=== program_ram_loader_flat ===
### Clock wiring as the flow saved it, program_ram_loader_flat

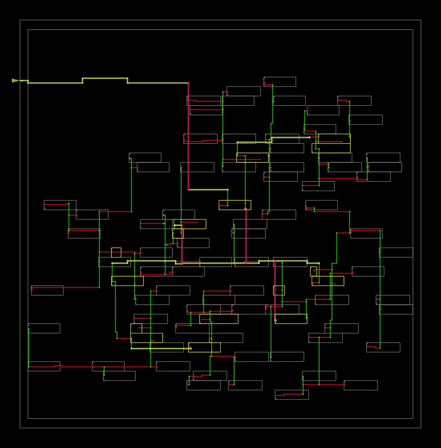
### I/O pins on the die edge, program_ram_loader_flat

Drawn at 3 px/um. Pins as bars across the die edge, other pins in gray.
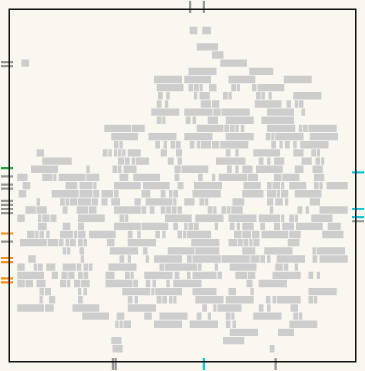
### Placement by cell class, program_ram_loader_flat

Drawn at 2 px/um.
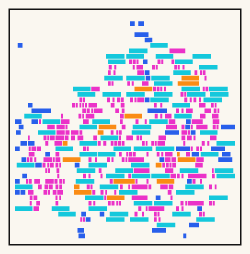
**config.mk**
```make
export PLATFORM = sky130hd
export DESIGN_NAME = program_ram_loader_flat
export DESIGN_NICKNAME = d
export VERILOG_FILES = /design/src/rtl/program_ram_loader_if.sv /design/src/rtl/program_ram_loader.sv /design/src/flat_wrapper.sv
export SDC_FILE = /design/constraint.sdc
export NUM_CORES = 1
export LEC_CHECK = 0
export CAP_MARGIN = 25
export CORE_AREA = 2 2 113 115
export CTS_CLUSTER_SIZE = 40
export DETAILED_ROUTE_END_ITERATION = 6
export DIE_AREA = 0 0 115 117
export PLACE_DENSITY = 0.55
export SYNTH_ARGS = -nofsm -noshare
export SYNTH_HDL_FRONTEND = slang
export SYNTH_SLANG_ARGS = --single-unit
```
**constraint.sdc**
```tcl
create_clock -name clk -period 3.03 [get_ports clk]
set_input_delay 0.7575 -clock clk [delete_from_list [all_inputs] [get_ports clk]]
set_output_delay 0.7575 -clock clk [all_outputs]
set_load 0.1 [all_outputs]
```
**src/rtl/program_ram_loader_if.sv**
```systemverilog
// Host write stream plus CPU fetch port of the writable program store.
//   master : host/CPU side (drives load_start, wr_*, fetch_addr)
//   slave  : program_ram_loader (drives wr_ready, cpu_hold, load_*, words_loaded, fetch_data)
interface program_ram_loader_if #(
  parameter int ADDR_W = 4,
  parameter int DATA_W = 4
);
  logic              load_start;
  logic              wr_valid;
  logic [DATA_W-1:0] wr_data;
  logic              wr_last;
  logic              wr_ready;
  logic              cpu_hold;
  logic              load_done;
  logic              load_error;
  logic [ADDR_W:0]   words_loaded;
  logic [ADDR_W-1:0] fetch_addr;
  logic [DATA_W-1:0] fetch_data;

  modport master (
    output load_start, wr_valid, wr_data, wr_last, fetch_addr,
    input  wr_ready, cpu_hold, load_done, load_error, words_loaded, fetch_data
  );

  modport slave (
    input  load_start, wr_valid, wr_data, wr_last, fetch_addr,
    output wr_ready, cpu_hold, load_done, load_error, words_loaded, fetch_data
  );
endinterface

```
**src/rtl/program_ram_loader.sv**
```systemverilog
// Writable DEPTH x DATA_W program store for the 4-bit CPU.
// A load (load_start in IDLE) first fills every word with NOP_CODE (CLEAR),
// then accepts host words over wr_valid/wr_ready (LOAD) until wr_last or the
// store is full. The CPU is held and fed NOP_CODE for the whole load.
// Ports:
//   clk, rst_n : clock (rising edge), asynchronous active-low reset
//   bus        : program_ram_loader_if.slave (host stream + fetch port)
module program_ram_loader #(
  parameter int ADDR_W = 4,
  parameter int DATA_W = 4,
  parameter int DEPTH  = 16,
  parameter logic [DATA_W-1:0] NOP_CODE = 4'b0111
) (
  input  logic                 clk,
  input  logic                 rst_n,
  program_ram_loader_if.slave  bus
);

  typedef enum logic [1:0] {IDLE, CLEAR, LOAD} state_t;

  localparam logic [ADDR_W-1:0] LAST_PTR = ADDR_W'(DEPTH - 1);
  localparam logic [ADDR_W:0]   LAST_CNT = (ADDR_W + 1)'(DEPTH - 1);

  state_t            state, state_nx;
  logic [DATA_W-1:0] mem [DEPTH];
  logic [ADDR_W-1:0] ptr;
  logic [ADDR_W:0]   count;
  logic              done_q;
  logic              error_q;

  logic hs;         // word accepted this cycle
  logic last_slot;  // this word fills the final address
  logic finish;     // accepted word ends the load

  always_comb begin
    hs        = (state == LOAD) && bus.wr_valid;
    last_slot = (count == LAST_CNT);
    finish    = hs && (bus.wr_last || last_slot);
  end

  // State register
  always_ff @(posedge clk or negedge rst_n) begin
    if (!rst_n) state <= IDLE;
    else        state <= state_nx;
  end

  // Next-state logic
  always_comb begin
    state_nx = state;
    case (state)
      IDLE:    if (bus.load_start)    state_nx = CLEAR;
      CLEAR:   if (ptr == LAST_PTR)   state_nx = LOAD;
      LOAD:    if (finish)            state_nx = IDLE;
      default:                        state_nx = IDLE;
    endcase
  end

  // Storage, pointer and status registers
  always_ff @(posedge clk or negedge rst_n) begin
    if (!rst_n) begin
      mem     <= '{default: NOP_CODE};
      ptr     <= '0;
      count   <= '0;
      done_q  <= 1'b0;
      error_q <= 1'b0;
    end else begin
      done_q <= 1'b0;
      case (state)
        IDLE: begin
          if (bus.load_start) begin
            ptr     <= '0;
            count   <= '0;
            error_q <= 1'b0;
          end
        end
        CLEAR: begin
          mem[ptr] <= NOP_CODE;
          ptr      <= ptr + 1'b1;  // wraps to 0 after the last address
        end
        LOAD: begin
          if (hs) begin
            mem[ptr] <= bus.wr_data;
            ptr      <= ptr + 1'b1;
            count    <= count + 1'b1;
            if (finish) done_q <= 1'b1;
            // Store filled without the host marking an end: overflow.
            if (!bus.wr_last && last_slot) error_q <= 1'b1;
          end
        end
        default: ;
      endcase
    end
  end

  // Outputs
  always_comb begin
    bus.cpu_hold     = (state != IDLE);
    bus.wr_ready     = (state == LOAD);
    bus.load_done    = done_q;
    bus.load_error   = error_q;
    bus.words_loaded = count;
    bus.fetch_data   = (state != IDLE) ? NOP_CODE : mem[bus.fetch_addr];
  end

endmodule

```
**src/flat_wrapper.sv**
```systemverilog
// flat-port wrapper written by rule: the top's interface ports become plain ports
module program_ram_loader_flat 
#(
  parameter int ADDR_W = 4,
  parameter int DATA_W = 4,
  parameter int DEPTH  = 16,
  parameter logic [DATA_W-1:0] NOP_CODE = 4'b0111
)
  (clk, rst_n, bus_load_start, bus_wr_valid, bus_wr_data, bus_wr_last, bus_fetch_addr, bus_wr_ready, bus_cpu_hold, bus_load_done, bus_load_error, bus_words_loaded, bus_fetch_data);
  program_ram_loader_if #(.ADDR_W(ADDR_W), .DATA_W(DATA_W)) bus_i ();
  input  logic clk;
  input  logic rst_n;
  input wire logic [$bits(bus_i.load_start)-1:0] bus_load_start;
  input wire logic [$bits(bus_i.wr_valid)-1:0] bus_wr_valid;
  input wire logic [$bits(bus_i.wr_data)-1:0] bus_wr_data;
  input wire logic [$bits(bus_i.wr_last)-1:0] bus_wr_last;
  input wire logic [$bits(bus_i.fetch_addr)-1:0] bus_fetch_addr;
  output wire logic [$bits(bus_i.wr_ready)-1:0] bus_wr_ready;
  output wire logic [$bits(bus_i.cpu_hold)-1:0] bus_cpu_hold;
  output wire logic [$bits(bus_i.load_done)-1:0] bus_load_done;
  output wire logic [$bits(bus_i.load_error)-1:0] bus_load_error;
  output wire logic [$bits(bus_i.words_loaded)-1:0] bus_words_loaded;
  output wire logic [$bits(bus_i.fetch_data)-1:0] bus_fetch_data;
  assign bus_i.load_start = bus_load_start;
  assign bus_i.wr_valid = bus_wr_valid;
  assign bus_i.wr_data = bus_wr_data;
  assign bus_i.wr_last = bus_wr_last;
  assign bus_i.fetch_addr = bus_fetch_addr;
  assign bus_wr_ready = bus_i.wr_ready;
  assign bus_cpu_hold = bus_i.cpu_hold;
  assign bus_load_done = bus_i.load_done;
  assign bus_load_error = bus_i.load_error;
  assign bus_words_loaded = bus_i.words_loaded;
  assign bus_fetch_data = bus_i.fetch_data;
  program_ram_loader #(.ADDR_W(ADDR_W), .DATA_W(DATA_W), .DEPTH(DEPTH), .NOP_CODE(NOP_CODE)) u_core (.clk(clk), .rst_n(rst_n), .bus(bus_i));
endmodule
```
==> flow_summary.toml <==
# yosys + openroad results
[route]
wl_met2_um = 4400
drtAntennaViolNets = 0
drt-pass1-iter-count = 4
drc_errors = 0

[critical_path]
arrival_ns = 2.25
crit_type = "input port to primary output"
r2r_start = "u_core.state[0]"
r2r-end = "u_core.mem[51]"

[synth]
simple_gate_share = 0.151
ys_sh_mux = 0.102
netlist_logic_family_top = "AND-OR/OR-AND gates"

[outcome]
status = "finished, final reports clean"

[power_and_ir_drop]
sequentialPowerShare = 0.372

[cts]
clock_sinks = 77
postCtsHoldBufs = 0

[sta]
finalSetupTns_ns = 0
setup_ws_ns = 0.0243

[grt]
grtUsageMet3 = 0.0360
gr-total-overflow = 0

[cells_and_area]
final_cells = 575
About 'Clock wiring as the flow saved it' of program_ram_loader_flat:
clock skew: 0.00905 ns
flop count: 77

About 'I/O pins on the die edge' of program_ram_loader_flat:
- cyan: `bus_fetch_data` (pins 4; direction output; edge 3 right, 1 bottom)
- green: `bus_wr_ready` (pins 1; direction output; edge left)
- orange: `bus_words_loaded` (pins 5; direction output; edge left)
- all pins by edge: 16 left, 4 bottom, 4 right, 2 top
Buffers on Ports: 25
Die Width: 115 um
Die Ht: 117 um

About 'Placement by cell class' of program_ram_loader_flat:
- blue: remaining buffers and delay cells (cells 49)
- orange: clock drivers and dummy loads (cells 16)
- cyan: sequential cells (cells 77)
- magenta: combinational and other logic (cells 283)
flop share of the area: 0.415
final instance area: 4790 um2

==> sequential cells by signal (all words and copies together), names as in the netlist <==
signal / count
u_core.bus.load_done: 1
u_core.bus.load_error: 1
u_core.bus.words_loaded: 5
u_core.mem: 64
u_core.ptr: 4
u_core.state: 2
==> cell type report <==
class | instances | area, um2
Fill cell | 1211 | 7520
Sequential cell | 77 | 1990
Multi-Input combinational cell | 273 | 1720
Timing Repair Buffer | 49 | 532
Clock buffer | 9 | 225
Tap cell | 150 | 188
Clock inverter | 7 | 98.8
Inverter | 10 | 38.8

=== set_assoc_cache ===
[config.mk]
export PLATFORM = sky130hd
export DESIGN_NAME = set_assoc_cache
export DESIGN_NICKNAME = d
export VERILOG_FILES = /design/src/rtl/set_assoc_cache.sv
export SDC_FILE = /design/constraint.sdc
export NUM_CORES = 2
export LEC_CHECK = 0
export CORE_MARGIN = 2
export CORE_UTILIZATION = 50
export CTS_CLUSTER_SIZE = 10
export DETAILED_ROUTE_END_ITERATION = 12
export DONT_BUFFER_PORTS = 1
export PLACE_DENSITY_LB_ADDON = 0.1
export RECOVER_POWER = 25
export SYNTH_ARGS = -nofsm -noshare
export SYNTH_HDL_FRONTEND = slang
export SYNTH_SLANG_ARGS = --single-unit
[constraint.sdc]
create_clock -name clk -period 4 [get_ports clk]
set_input_delay 0.6 -clock clk [delete_from_list [all_inputs] [get_ports clk]]
set_output_delay 0.6 -clock clk [all_outputs]
set_load 0.05 [all_outputs]
[src/rtl/set_assoc_cache.sv]
// N-way set-associative, write-back, write-allocate cache placed between a
// 32-bit word-addressed requester and a one-word-per-transaction RAM.
// Victims are chosen by a per-set round-robin pointer, and dirty lines are
// written back before the refill.
module set_assoc_cache #(
    parameter int ADDRESS_WIDTH     = 16,
    parameter int INDEX_WIDTH       = 3,
    parameter int WORD_OFFSET_WIDTH = 2,
    parameter int WAYS              = 2
) (
    input  logic                     clk,
    input  logic                     rst,
    input  logic [ADDRESS_WIDTH-1:0] cache_address,
    input  logic                     cache_rd,
    input  logic                     cache_wr,
    input  logic [3:0]               cache_byte_enable,
    input  logic [31:0]              cache_data_wr,
    output logic [31:0]              cache_data_out,
    output logic                     cache_ready,
    output logic [ADDRESS_WIDTH-1:0] ram_address,
    output logic                     ram_rd,
    output logic                     ram_wr,
    output logic [31:0]              ram_data_wr,
    output logic [3:0]               ram_byte_enable,
    input  logic [31:0]              ram_data_rd,
    input  logic                     ram_ready
);

    localparam int SETS      = 1 << INDEX_WIDTH;
    localparam int WORDS     = 1 << WORD_OFFSET_WIDTH;
    localparam int TAG_WIDTH = ADDRESS_WIDTH - INDEX_WIDTH - WORD_OFFSET_WIDTH - 2;
    localparam int WAY_BITS  = (WAYS > 1) ? $clog2(WAYS) : 1;

    typedef enum logic [2:0] {
        IDLE,
        COMPARE,
        WRITEBACK,
        REFILL,
        RESPOND
    } state_t;

    state_t state, state_next;

    // Line storage
    logic [SETS-1:0]      valid_q [WAYS];
    logic [SETS-1:0]      dirty_q [WAYS];
    logic [TAG_WIDTH-1:0] tag_q   [WAYS][SETS];
    logic [31:0]          data_q  [WAYS][SETS][WORDS];
    logic [WAY_BITS-1:0]  rr_q    [SETS];

    // Latched request
    logic [TAG_WIDTH-1:0]         req_tag;
    logic [INDEX_WIDTH-1:0]       req_index;
    logic [WORD_OFFSET_WIDTH-1:0] req_word;
    logic                         req_wr;
    logic [3:0]                   req_be;
    logic [31:0]                  req_data;

    // Line transfer bookkeeping
    logic [WAY_BITS-1:0]          way_sel;
    logic [WORD_OFFSET_WIDTH-1:0] word_cnt;
    logic                         pending;
    logic                         last_word;

    logic                hit;
    logic [WAY_BITS-1:0] hit_way;
    logic [WAY_BITS-1:0] victim;
    logic                victim_found;

    // The byte offset is never used: the cache is word-addressed.
    logic unused_byte_offset;
    assign unused_byte_offset = ^cache_address[1:0];

    assign ram_byte_enable = 4'hf;
    assign last_word       = (word_cnt == '1);

    // Parallel tag compare and victim choice for the latched request
    always_comb begin
        hit          = 1'b0;
        hit_way      = '0;
        victim_found = 1'b0;
        victim       = rr_q[req_index];
        for (int unsigned w = 0; w < WAYS; w++) begin
            if (valid_q[w][req_index] && (tag_q[w][req_index] == req_tag)) begin
                hit     = 1'b1;
                hit_way = WAY_BITS'(w);
            end
            if (!victim_found && !valid_q[w][req_index]) begin
                victim_found = 1'b1;
                victim       = WAY_BITS'(w);
            end
        end
    end

    // State register
    always_ff @(posedge clk or posedge rst) begin
        if (rst) state <= IDLE;
        else     state <= state_next;
    end

    // Next-state logic and RAM pulses; a pulse is issued only when no word is outstanding
    always_comb begin
        state_next = state;
        ram_rd     = 1'b0;
        ram_wr     = 1'b0;
        case (state)
            IDLE: begin
                if ((cache_rd || cache_wr) && !cache_ready) state_next = COMPARE;
            end
            COMPARE: begin
                if (hit)
                    state_next = RESPOND;
                else if (valid_q[victim][req_index] && dirty_q[victim][req_index])
                    state_next = WRITEBACK;
                else
                    state_next = REFILL;
            end
            WRITEBACK: begin
                if (!pending)                    ram_wr     = 1'b1;
                else if (ram_ready && last_word) state_next = REFILL;
            end
            REFILL: begin
                if (!pending)                    ram_rd     = 1'b1;
                else if (ram_ready && last_word) state_next = RESPOND;
            end
            RESPOND: state_next = IDLE;
            default: state_next = IDLE;
        endcase
    end

    // RAM address and write data for the word being transferred
    always_comb begin
        ram_address = '0;
        ram_data_wr = '0;
        if (state == WRITEBACK) begin
            ram_address = {tag_q[way_sel][req_index], req_index, word_cnt, 2'b00};
            ram_data_wr = data_q[way_sel][req_index][word_cnt];
        end else if (state == REFILL) begin
            ram_address = {req_tag, req_index, word_cnt, 2'b00};
        end
    end

    // Control state: request latch, line status bits, replacement pointers, responses
    always_ff @(posedge clk or posedge rst) begin
        if (rst) begin
            req_tag        <= '0;
            req_index      <= '0;
            req_word       <= '0;
            req_wr         <= 1'b0;
            req_be         <= '0;
            req_data       <= '0;
            way_sel        <= '0;
            word_cnt       <= '0;
            pending        <= 1'b0;
            cache_ready    <= 1'b0;
            cache_data_out <= '0;
            for (int unsigned w = 0; w < WAYS; w++) begin
                valid_q[w] <= '0;
                dirty_q[w] <= '0;
            end
            for (int unsigned s = 0; s < SETS; s++) rr_q[s] <= '0;
        end else begin
            cache_ready <= 1'b0;
            case (state)
                IDLE: begin
                    if ((cache_rd || cache_wr) && !cache_ready) begin
                        req_tag   <= cache_address[ADDRESS_WIDTH-1 -: TAG_WIDTH];
                        req_index <= cache_address[WORD_OFFSET_WIDTH+2 +: INDEX_WIDTH];
                        req_word  <= cache_address[2 +: WORD_OFFSET_WIDTH];
                        req_wr    <= cache_wr;
                        req_be    <= cache_byte_enable;
                        req_data  <= cache_data_wr;
                    end
                end
                COMPARE: begin
                    way_sel  <= hit ? hit_way : victim;
                    word_cnt <= '0;
                    pending  <= 1'b0;
                end
                WRITEBACK, REFILL: begin
                    if (!pending) begin
                        pending <= 1'b1;
                    end else if (ram_ready) begin
                        pending  <= 1'b0;
                        word_cnt <= word_cnt + WORD_OFFSET_WIDTH'(1);
                        if (last_word) begin
                            dirty_q[way_sel][req_index] <= 1'b0;
                            if (state == REFILL) begin
                                valid_q[way_sel][req_index] <= 1'b1;
                                if (WAYS > 1) rr_q[req_index] <= way_sel + WAY_BITS'(1);
                            end
                        end
                    end
                end
                RESPOND: begin
                    cache_ready <= 1'b1;
                    if (req_wr) dirty_q[way_sel][req_index] <= 1'b1;
                    else        cache_data_out <= data_q[way_sel][req_index][req_word];
                end
                default: ;
            endcase
        end
    end

    // Line data and tags: refill capture and byte-lane write merge
    always_ff @(posedge clk) begin
        if (state == REFILL && pending && ram_ready) begin
            data_q[way_sel][req_index][word_cnt] <= ram_data_rd;
            if (last_word) tag_q[way_sel][req_index] <= req_tag;
        end
        if (state == RESPOND && req_wr) begin
            for (int unsigned b = 0; b < 4; b++) begin
                if (req_be[b]) data_q[way_sel][req_index][req_word][b*8 +: 8] <= req_data[b*8 +: 8];
            end
        end
    end

endmodule
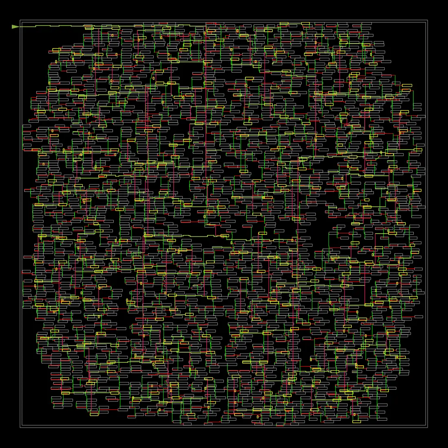
*Clock wiring as the flow saved it, set_assoc_cache*
clock skew: 0.0548 ns
clock sink total: 2323
flop count: 2323

==> flow_summary.toml <==
# yosys + openroad results
[critical_path]
r2r-end = "tag_q[0][51]"
critPathSlowestCell = "dfrtp_4"
worstSetupPathDepth = 11
path_cells = "buf_12 -> clkbuf_16 -> buf_16 -> mux4_2 -> nor2_1 -> nor2_1 -> a221oi_1 -> buf_4 -> mux4_2 -> nor2_2 -> buf_6"
max_stage_delay_ns = 0.52
arrival_ns = 3.90
cp.required_ns = 3.40

[placed_design]
placed_cell_area_um2 = 113000
routabilityCongestion = 0.866

[power_and_ir_drop]
finalPower_uw = 91400

[cells_and_area]
layout.comb_gates.multi_input = 3607
final_cell_mix = "2192 x edfxtp_1, 1109 x mux2_2, 656 x buf_4"
n_all_inverters = 11
drive_gt1_frac = 0.406
n_all_buffers = 960
largest_reg_flops = 2048
nets = 7284
top_regs = "data_q: 2048 flops, tag_q: 144 flops"
final_common_cell = "edfxtp_1"
area_growth_pct = 19.6

[synth]
syn_area_um2 = 106000
largest_area_cell = "edfxtp_1"
common_cells = "2192 x edfxtp_1, 1111 x mux2_2, 618 x mux2i_1"
xor_share = 0.00124
ys_area_um2 = 106000
yosys_cells = 6480

[sta]
setup_ws_ns = -0.496
slew_violations = 119
setup_violations = 34
rsz0062_at_grt = "yes"

[floorplanning]
fp.dieArea_um2 = 216000
coreArea_um2 = 212000
fp.dieH_um = 465

[outcome]
status = "finished, violations left"
violations = "max-capacitance violations, max-slew violations, negative setup slack"

[route]
wire_per_inst_um = 36.3
wl_um = 369000
drt_iter0_markers = 9553

[job]
drv_cap = 3
[power groups by stage]
stage	registers (uW)	clock network, uW	logic [uW]
finish	29000	23100	39400
floorplan	28900	0	18400
global placement	29400	0	32000
detailed placement	29500	0	32200
CTS	28900	23300	34800
global route	29000	24200	40100
[repair_timing]
| item | CTS | global route |
|---|---|---|
| gates cloned | 13 | 28 |
| hold buffers | 85 | 0 |
| pin swaps | 2 | 95 |
| hold endpoints to repair | 2126 | 0 |
| setup endpoints to repair | 174 | 53 |
| resized | 195 | 363 |
| setup buffers | 20 | 124 |

=== fp_share_arbiter ===
### I/O pins on the die edge, fp_share_arbiter

Drawn at 1 px/um. Pins as bars across the die edge, other pins in gray.
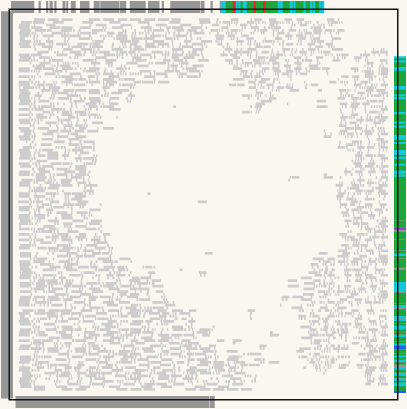
### Wiring by layer, fp_share_arbiter

Drawn at 1 px/um.
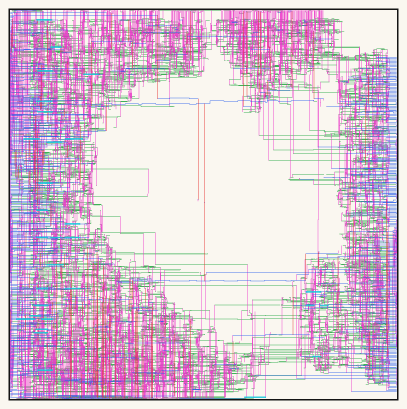
--- src/rtl/fp_share_pkg.sv ---
// Shared types and constants for the FP-operator share arbiter.
package fp_share_pkg;

    typedef enum logic [1:0] {
        IDLE  = 2'd0,
        ISSUE = 2'd1,
        WAIT  = 2'd2
    } state_t;

    localparam int ERR_OVERRUN  = 0;
    localparam int ERR_SPURIOUS = 1;
    localparam int ERR_TIMEOUT  = 2;

    // Width needed to hold values 0..n-1, never less than one bit.
    function automatic int idx_width(input int n);
        int w;
        w = 1;
        while ((1 << w) < n) w++;
        return w;
    endfunction

endpackage

--- src/rtl/fp_share_arbiter_rr_arbiter.sv ---
// Combinational round-robin picker: first set request at or after ptr, cyclically.
module rr_arbiter
    import fp_share_pkg::*;
#(
    parameter  int NREQ = 4,
    localparam int IW   = idx_width(NREQ)
) (
    input  logic [NREQ-1:0] req,
    input  logic [IW-1:0]   ptr,
    output logic [NREQ-1:0] grant,
    output logic [IW-1:0]   idx
);

    logic [NREQ-1:0] rot;
    logic [IW:0]     sum;

    // rot[k] is req[(ptr + k) mod NREQ]; the lowest set k wins.
    always_comb begin
        rot   = NREQ'({req, req} >> ptr);
        grant = '0;
        idx   = '0;
        sum   = '0;
        for (int k = NREQ - 1; k >= 0; k--) begin
            if (rot[k]) begin
                sum = {1'b0, ptr} + (IW + 1)'(k);
                idx = (sum >= (IW + 1)'(NREQ)) ? IW'(sum - (IW + 1)'(NREQ)) : IW'(sum);
            end
        end
        if (|req) grant = NREQ'(1) << idx;
    end

endmodule

--- src/rtl/fp_share_arbiter.sv ---
// Shares one non-pipelined FP unit between NREQ valid/ready/finish requesters:
// one pending slot per port, round-robin issue, result routed back to its owner.
module fp_share_arbiter
    import fp_share_pkg::*;
#(
    parameter int DBL_WIDTH = 64,
    parameter int NREQ      = 4,
    parameter int TIMEOUT   = 255
) (
    input  logic                      clk,
    input  logic                      rst,
    input  logic [NREQ-1:0]           req_valid,
    input  logic [NREQ*DBL_WIDTH-1:0] req_a,
    input  logic [NREQ*DBL_WIDTH-1:0] req_b,
    output logic [NREQ-1:0]           req_ready,
    output logic [NREQ-1:0]           req_finish,
    output logic [NREQ*DBL_WIDTH-1:0] req_result,
    output logic                      fu_valid,
    output logic [DBL_WIDTH-1:0]      fu_a,
    output logic [DBL_WIDTH-1:0]      fu_b,
    input  logic                      fu_ready,
    input  logic                      fu_finish,
    input  logic [DBL_WIDTH-1:0]      fu_result,
    output logic [2:0]                err
);

    // state | meaning
    // IDLE  | wait for a full slot and an idle FP unit, then arbitrate
    // ISSUE | fu_valid high for this single cycle with the winner's operands
    // WAIT  | wait for fu_finish, bounded by the timeout down-counter

    localparam int IW = idx_width(NREQ);
    localparam int TW = idx_width(TIMEOUT);

    state_t                 state;
    logic [NREQ-1:0]        slot_full;
    logic [DBL_WIDTH-1:0]   slot_a [NREQ];
    logic [DBL_WIDTH-1:0]   slot_b [NREQ];
    logic [IW-1:0]          rr_ptr;
    logic [IW-1:0]          owner;
    logic [TW-1:0]          tmr;
    logic [NREQ-1:0]        grant;
    logic [IW-1:0]          win_idx;

    assign req_ready = ~slot_full;

    rr_arbiter #(.NREQ(NREQ)) u_rr (
        .req   (slot_full),
        .ptr   (rr_ptr),
        .grant (grant),
        .idx   (win_idx)
    );

    always_ff @(posedge clk) begin
        for (int i = 0; i < NREQ; i++) begin
            if (req_valid[i] && !slot_full[i]) begin
                slot_a[i] <= req_a[i*DBL_WIDTH +: DBL_WIDTH];
                slot_b[i] <= req_b[i*DBL_WIDTH +: DBL_WIDTH];
            end
        end
    end

    always_ff @(posedge clk) begin
        if (rst) begin
            state      <= IDLE;
            slot_full  <= '0;
            rr_ptr     <= '0;
            owner      <= '0;
            tmr        <= '0;
            req_finish <= '0;
            req_result <= '0;
            fu_valid   <= 1'b0;
            fu_a       <= '0;
            fu_b       <= '0;
            err        <= '0;
        end else begin
            req_finish <= '0;
            for (int i = 0; i < NREQ; i++) begin
                if (req_valid[i]) begin
                    if (slot_full[i]) err[ERR_OVERRUN] <= 1'b1;
                    else              slot_full[i]     <= 1'b1;
                end
            end
            // Owner-slot clears below come after the capture loop and win.
            case (state)
                IDLE: begin
                    if (fu_finish) err[ERR_SPURIOUS] <= 1'b1;
                    if ((|grant) && fu_ready) begin
                        fu_a     <= slot_a[win_idx];
                        fu_b     <= slot_b[win_idx];
                        owner    <= win_idx;
                        fu_valid <= 1'b1;
                        state    <= ISSUE;
                    end
                end
                ISSUE: begin
                    if (fu_finish) err[ERR_SPURIOUS] <= 1'b1;
                    fu_valid <= 1'b0;
                    tmr      <= TW'(TIMEOUT - 1);
                    state    <= WAIT;
                end
                WAIT: begin
                    if (fu_finish) begin
                        for (int i = 0; i < NREQ; i++) begin
                            if (owner == IW'(i)) req_result[i*DBL_WIDTH +: DBL_WIDTH] <= fu_result;
                        end
                        req_finish[owner] <= 1'b1;
                        slot_full[owner]  <= 1'b0;
                        rr_ptr <= (owner == IW'(NREQ - 1)) ? '0 : owner + 1'b1;
                        state  <= IDLE;
                    end else if (tmr == '0) begin
                        err[ERR_TIMEOUT] <= 1'b1;
                        slot_full[owner] <= 1'b0;
                        state            <= IDLE;
                    end else begin
                        tmr <= tmr - 1'b1;
                    end
                end
                default: state <= IDLE;
            endcase
        end
    end

endmodule

--- config.mk ---
export PLATFORM = sky130hd
export DESIGN_NAME = fp_share_arbiter
export DESIGN_NICKNAME = d
export VERILOG_FILES = /design/src/rtl/fp_share_pkg.sv /design/src/rtl/fp_share_arbiter_rr_arbiter.sv /design/src/rtl/fp_share_arbiter.sv
export SDC_FILE = /design/constraint.sdc
export NUM_CORES = 1
export LEC_CHECK = 0
export ABC_AREA = 1
export CAP_MARGIN = 20
export CELL_PAD_IN_SITES_DETAIL_PLACEMENT = 1
export CELL_PAD_IN_SITES_GLOBAL_PLACEMENT = 1
export CORE_AREA = 8 8 379 381
export CTS_CLUSTER_DIAMETER = 100
export DETAILED_ROUTE_END_ITERATION = 10
export DIE_AREA = 0 0 387 389
export DONT_BUFFER_PORTS = 1
export PLACE_DENSITY = 0.56
export SYNTH_ARGS = -nofsm -noshare
export SYNTH_HDL_FRONTEND = slang
export SYNTH_SLANG_ARGS = --single-unit
--- constraint.sdc ---
create_clock -name clk -period 9.7 [get_ports clk]
set_clock_uncertainty 0.15 [all_clocks]
set_input_delay 1.455 -clock clk [delete_from_list [all_inputs] [get_ports clk]]
set_output_delay 1.455 -clock clk [all_outputs]
set_load 0.02 [all_outputs]
==> flow_summary.toml <==
# yosys + openroad results
[floorplanning]
taps = 1807
coreArea_um2 = 138000

[cells_and_area]
top_regs = "req_result: 256 flops, slot_a: 256 flops, slot_b: 256 flops"
comb_share = 0.237
finalInstanceArea_um2 = 39300
buffer_area_frac = 0.00852
sh_seq_area = 0.599
final_cell_mix = "531 x nor2_1, 526 x nand3_1, 512 x edfxtp_1"
final_cells = 5114
area_growth_pct = 15.0
drive_gt1_frac = 0.0643

[power_and_ir_drop]
clkPwrFrac = 0.417
pwr_density_cell_nw_per_um2 = 245
finalPower_uw = 9650
power.leakage_uw = 0.0148

[synth]
simple_gate_share = 0.186
syn_inst = 3263
fa_ha_area_frac = 0.00183
yosysSeqAreaShare = 0.689
top_cell_area_share = 0.449
xor_share = 0.00128

[critical_path]
arrival_ns = 4.74
path_cells = "inv_1 -> nand2_1 -> nand3_1 -> nand2_1 -> nand2_1 -> nand3_4 -> buf_4 -> buf_12 -> nand3_1 -> nand3_1 -> nand2_1 -> a21oi_1"
crit_buf_inv = 3
end_kind = "flip-flop"
r2r_start = "slot_full[2]"
max_stage_delay_ns = 0.81
crit_path_start_kind = "flip-flop"
cp_common_cell = "nand2_1"
path_delay_family = "buffers and inverters"

[cts]
clockBufferDepth = 3
clk_latency_ns = 0.75
clk_pin_slew_ns = 0.06

[hold_path]
holdCritPathClass = "flip-flop to flip-flop"

[outcome]
status = "finished, final reports clean"

[sta]
fmax_ghz = 0.232
setup_ws_ns = 5.39

[route]
wl_met1_um = 52700
wl_met2_um = 68600
met3_length_um = 15900

[placed_design]
dp_cells = 4855

[grt]
grt_pass1_vias = 25100
## Picture notes: 'I/O pins on the die edge' of fp_share_arbiter
- cyan: `fu_result` (pins 64; direction input; edge 44 right, 20 top)
- red: `req_finish` (pins 4; direction output; edge top)
- purple: `fu_ready` (pins 1; direction input; edge right)
- green: `req_result` (pins 256; direction output; edge 169 right, 87 top)
- blue: `err` (pins 3; direction output; edge right)
- all pins by edge: 284 left, 247 right, 240 top, 209 bottom
Die Width: 387 um
Die Ht: 389 um

## Picture notes: 'Wiring by layer' of fp_share_arbiter
- magenta: metal 2 (wire length 68.6 mm)
- green: metal 1 (wire length 52.7 mm)
- red: metal 4 (wire length 4980 um)
- blue: metal 3 (wire length 15900 um)
- cyan: metal 5 (wire length 379 um)
final wirelength: 143000 um
via count: 24.9k
overall routing resource usage: 0.179
wire length per cell: 27.9 um

[synthesized netlist by cell type (all sizes together)]
cell / instances
xnor2: 1
nand4: 1
a21oi: 146
dfxtp: 410
o21ai: 397
o22ai: 1
clkbuf: 115
xor2: 4
inv: 33
nand3b: 2
edfxtp: 512
nand3: 528
ha: 5
a211oi: 6
nor2: 536
buf: 128
a31oi: 2
nor3: 10
nand2: 426
[power groups by stage]
stage                     Clock, uW  Sequential (uW)  Combinational, uW
after floorplan                   0             4640                738
after global placement            0             4720                984
after detailed placement          0             4720                998
after CTS                      4130             4640               1000
after global routing           4260             4660               1100
final                          4030             4640                985

=== core_mmio_router ===
## config.mk

```make
export PLATFORM = sky130hd
export DESIGN_NAME = core_mmio_router
export DESIGN_NICKNAME = d
export VERILOG_FILES = /design/src/rtl/core_mmio_router.sv
export SDC_FILE = /design/constraint.sdc
export NUM_CORES = 1
export LEC_CHECK = 0
export CAP_MARGIN = 10
export CELL_PAD_IN_SITES_DETAIL_PLACEMENT = 1
export CELL_PAD_IN_SITES_GLOBAL_PLACEMENT = 2
export CORE_AREA = 2 2 239 241
export DETAILED_ROUTE_END_ITERATION = 6
export DIE_AREA = 0 0 241 243
export GPL_TIMING_DRIVEN = 0
export PLACE_DENSITY_LB_ADDON = 0.05
export SLEW_MARGIN = 20
export SYNTH_ARGS = -nofsm -noshare
export SYNTH_HDL_FRONTEND = slang
export SYNTH_SLANG_ARGS = --single-unit
```

## constraint.sdc

```tcl
create_clock -name g_clk -period 2.7 [get_ports g_clk]
set_input_delay 0.54 -clock g_clk [delete_from_list [all_inputs] [get_ports g_clk]]
set_output_delay 0.54 -clock g_clk [all_outputs]
set_load 0.02 [all_outputs]
```

## src/rtl/core_mmio_router.sv

```systemverilog
// -----------------------------------------------------------------------------
// core_mmio_router
//
// Purpose:
//   Steers core data-side requests either to the counter/timer MMIO register
//   block or to the external data memory bus, and returns the response to the
//   core. Only one transaction is ever outstanding. The MMIO block answers a
//   fixed one cycle after grant, so its response is captured into a small
//   buffer in case the core is not ready to take it. Partial-width writes into
//   the MMIO region are not supported by the counter block; they are accepted
//   here and answered locally with an error response.
//
// Handshake semantics (all interfaces):
//   A request transfers on a cycle where *_req and *_gnt are both high.
//   A response transfers on a cycle where *_recv and *_ack are both high.
//   Requests are held stable by the initiator until granted. Grants and
//   response-valid may depend combinationally on the same-cycle request/ack.
//
// Ports:
//   g_clk, g_resetn        clock, synchronous active-low reset
//   cpu_*                  core load/store side (request in, response out)
//   mmio_*                 counter block side (fixed 1-cycle read latency)
//   mem_*                  external memory bus (variable latency)
//   dbg_state              current FSM state, for observation only
// -----------------------------------------------------------------------------
module core_mmio_router #(
    parameter int              AW             = 64,
    parameter int              DW             = 64,
    parameter logic [AW-1:0]   MMIO_BASE_ADDR = 64'h0000_0000_0001_0000,
    parameter logic [AW-1:0]   MMIO_SIZE_MASK = 64'h0000_0000_0000_FFFF
) (
    input  logic              g_clk,
    input  logic              g_resetn,

    // Core side
    input  logic              cpu_req,
    input  logic              cpu_wen,
    input  logic [DW/8-1:0]   cpu_strb,
    input  logic [AW-1:0]     cpu_addr,
    input  logic [DW-1:0]     cpu_wdata,
    output logic              cpu_gnt,
    output logic              cpu_recv,
    input  logic              cpu_ack,
    output logic [DW-1:0]     cpu_rdata,
    output logic              cpu_error,

    // Counter / timer MMIO block
    output logic              mmio_req,
    output logic              mmio_wen,
    output logic [AW-1:0]     mmio_addr,
    output logic [DW-1:0]     mmio_wdata,
    input  logic              mmio_gnt,
    input  logic [DW-1:0]     mmio_rdata,
    input  logic              mmio_error,

    // External memory bus
    output logic              mem_req,
    output logic              mem_wen,
    output logic [DW/8-1:0]   mem_strb,
    output logic [AW-1:0]     mem_addr,
    output logic [DW-1:0]     mem_wdata,
    input  logic              mem_gnt,
    input  logic              mem_recv,
    output logic              mem_ack,
    input  logic [DW-1:0]     mem_rdata,
    input  logic              mem_error,

    // Observation
    output logic [2:0]        dbg_state
);

    typedef enum logic [2:0] {
        IDLE      = 3'd0,
        MMIO_RSP  = 3'd1,
        MMIO_HOLD = 3'd2,
        ERR_RSP   = 3'd3,
        MEM_RSP   = 3'd4
    } state_t;

    state_t          state_q,     state_d;
    logic [DW-1:0]   buf_rdata_q, buf_rdata_d;
    logic            buf_error_q, buf_error_d;

    logic            addr_hit;
    logic            strb_full;

    // Region match: the low bits covered by the size mask are don't-care.
    assign addr_hit  = ((cpu_addr & ~MMIO_SIZE_MASK) == MMIO_BASE_ADDR);
    assign strb_full = &cpu_strb;

    assign dbg_state = state_q;

    // -------------------------------------------------------------------------
    // State and response buffer registers
    // -------------------------------------------------------------------------
    always_ff @(posedge g_clk) begin
        if (!g_resetn) begin
            state_q     <= IDLE;
            buf_rdata_q <= '0;
            buf_error_q <= 1'b0;
        end else begin
            state_q     <= state_d;
            buf_rdata_q <= buf_rdata_d;
            buf_error_q <= buf_error_d;
        end
    end

    // -------------------------------------------------------------------------
    // Next-state and output decode
    // -------------------------------------------------------------------------
    always_comb begin
        state_d     = state_q;
        buf_rdata_d = buf_rdata_q;
        buf_error_d = buf_error_q;

        cpu_gnt     = 1'b0;
        cpu_recv    = 1'b0;
        cpu_rdata   = '0;
        cpu_error   = 1'b0;

        mmio_req    = 1'b0;
        mmio_wen    = 1'b0;
        mmio_addr   = '0;
        mmio_wdata  = '0;

        mem_req     = 1'b0;
        mem_wen     = 1'b0;
        mem_strb    = '0;
        mem_addr    = '0;
        mem_wdata   = '0;
        mem_ack     = 1'b0;

        // While reset is asserted every output stays at zero, so the core
        // never sees a grant that the register reset would then discard.
        if (g_resetn) begin
            case (state_q)
                IDLE: begin
                    if (cpu_req) begin
                        if (addr_hit) begin
                            if (cpu_wen && !strb_full) begin
                                // Counter block only takes full-width writes:
                                // swallow the request and answer with an error.
                                cpu_gnt = 1'b1;
                                state_d = ERR_RSP;
                            end else begin
                                mmio_req   = 1'b1;
                                mmio_wen   = cpu_wen;
                                mmio_addr  = cpu_addr;
                                mmio_wdata = cpu_wdata;
                                cpu_gnt    = mmio_gnt;
                                if (mmio_gnt) begin
                                    state_d = MMIO_RSP;
                                end
                            end
                        end else begin
                            mem_req   = 1'b1;
                            mem_wen   = cpu_wen;
                            mem_strb  = cpu_strb;
                            mem_addr  = cpu_addr;
                            mem_wdata = cpu_wdata;
                            cpu_gnt   = mem_gnt;
                            if (mem_gnt) begin
                                state_d = MEM_RSP;
                            end
                        end
                    end
                end

                MMIO_RSP: begin
                    // The counter block only drives its response in this one
                    // cycle, so it is always captured in case the core stalls.
                    cpu_recv    = 1'b1;
                    cpu_rdata   = mmio_rdata;
                    cpu_error   = mmio_error;
                    buf_rdata_d = mmio_rdata;
                    buf_error_d = mmio_error;
                    state_d     = cpu_ack ? IDLE : MMIO_HOLD;
                end

                MMIO_HOLD: begin
                    cpu_recv  = 1'b1;
                    cpu_rdata = buf_rdata_q;
                    cpu_error = buf_error_q;
                    if (cpu_ack) begin
                        state_d = IDLE;
                    end
                end

                ERR_RSP: begin
                    cpu_recv  = 1'b1;
                    cpu_error = 1'b1;
                    if (cpu_ack) begin
                        state_d = IDLE;
                    end
                end

                MEM_RSP: begin
                    // Memory response flows straight through; data and error
                    // are masked while no response is valid.
                    cpu_recv = mem_recv;
                    mem_ack  = cpu_ack;
                    if (mem_recv) begin
                        cpu_rdata = mem_rdata;
                        cpu_error = mem_error;
                        if (cpu_ack) begin
                            state_d = IDLE;
                        end
                    end
                end

                default: begin
                    state_d = IDLE;
                end
            endcase
        end
    end

endmodule

```

==> flow_summary.toml <==
# yosys + openroad results
[outcome]
status = "finished, violations left"
violations = "negative setup slack"

[sta]
fin_crit_sh = 1.09
setup_ws_ns = -0.237
setup_violations = 219
period_needed_ns = 2.94

[cells_and_area]
biggestCellCategory = "non-clock buffers"
combGateArea_um2 = 4480
final_common_cell = "clkdlybuf4s50_1"
comb_share = 0.310
num_antenna_cells = 8

[synth]
topCellsByArea = "and2_1 24%, dfxtp_1 24%, a222oi_1 11%, nand2_1 9.0%, a21boi_0 8.6%"
edf_count = 0

[power_and_ir_drop]
clkPwrFrac = 0.143
p_int_uw = 4750

[critical_path]
reg2reg_slack_ns = 0.60
arrival_ns = 2.40

[cts]
postCtsSetupRepairBufs = 10

[route]
routed.top_layer = "met5"

[placed_design]
place_ws_ns = -2.05
==> kinds of logic (layout without fill, tap and decap cells) <==
family                 count (synthesis)  count (layout)  share of synthesized area
XOR/XNOR                               1               1                    0.00154
flip-flops                            68              68                      0.239
buffers and inverters                124             751                      0.125
other                                  1              55                   0.000659
AND-OR/OR-AND                        143             143                      0.215
AND/OR/NAND/NOR                      461             462                      0.418
==> worst register-to-register path, stage by stage, from the launching register on <==
cell and delay (ns):
dfxtp_2 0.33, buf_2 0.15, or3b_2 0.21, clkbuf_1 0.52
buf_1 0.52, nand2_1 0.11, a21boi_0 0.18
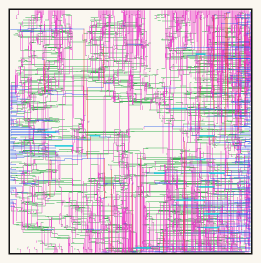
*Wiring by layer, core_mmio_router*
Drawn at 1 px/um.
- magenta: metal 2 (wire length 28.4 mm)
- blue: metal 3 (wire length 4490 um)
- green: metal 1 (wire length 19600 um)
- cyan: metal 5 (wire length 182 um)
- red: metal 4 (wire length 1450 um)
via count: 8443
final wirelength: 54200 um
overall routing resource usage: 0.173
wire length per cell: 24.2 um

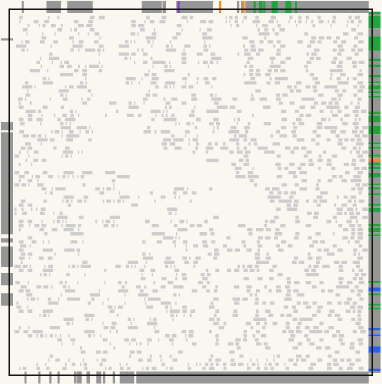
*I/O pins on the die edge, core_mmio_router*
Drawn at 1.5 px/um. Pins as bars across the die edge, other pins in gray.
- purple: `mem_error` (pins 1; direction input; edge top)
- blue: `cpu_strb` (pins 8; direction input; edge right)
- green: `mem_addr` (pins 64; direction output; edge 51 right, 13 top)
- orange: `dbg_state` (pins 3; direction output; edge 2 top, 1 right)
- all pins by edge: 193 bottom, 177 right, 164 top, 79 left
Die Width: 241 um
Die Ht: 243 um
Buffers on Ports: 565


=== vga_sync_gen ===
[config.mk]
export PLATFORM = sky130hd
export DESIGN_NAME = vga_sync_gen
export DESIGN_NICKNAME = d
export VERILOG_FILES = /design/src/rtl/vga_sync_gen.sv
export SDC_FILE = /design/constraint.sdc
export NUM_CORES = 1
export LEC_CHECK = 0
export ABC_AREA = 1
export CELL_PAD_IN_SITES_DETAIL_PLACEMENT = 0
export CELL_PAD_IN_SITES_GLOBAL_PLACEMENT = 1
export CORE_AREA = 4 4 74 76
export DETAILED_ROUTE_END_ITERATION = 7
export DIE_AREA = 0 0 78 80
export HOLD_SLACK_MARGIN = 0.15
export PLACE_DENSITY = 0.82
export SYNTH_ARGS = -nofsm -noshare
export SYNTH_HDL_FRONTEND = slang
export SYNTH_SLANG_ARGS = --single-unit
[constraint.sdc]
create_clock -name i_CLK -period 2.92 [get_ports i_CLK]
set_input_delay 0.292 -clock i_CLK [delete_from_list [all_inputs] [get_ports i_CLK]]
set_output_delay 0.292 -clock i_CLK [all_outputs]
set_load 0.02 [all_outputs]
[src/rtl/vga_sync_gen.sv]
// VGA pixel-timing generator: position counters, sync pulses, display enable,
// a one-cycle frame-start strobe and a modulo-256 frame counter.
module vga_sync_gen #(
  parameter int unsigned H_ACTIVE = 640,
  parameter int unsigned H_FP     = 16,
  parameter int unsigned H_SYNC   = 96,
  parameter int unsigned H_BP     = 48,
  parameter int unsigned V_ACTIVE = 480,
  parameter int unsigned V_FP     = 10,
  parameter int unsigned V_SYNC   = 2,
  parameter int unsigned V_BP     = 33,
  parameter logic        SYNC_POL = 1'b0
) (
  input  logic       i_CLK,
  input  logic       i_RST,
  input  logic       i_EN,
  output logic [9:0] o_X,
  output logic [9:0] o_Y,
  output logic       o_DE,
  output logic       o_HSYNC,
  output logic       o_VSYNC,
  output logic       o_FRAME_START,
  output logic [7:0] o_FRAME_CNT
);

  localparam int unsigned HTotal = H_ACTIVE + H_FP + H_SYNC + H_BP;
  localparam int unsigned VTotal = V_ACTIVE + V_FP + V_SYNC + V_BP;

  localparam logic [9:0] HMax     = 10'(HTotal - 1);
  localparam logic [9:0] VMax     = 10'(VTotal - 1);
  localparam logic [9:0] HActEnd  = 10'(H_ACTIVE);
  localparam logic [9:0] VActEnd  = 10'(V_ACTIVE);
  localparam logic [9:0] HsStart  = 10'(H_ACTIVE + H_FP);
  localparam logic [9:0] HsEnd    = 10'(H_ACTIVE + H_FP + H_SYNC);
  localparam logic [9:0] VsStart  = 10'(V_ACTIVE + V_FP);
  localparam logic [9:0] VsEnd    = 10'(V_ACTIVE + V_FP + V_SYNC);

  logic [9:0] x_q, x_d;
  logic [9:0] y_q, y_d;
  logic       de_q, de_d;
  logic       hs_q, hs_d;
  logic       vs_q, vs_d;
  logic       fs_q, fs_d;
  logic [7:0] cnt_q, cnt_d;

  always_comb begin
    x_d = x_q;
    y_d = y_q;
    if (i_EN) begin
      if (x_q == HMax) begin
        x_d = '0;
        y_d = (y_q == VMax) ? '0 : y_q + 10'd1;
      end else begin
        x_d = x_q + 10'd1;
      end
    end

    // Decodes use the next position so they line up with the registered counters.
    de_d  = (x_d < HActEnd) && (y_d < VActEnd);
    hs_d  = ((x_d >= HsStart) && (x_d < HsEnd)) ? SYNC_POL : ~SYNC_POL;
    vs_d  = ((y_d >= VsStart) && (y_d < VsEnd)) ? SYNC_POL : ~SYNC_POL;
    fs_d  = i_EN && (x_q == HMax) && (y_q == VMax);
    cnt_d = cnt_q + {7'd0, fs_d};
  end

  always_ff @(posedge i_CLK or posedge i_RST) begin
    if (i_RST) begin
      x_q   <= HMax;
      y_q   <= VMax;
      de_q  <= 1'b0;
      hs_q  <= ~SYNC_POL;
      vs_q  <= ~SYNC_POL;
      fs_q  <= 1'b0;
      cnt_q <= 8'd0;
    end else begin
      x_q   <= x_d;
      y_q   <= y_d;
      de_q  <= de_d;
      hs_q  <= hs_d;
      vs_q  <= vs_d;
      fs_q  <= fs_d;
      cnt_q <= cnt_d;
    end
  end

  assign o_X           = x_q;
  assign o_Y           = y_q;
  assign o_DE          = de_q;
  assign o_HSYNC       = hs_q;
  assign o_VSYNC       = vs_q;
  assign o_FRAME_START = fs_q;
  assign o_FRAME_CNT   = cnt_q;

endmodule

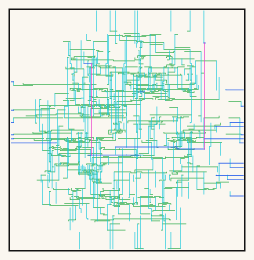
*Wiring by layer, vga_sync_gen*
Drawn at 3 px/um.
- magenta: metal 4 (wire length 66.0 um)
- green: metal 1 (wire length 1720 um)
- blue: metal 3 (wire length 137 um)
- cyan: metal 2 (wire length 1750 um)
final wirelength: 3670 um
via count: 1407
overall routing resource usage: 0.132
wire length per cell: 11.5 um

==> flow_summary.toml <==
# yosys + openroad results
[job]
warnings = 27

[cells_and_area]
layout.comb_gates.multi_input = 135
flop_area_um2 = 816
flops = 32
n_all_buffers = 35
area_growth_pct = 30.9
comb_share = 0.326

[critical_path]
end_kind = "flip-flop"
worstPathMaxFanout = 11
crit_buf_inv = 1
critPathSlowestCell = "dfstp_2"

[placed_design]
routabilityCongestion = 0.817

[synth]
topCellsByArea = "dfrtp_1 29%, dfstp_2 18%, nand2_1 10%, inv_1 8.9%, nand3_1 6.1%"
yosys_warnings = 0
largest_area_cell = "dfrtp_1"
synth_top_flop_cell = "dfrtp_1"
yosysSeqAreaShare = 0.470

[outcome]
status = "finished, final reports clean"

[grt]
grt_pass1_vias = 1393
gr-total-overflow = 0

[sta]
rsz0062_at_grt = "no"

[power_and_ir_drop]
finalPower_uw = 1520
clkPwrFrac = 0.303
p_int_uw = 1020
combPwrFrac = 0.290

[cts]
postCtsResizedCells = 0
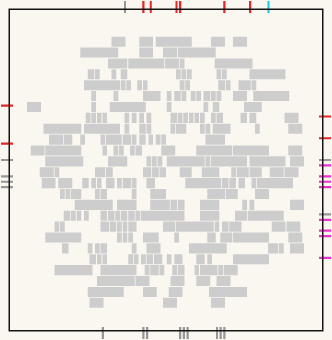
*I/O pins on the die edge, vga_sync_gen*
Drawn at 4 px/um. Pins as bars across the die edge, other pins in gray.
- cyan: `i_CLK` (pins 1; direction input; edge top)
- magenta: `o_FRAME_CNT` (pins 8; direction output; edge right)
- red: `o_Y` (pins 10; direction output; edge 6 top, 2 right, 2 left)
Die Width: 78 um
Buffers on Ports: 34
Die Ht: 80 um

-- state kept, by name, summed over array words and instances, names as in the netlist --
register	count
o_X	10
o_Y	10
o_FRAME_CNT	8
o_DE	1
o_FRAME_START	1
o_HSYNC	1
o_VSYNC	1
-- metrics by stage --
step / utilization / setup slack [ns] / hold WS, ns
detailed placement: 0.454 / 0.323 / 0.475
floorplan: - / 0.532 / 0.351
CTS: 0.481 / 0.441 / 0.419
global route: 0.481 / 0.168 / 0.464
finish: 0.481 / 0.473 / 0.405
global placement: 0.454 / 0.371 / 0.474

=== axi_fft_master ===
### Local utilization, axi_fft_master

Drawn at 4 px/um. The die is cut into 12 by 6 equal tiles; black is low, pale yellow is high, 0 to 100% covered.
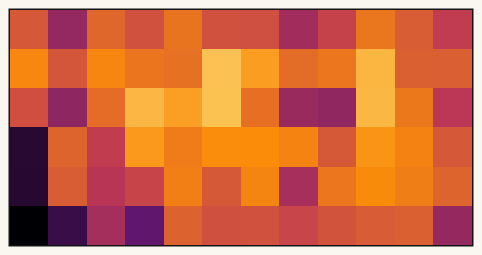
### I/O pins on the die edge, axi_fft_master

Drawn at 4 px/um. Pins as bars across the die edge, other pins in gray.
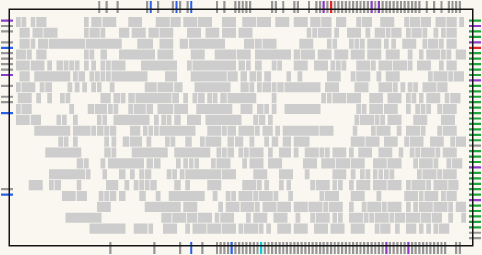
==> config.mk <==
export PLATFORM = sky130hd
export DESIGN_NAME = axi_fft_master
export DESIGN_NICKNAME = d
export VERILOG_FILES = /design/src/rtl/axi_fft_master.sv
export SDC_FILE = /design/constraint.sdc
export NUM_CORES = 1
export LEC_CHECK = 0
export ABC_AREA = 1
export CAP_MARGIN = 25
export CORE_ASPECT_RATIO = 0.5
export CORE_UTILIZATION = 36
export CTS_CLUSTER_DIAMETER = 80
export DETAILED_ROUTE_END_ITERATION = 12
export GPL_TIMING_DRIVEN = 0
export PLACE_DENSITY_LB_ADDON = 0.2
export SYNTH_ARGS = -nofsm -noshare
export SYNTH_HDL_FRONTEND = slang
export SYNTH_SLANG_ARGS = --single-unit
==> constraint.sdc <==
create_clock -name i_clk -period 3.3 [get_ports i_clk]
set_clock_uncertainty 0.15 [all_clocks]
set_input_delay 0.66 -clock i_clk [delete_from_list [all_inputs] [get_ports i_clk]]
set_output_delay 0.66 -clock i_clk [all_outputs]
set_load 0.01 [all_outputs]
==> src/rtl/axi_fft_master.sv <==
// AXI initiator for the FFT slave bridge: writes one sample burst, waits for the FFT,
// reads one result burst. Optional response timeout via AXI_FFT_MASTER_TIMEOUT_EN.
module axi_fft_master #(
    parameter int          DATA_WIDTH     = 32,
    parameter int          ID_WIDTH       = 2,
    parameter logic [11:0] BASE_ADDR      = 12'h000,
    parameter int          WR_ID          = 0,
    parameter int          RD_ID          = 1,
    parameter int          TIMEOUT_CYCLES = 1024
) (
    input  logic                  i_clk,
    input  logic                  i_rstn,
    input  logic                  i_start,
    input  logic [7:0]            i_len,
    input  logic [15:0]           i_SAMPLE,
    input  logic                  i_SAMPLE_VALID,
    output logic                  o_SAMPLE_READY,
    output logic [DATA_WIDTH-1:0] o_RESULT,
    output logic                  o_RESULT_VALID,
    input  logic                  i_RESULT_READY,
    output logic [11:0]           o_AWADDR,
    output logic [7:0]            o_AWLEN,
    output logic [2:0]            o_AWSIZE,
    output logic [1:0]            o_AWBURST,
    output logic [ID_WIDTH-1:0]   o_AWID,
    output logic                  o_AWVALID,
    input  logic                  i_AWREADY,
    output logic [15:0]           o_WDATA,
    output logic [1:0]            o_WSTRB,
    output logic                  o_WVALID,
    output logic                  o_WLAST,
    input  logic                  i_WREADY,
    input  logic                  i_BVALID,
    input  logic [ID_WIDTH-1:0]   i_BID,
    output logic                  o_BREADY,
    output logic [11:0]           o_ARADDR,
    output logic [7:0]            o_ARLEN,
    output logic [2:0]            o_ARSIZE,
    output logic [1:0]            o_ARBURST,
    output logic [ID_WIDTH-1:0]   o_ARID,
    output logic                  o_ARVALID,
    input  logic                  i_ARREADY,
    input  logic [DATA_WIDTH-1:0] i_RDATA,
    input  logic [ID_WIDTH-1:0]   i_RID,
    input  logic                  i_RVALID,
    input  logic                  i_RLAST,
    output logic                  o_RREADY,
    input  logic                  i_CALC_END,
    output logic                  o_BUSY,
    output logic                  o_DONE,
    output logic                  o_ERR
);

    localparam logic [2:0]          AR_SIZE = 3'($clog2(DATA_WIDTH / 8));
    localparam logic [ID_WIDTH-1:0] WID     = ID_WIDTH'(WR_ID);
    localparam logic [ID_WIDTH-1:0] RID     = ID_WIDTH'(RD_ID);

    typedef enum logic [2:0] {
        S_IDLE, S_AW, S_W, S_B, S_WAIT_CALC, S_AR, S_R, S_DONE
    } state_t;

    state_t     state_q, state_d;
    logic [7:0] len_q, len_d;
    logic [8:0] cnt_q, cnt_d;
    logic       err_q, err_d;
    logic       awvalid_q, awvalid_d;
    logic       arvalid_q, arvalid_d;
    logic       bready_q, bready_d;
    logic       done_q, done_d;
    logic       busy_q, busy_d;

    logic in_w, in_r, w_hs, r_hs, last_beat;

    assign in_w      = (state_q == S_W);
    assign in_r      = (state_q == S_R);
    assign w_hs      = in_w && i_SAMPLE_VALID && i_WREADY;
    assign r_hs      = in_r && i_RVALID && i_RESULT_READY;
    // 9-bit counter against zero-extended length so 256-beat bursts never wrap
    assign last_beat = (cnt_q == {1'b0, len_q});

`ifdef AXI_FFT_MASTER_TIMEOUT_EN
    localparam int TO_W = $clog2(TIMEOUT_CYCLES + 1);
    localparam logic [TO_W-1:0] TO_LAST = TO_W'(TIMEOUT_CYCLES - 1);
    logic [TO_W-1:0] to_cnt_q, to_cnt_d;
`else
    logic unused_cfg;
    assign unused_cfg = (TIMEOUT_CYCLES != 0);
`endif

    always_comb begin
        state_d = state_q;
        len_d   = len_q;
        cnt_d   = cnt_q;
        err_d   = err_q;
        case (state_q)
            S_IDLE: if (i_start) begin
                len_d   = i_len;
                cnt_d   = '0;
                state_d = S_AW;
            end
            S_AW: if (i_AWREADY) state_d = S_W;
            S_W: if (w_hs) begin
                if (last_beat) begin
                    cnt_d   = '0;
                    state_d = S_B;
                end else begin
                    cnt_d = cnt_q + 9'd1;
                end
            end
            S_B: if (i_BVALID) begin
                state_d = S_WAIT_CALC;
                if (i_BID != WID) err_d = 1'b1;
            end
            S_WAIT_CALC: if (i_CALC_END) state_d = S_AR;
            S_AR: if (i_ARREADY) state_d = S_R;
            S_R: if (r_hs) begin
                if ((i_RLAST != last_beat) || (i_RID != RID)) err_d = 1'b1;
                // the beat count, not RLAST, decides when the burst is over
                if (last_beat) begin
                    cnt_d   = '0;
                    state_d = S_DONE;
                end else begin
                    cnt_d = cnt_q + 9'd1;
                end
            end
            S_DONE:  state_d = S_IDLE;
            default: state_d = S_IDLE;
        endcase

`ifdef AXI_FFT_MASTER_TIMEOUT_EN
        to_cnt_d = '0;
        if ((state_q == S_B || state_q == S_WAIT_CALC || state_q == S_R) &&
            state_d == state_q && !r_hs) begin
            if (to_cnt_q == TO_LAST) begin
                err_d   = 1'b1;
                cnt_d   = '0;
                state_d = S_IDLE;
            end else begin
                to_cnt_d = to_cnt_q + 1'b1;
            end
        end
`endif

        awvalid_d = (state_d == S_AW);
        arvalid_d = (state_d == S_AR);
        bready_d  = (state_d == S_B);
        done_d    = (state_d == S_DONE);
        busy_d    = (state_d != S_IDLE);
    end

    always_ff @(posedge i_clk or negedge i_rstn) begin
        if (!i_rstn) begin
            state_q   <= S_IDLE;
            len_q     <= '0;
            cnt_q     <= '0;
            err_q     <= 1'b0;
            awvalid_q <= 1'b0;
            arvalid_q <= 1'b0;
            bready_q  <= 1'b0;
            done_q    <= 1'b0;
            busy_q    <= 1'b0;
`ifdef AXI_FFT_MASTER_TIMEOUT_EN
            to_cnt_q  <= '0;
`endif
        end else begin
            state_q   <= state_d;
            len_q     <= len_d;
            cnt_q     <= cnt_d;
            err_q     <= err_d;
            awvalid_q <= awvalid_d;
            arvalid_q <= arvalid_d;
            bready_q  <= bready_d;
            done_q    <= done_d;
            busy_q    <= busy_d;
`ifdef AXI_FFT_MASTER_TIMEOUT_EN
            to_cnt_q  <= to_cnt_d;
`endif
        end
    end

    assign o_AWADDR  = BASE_ADDR;
    assign o_AWLEN   = len_q;
    assign o_AWSIZE  = 3'b001;
    assign o_AWBURST = 2'b01;
    assign o_AWID    = WID;
    assign o_AWVALID = awvalid_q;

    // W and R channels are zero-latency pass-throughs gated by state
    assign o_WDATA        = in_w ? i_SAMPLE : '0;
    assign o_WSTRB        = 2'b11;
    assign o_WVALID       = in_w && i_SAMPLE_VALID;
    assign o_WLAST        = in_w && last_beat;
    assign o_SAMPLE_READY = in_w && i_WREADY;
    assign o_BREADY       = bready_q;

    assign o_ARADDR  = BASE_ADDR;
    assign o_ARLEN   = len_q;
    assign o_ARSIZE  = AR_SIZE;
    assign o_ARBURST = 2'b01;
    assign o_ARID    = RID;
    assign o_ARVALID = arvalid_q;

    assign o_RESULT       = in_r ? i_RDATA : '0;
    assign o_RESULT_VALID = in_r && i_RVALID;
    assign o_RREADY       = in_r && i_RESULT_READY;

    assign o_BUSY = busy_q;
    assign o_DONE = done_q;
    assign o_ERR  = err_q;

endmodule

==> flow_summary.toml <==
# yosys + openroad results
[outcome]
status = "finished, final reports clean"

[hold_path]
holdCritPathClass = "flip-flop to flip-flop"

[cells_and_area]
area_growth_pct = 79.1
clkCellAreaFrac = 0.0253
flop_area_um2 = 651
nets = 624
buffer_area_frac = 0.456

[route]
drt_iter0_markers = 87
wl_met2_um = 3600
wl_met1_um = 3030

[placed_design]
dp_cells = 634

[sta]
setup_ws_ns = 0.374
fin_crit_sh = 0.887
rsz0062_at_grt = "no"
finalSetupTns_ns = 0
setup_violations = 0

[synth]
synth_top_flop_cell = "dfrtp_1"
synthArstFlopShare = 1.00
yosys_warnings = 0
edf_count = 0
xor_share = 0.0227
top_cell_area_share = 0.281
syn_area_um2 = 2320

[critical_path]
crit_start = "state_q[0]"

[cts]
cts_buffers = 3
postCtsResizedCells = 0
cts_tree = "yes"
About 'Local utilization' of axi_fft_master:
- mean over tiles: 60%
- tiles over 75% full: 14%
- densest ninth of the die: center
- nearly empty tiles: 1.4%
CORE AREA: 6130 um2
Final Util: 0.677
initial core utilization: 0.378

About 'I/O pins on the die edge' of axi_fft_master:
- purple: `o_ARADDR` (pins 12; direction output; edge 5 right, 3 top, 2 bottom, 2 left)
- green: `i_RDATA` (pins 32; direction input; edge right)
- blue: `o_AWLEN` (pins 8; direction output; edge 3 left, 3 top, 2 bottom)
- red: `o_ARBURST` (pins 2; direction output; edge 1 right, 1 top)
- cyan: `i_WREADY` (pins 1; direction input; edge bottom)
- all pins by edge: 70 bottom, 60 top, 41 right, 16 left
Die Ht: 58.7 um
Buffers on Ports: 146
Die Width: 115 um

-- sequential cells by signal (all words and copies together) (netlist names) --
name	flops
o_BREADY	1
o_ARVALID	1
o_ERR	1
o_ARLEN	8
o_BUSY	1
cnt_q	9
state_q	3
o_AWVALID	1
o_DONE	1
-- worst reg2reg max path, delay by kind of cell (launching register included) --
kind                   cells  cell delay, ns
AOI/OAI and AO/OA          1            0.05
buffers and inverters      2            0.49
and+or+nand+nor            3            0.62
DFF                        1            0.36
-- report_power, final --
part	switching [uW]	total, uW	internal [uW]
Sequential	83.2	495	411
Clock	115	356	241
Combinational	685	1390	710

=== grant_bus_mux ===
==> src/rtl/grant_bus_mux.sv <==
`default_nettype none
// ============================================================================
//  Module   : grant_bus_mux
//  Purpose  : Bus-owner latch and beat forwarder behind a 4-way arbiter.
//             Takes the one-hot grant, latches the granted requester as owner,
//             forwards its beats through one registered output stage to a
//             single slave, and pulses done[owner] once the burst has fully
//             left the output register.
//  Ports    : clk, res_n              clock, async active-low reset
//             grant[3:0]              one-hot grant from arbiter
//             m_valid/m_data/m_last   per-requester beat inputs
//             m_ready[3:0]            per-requester accept (at most one high)
//             done[3:0]               one-cycle end-of-burst pulse to owner
//             s_valid/s_data/s_owner/s_last, s_ready   slave side
//             err_grant               sticky grant protocol error
//  Revision : 1.0  initial release
// ============================================================================
module grant_bus_mux #(
    parameter int DW        = 8,
    parameter int MAX_BEATS = 16
) (
    input  logic            clk,
    input  logic            res_n,
    input  logic [3:0]      grant,
    input  logic [3:0]      m_valid,
    input  logic [4*DW-1:0] m_data,
    input  logic [3:0]      m_last,
    output logic [3:0]      m_ready,
    output logic [3:0]      done,
    output logic            s_valid,
    output logic [DW-1:0]   s_data,
    output logic [1:0]      s_owner,
    output logic            s_last,
    input  logic            s_ready,
    output logic            err_grant
);

    localparam int CW = $clog2(MAX_BEATS + 1);
    localparam logic [CW-1:0] C_LAST_CNT = CW'(MAX_BEATS - 1);

    localparam logic [1:0] ST_IDLE    = 2'd0;
    localparam logic [1:0] ST_XFER    = 2'd1;
    localparam logic [1:0] ST_DRAIN   = 2'd2;
    localparam logic [1:0] ST_RELEASE = 2'd3;

    logic [1:0]    state_q, state_d;
    logic [1:0]    owner_q;
    logic [CW-1:0] cnt_q;
    logic          s_valid_q;
    logic [DW-1:0] s_data_q;
    logic [1:0]    s_owner_q;
    logic          s_last_q;
    logic          err_q;

    logic [DW-1:0] req_data [4];
    logic          grant_onehot;
    logic          grant_multi;
    logic [1:0]    grant_idx;
    logic          out_free;
    logic          beat_acc;
    logic          beat_end;

    generate
        for (genvar gi = 0; gi < 4; gi++) begin : g_unpack
            assign req_data[gi] = m_data[gi*DW +: DW];
        end
    endgenerate

    // Power-of-two test: a non-zero vector with a single bit set.
    assign grant_onehot = (grant != 4'b0000) && ((grant & (grant - 4'd1)) == 4'b0000);
    assign grant_multi  = (grant != 4'b0000) && !grant_onehot;

    always_comb begin
        grant_idx = 2'd0;
        case (grant)
            4'b0010: grant_idx = 2'd1;
            4'b0100: grant_idx = 2'd2;
            4'b1000: grant_idx = 2'd3;
            default: grant_idx = 2'd0;
        endcase
    end

    // The output register can take a new beat when it is empty or being
    // emptied this cycle; this gives 1 beat/clk with s_ready held high.
    assign out_free = !s_valid_q || s_ready;

    // ---------------------------------------------------------------- state
    always_ff @(posedge clk or negedge res_n) begin
        if (!res_n) begin
            state_q <= ST_IDLE;
        end else begin
            state_q <= state_d;
        end
    end

    // ----------------------------------------------------------- next state
    always_comb begin
        state_d = state_q;
        case (state_q)
            ST_IDLE:    if (grant_onehot)     state_d = ST_XFER;
            ST_XFER:    if (beat_end)         state_d = ST_DRAIN;
            ST_DRAIN:   if (out_free)         state_d = ST_RELEASE;
            ST_RELEASE: if (!grant[owner_q])  state_d = ST_IDLE;
            default:                          state_d = ST_IDLE;
        endcase
    end

    // -------------------------------------------------------------- outputs
    always_comb begin
        m_ready  = 4'b0000;
        done     = 4'b0000;
        beat_acc = 1'b0;
        beat_end = 1'b0;
        case (state_q)
            ST_XFER: begin
                m_ready[owner_q] = out_free;
                beat_acc         = m_valid[owner_q] && out_free;
                beat_end         = beat_acc && (m_last[owner_q] || (cnt_q == C_LAST_CNT));
            end
            ST_DRAIN: begin
                done[owner_q] = out_free;
            end
            default: begin
                m_ready  = 4'b0000;
                done     = 4'b0000;
            end
        endcase
    end

    // ------------------------------------------------- owner and beat count
    always_ff @(posedge clk or negedge res_n) begin
        if (!res_n) begin
            owner_q <= 2'd0;
            cnt_q   <= '0;
        end else if ((state_q == ST_IDLE) && grant_onehot) begin
            owner_q <= grant_idx;
            cnt_q   <= '0;
        end else if (beat_acc) begin
            cnt_q   <= cnt_q + CW'(1);
        end
    end

    // ------------------------------------------------ registered output stage
    always_ff @(posedge clk or negedge res_n) begin
        if (!res_n) begin
            s_valid_q <= 1'b0;
            s_data_q  <= '0;
            s_owner_q <= 2'd0;
            s_last_q  <= 1'b0;
        end else if (beat_acc) begin
            s_valid_q <= 1'b1;
            s_data_q  <= req_data[owner_q];
            s_owner_q <= owner_q;
            s_last_q  <= beat_end;
        end else if (s_valid_q && s_ready) begin
            s_valid_q <= 1'b0;
        end
    end

    // ---------------------------------------------------- sticky grant error
    // The owner's grant must stay up until RELEASE; routing ignores it anyway.
    always_ff @(posedge clk or negedge res_n) begin
        if (!res_n) begin
            err_q <= 1'b0;
        end else if (((state_q == ST_IDLE) && grant_multi) ||
                     (((state_q == ST_XFER) || (state_q == ST_DRAIN)) && !grant[owner_q])) begin
            err_q <= 1'b1;
        end
    end

    assign s_valid   = s_valid_q;
    assign s_data    = s_data_q;
    assign s_owner   = s_owner_q;
    assign s_last    = s_last_q;
    assign err_grant = err_q;

endmodule
`default_nettype wire

==> config.mk <==
export PLATFORM = sky130hd
export DESIGN_NAME = grant_bus_mux
export DESIGN_NICKNAME = d
export VERILOG_FILES = /design/src/rtl/grant_bus_mux.sv
export SDC_FILE = /design/constraint.sdc
export NUM_CORES = 1
export LEC_CHECK = 0
export CAP_MARGIN = 30
export CELL_PAD_IN_SITES_DETAIL_PLACEMENT = 1
export CELL_PAD_IN_SITES_GLOBAL_PLACEMENT = 2
export CORE_UTILIZATION = 24
export CTS_BUF_LIST = sky130_fd_sc_hd__clkbuf_16
export DETAILED_ROUTE_END_ITERATION = 12
export GPL_ROUTABILITY_DRIVEN = 1
export PLACE_DENSITY_LB_ADDON = 0.1
export SYNTH_ARGS = -nofsm -noshare
export SYNTH_HDL_FRONTEND = slang
export SYNTH_SLANG_ARGS = --single-unit
==> constraint.sdc <==
create_clock -name clk -period 2.5 [get_ports clk]
set_input_delay 0.5 -clock clk [delete_from_list [all_inputs] [get_ports clk]]
set_output_delay 0.5 -clock clk [all_outputs]
set_load 0.03 [all_outputs]
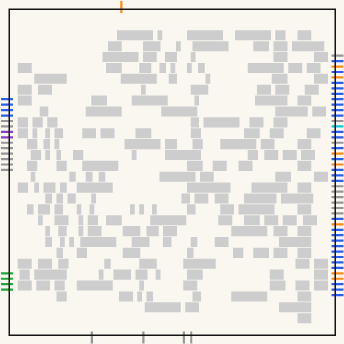
*I/O pins on the die edge, grant_bus_mux*
Drawn at 4 px/um. Pins as bars across the die edge, other pins in gray.
- blue: `m_data` (pins 32; direction input; edge 28 right, 4 left)
- purple: `s_owner` (pins 2; direction output; edge left)
- green: `grant` (pins 4; direction input; edge left)
- cyan: `s_last` (pins 1; direction output; edge right)
- orange: `s_data` (pins 8; direction output; edge 7 right, 1 top)
- all pins by edge: 45 right, 18 left, 4 bottom, 1 top
Die Ht: 81.1 um
Buffers on Ports: 67
Die Width: 81.1 um

==> flow_summary.toml <==
# yosys + openroad results
[outcome]
status = "finished, final reports clean"

[synth]
aoi_share = 0.0824
syn_area_um2 = 1500
netlist_logic_family_top = "multiplexers"
synthArstFlopShare = 1.00
top_cell_area_share = 0.366
edf_count = 0
yosys_warnings = 0

[floorplanning]
rows = 28
ios = 68

[cells_and_area]
flop_area_um2 = 551
combGateArea_um2 = 871
final_cells = 284
fin_util = 0.393
clkbuf_count = 3
final_common_cell = "clkdlybuf4s50_1"
flops = 22

[placed_design]
place_ws_ns = 0.111
placed_cell_area_um2 = 2250

[cts]
clock_sinks = 22
postCtsSetupRepairBufs = 0
clockBufferDepth = 2

[power_and_ir_drop]
finalPower_uw = 2260
maxPowerGroup = "combinational logic"
pwr_density_cell_nw_per_um2 = 960

[grt]
grt_start_max_net_pins = 23
grt_pass1_wl_um = 7190

[sta]
clock_skew_ns = 0.00191
whs_ns = 0.484
fmax_ghz = 0.440
tightest_slew_ns = 0.501
finalSetupTns_ns = 0

[critical_path]
crit_start = "s_ready"
crit_path_start_kind = "input port"
[state kept, by name (all words and copies together), names as in the netlist]
signal and count:
s_valid 1, s_last 1, s_data 8, cnt_q 5, err_grant 1, owner_q 2
state_q 2, s_owner 2
[metal layers]
layer	wire [um]	vias up	part of all wire	global-route usage
li1	-	635	-	-
met5	0	-	0	0
met1	1950	677	0.42	0.164
met4	40	0	0.0087	0.0482
met3	477	2	0.10	0.0360
met2	2130	67	0.46	0.271
[critical path, stage by stage]
cell	delay, ns
clkdlybuf4s50_1	0.48
nand2b_1	0.25
nand2_1	0.18
nor3_1	0.17
buf_4	0.19


==> gallery <==
Clock wiring as the flow saved it.
picture 1
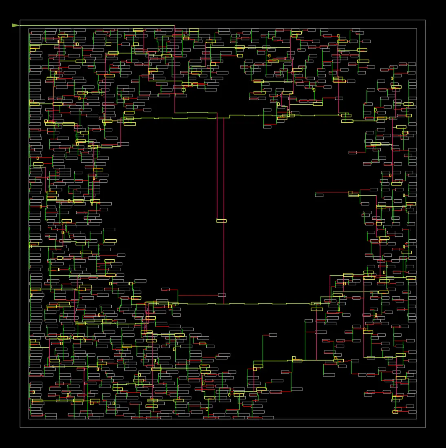
picture 2
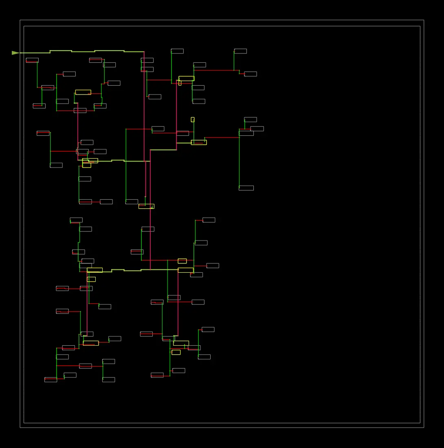
picture 3
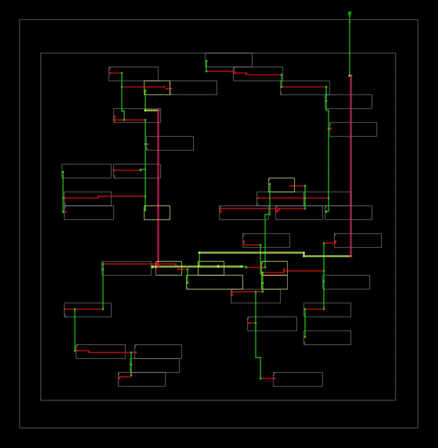
picture 4
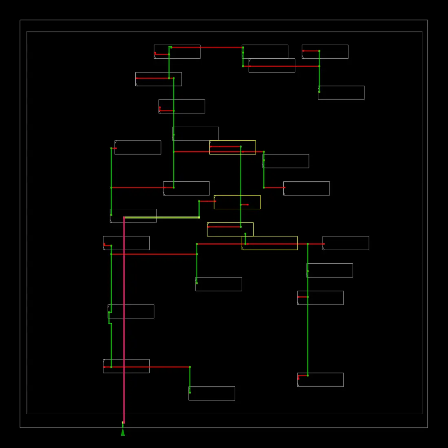
picture 5
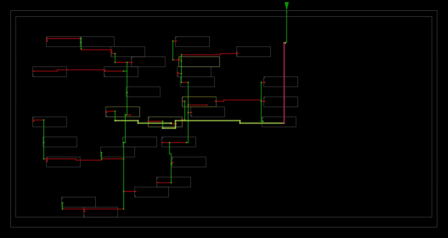
- picture 1 = fp_share_arbiter
- picture 4 = grant_bus_mux
- picture 3 = vga_sync_gen
- picture 2 = core_mmio_router
- picture 5 = axi_fft_master
Of these, most sequential cells: picture 1
Of these, most clock buffers: picture 1


## Gallery

Placement by cell class.
panel A
Drawn at 1 px/um.
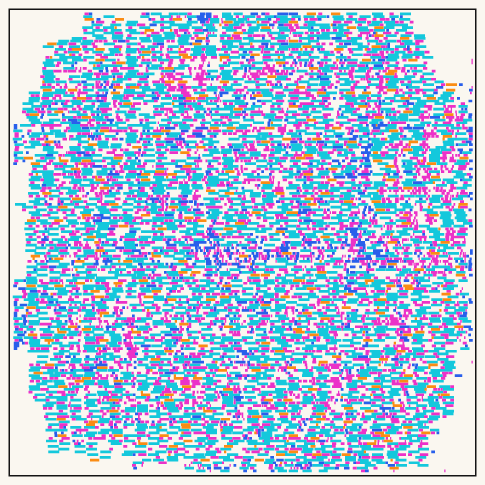
panel B
Drawn at 3 px/um.
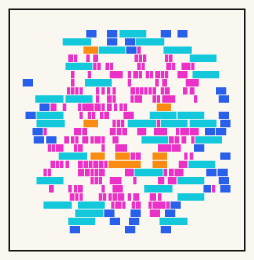
panel C
Drawn at 3 px/um.
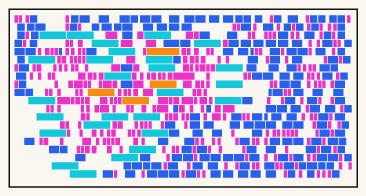
panel D
Drawn at 3 px/um.
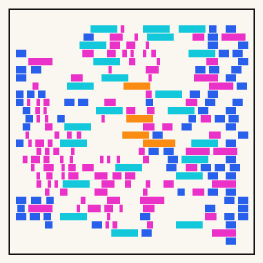
panel E
Drawn at 1 px/um.
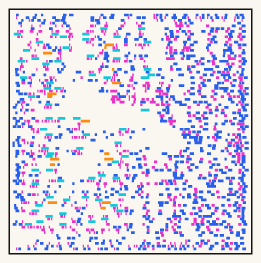
panel F
Drawn at 1 px/um.
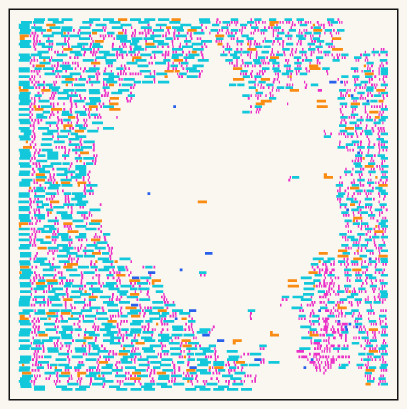
fp_share_arbiter is panel F.
set_assoc_cache is panel A.
axi_fft_master is panel C.
core_mmio_router is panel E.
vga_sync_gen is panel B.
grant_bus_mux is panel D.

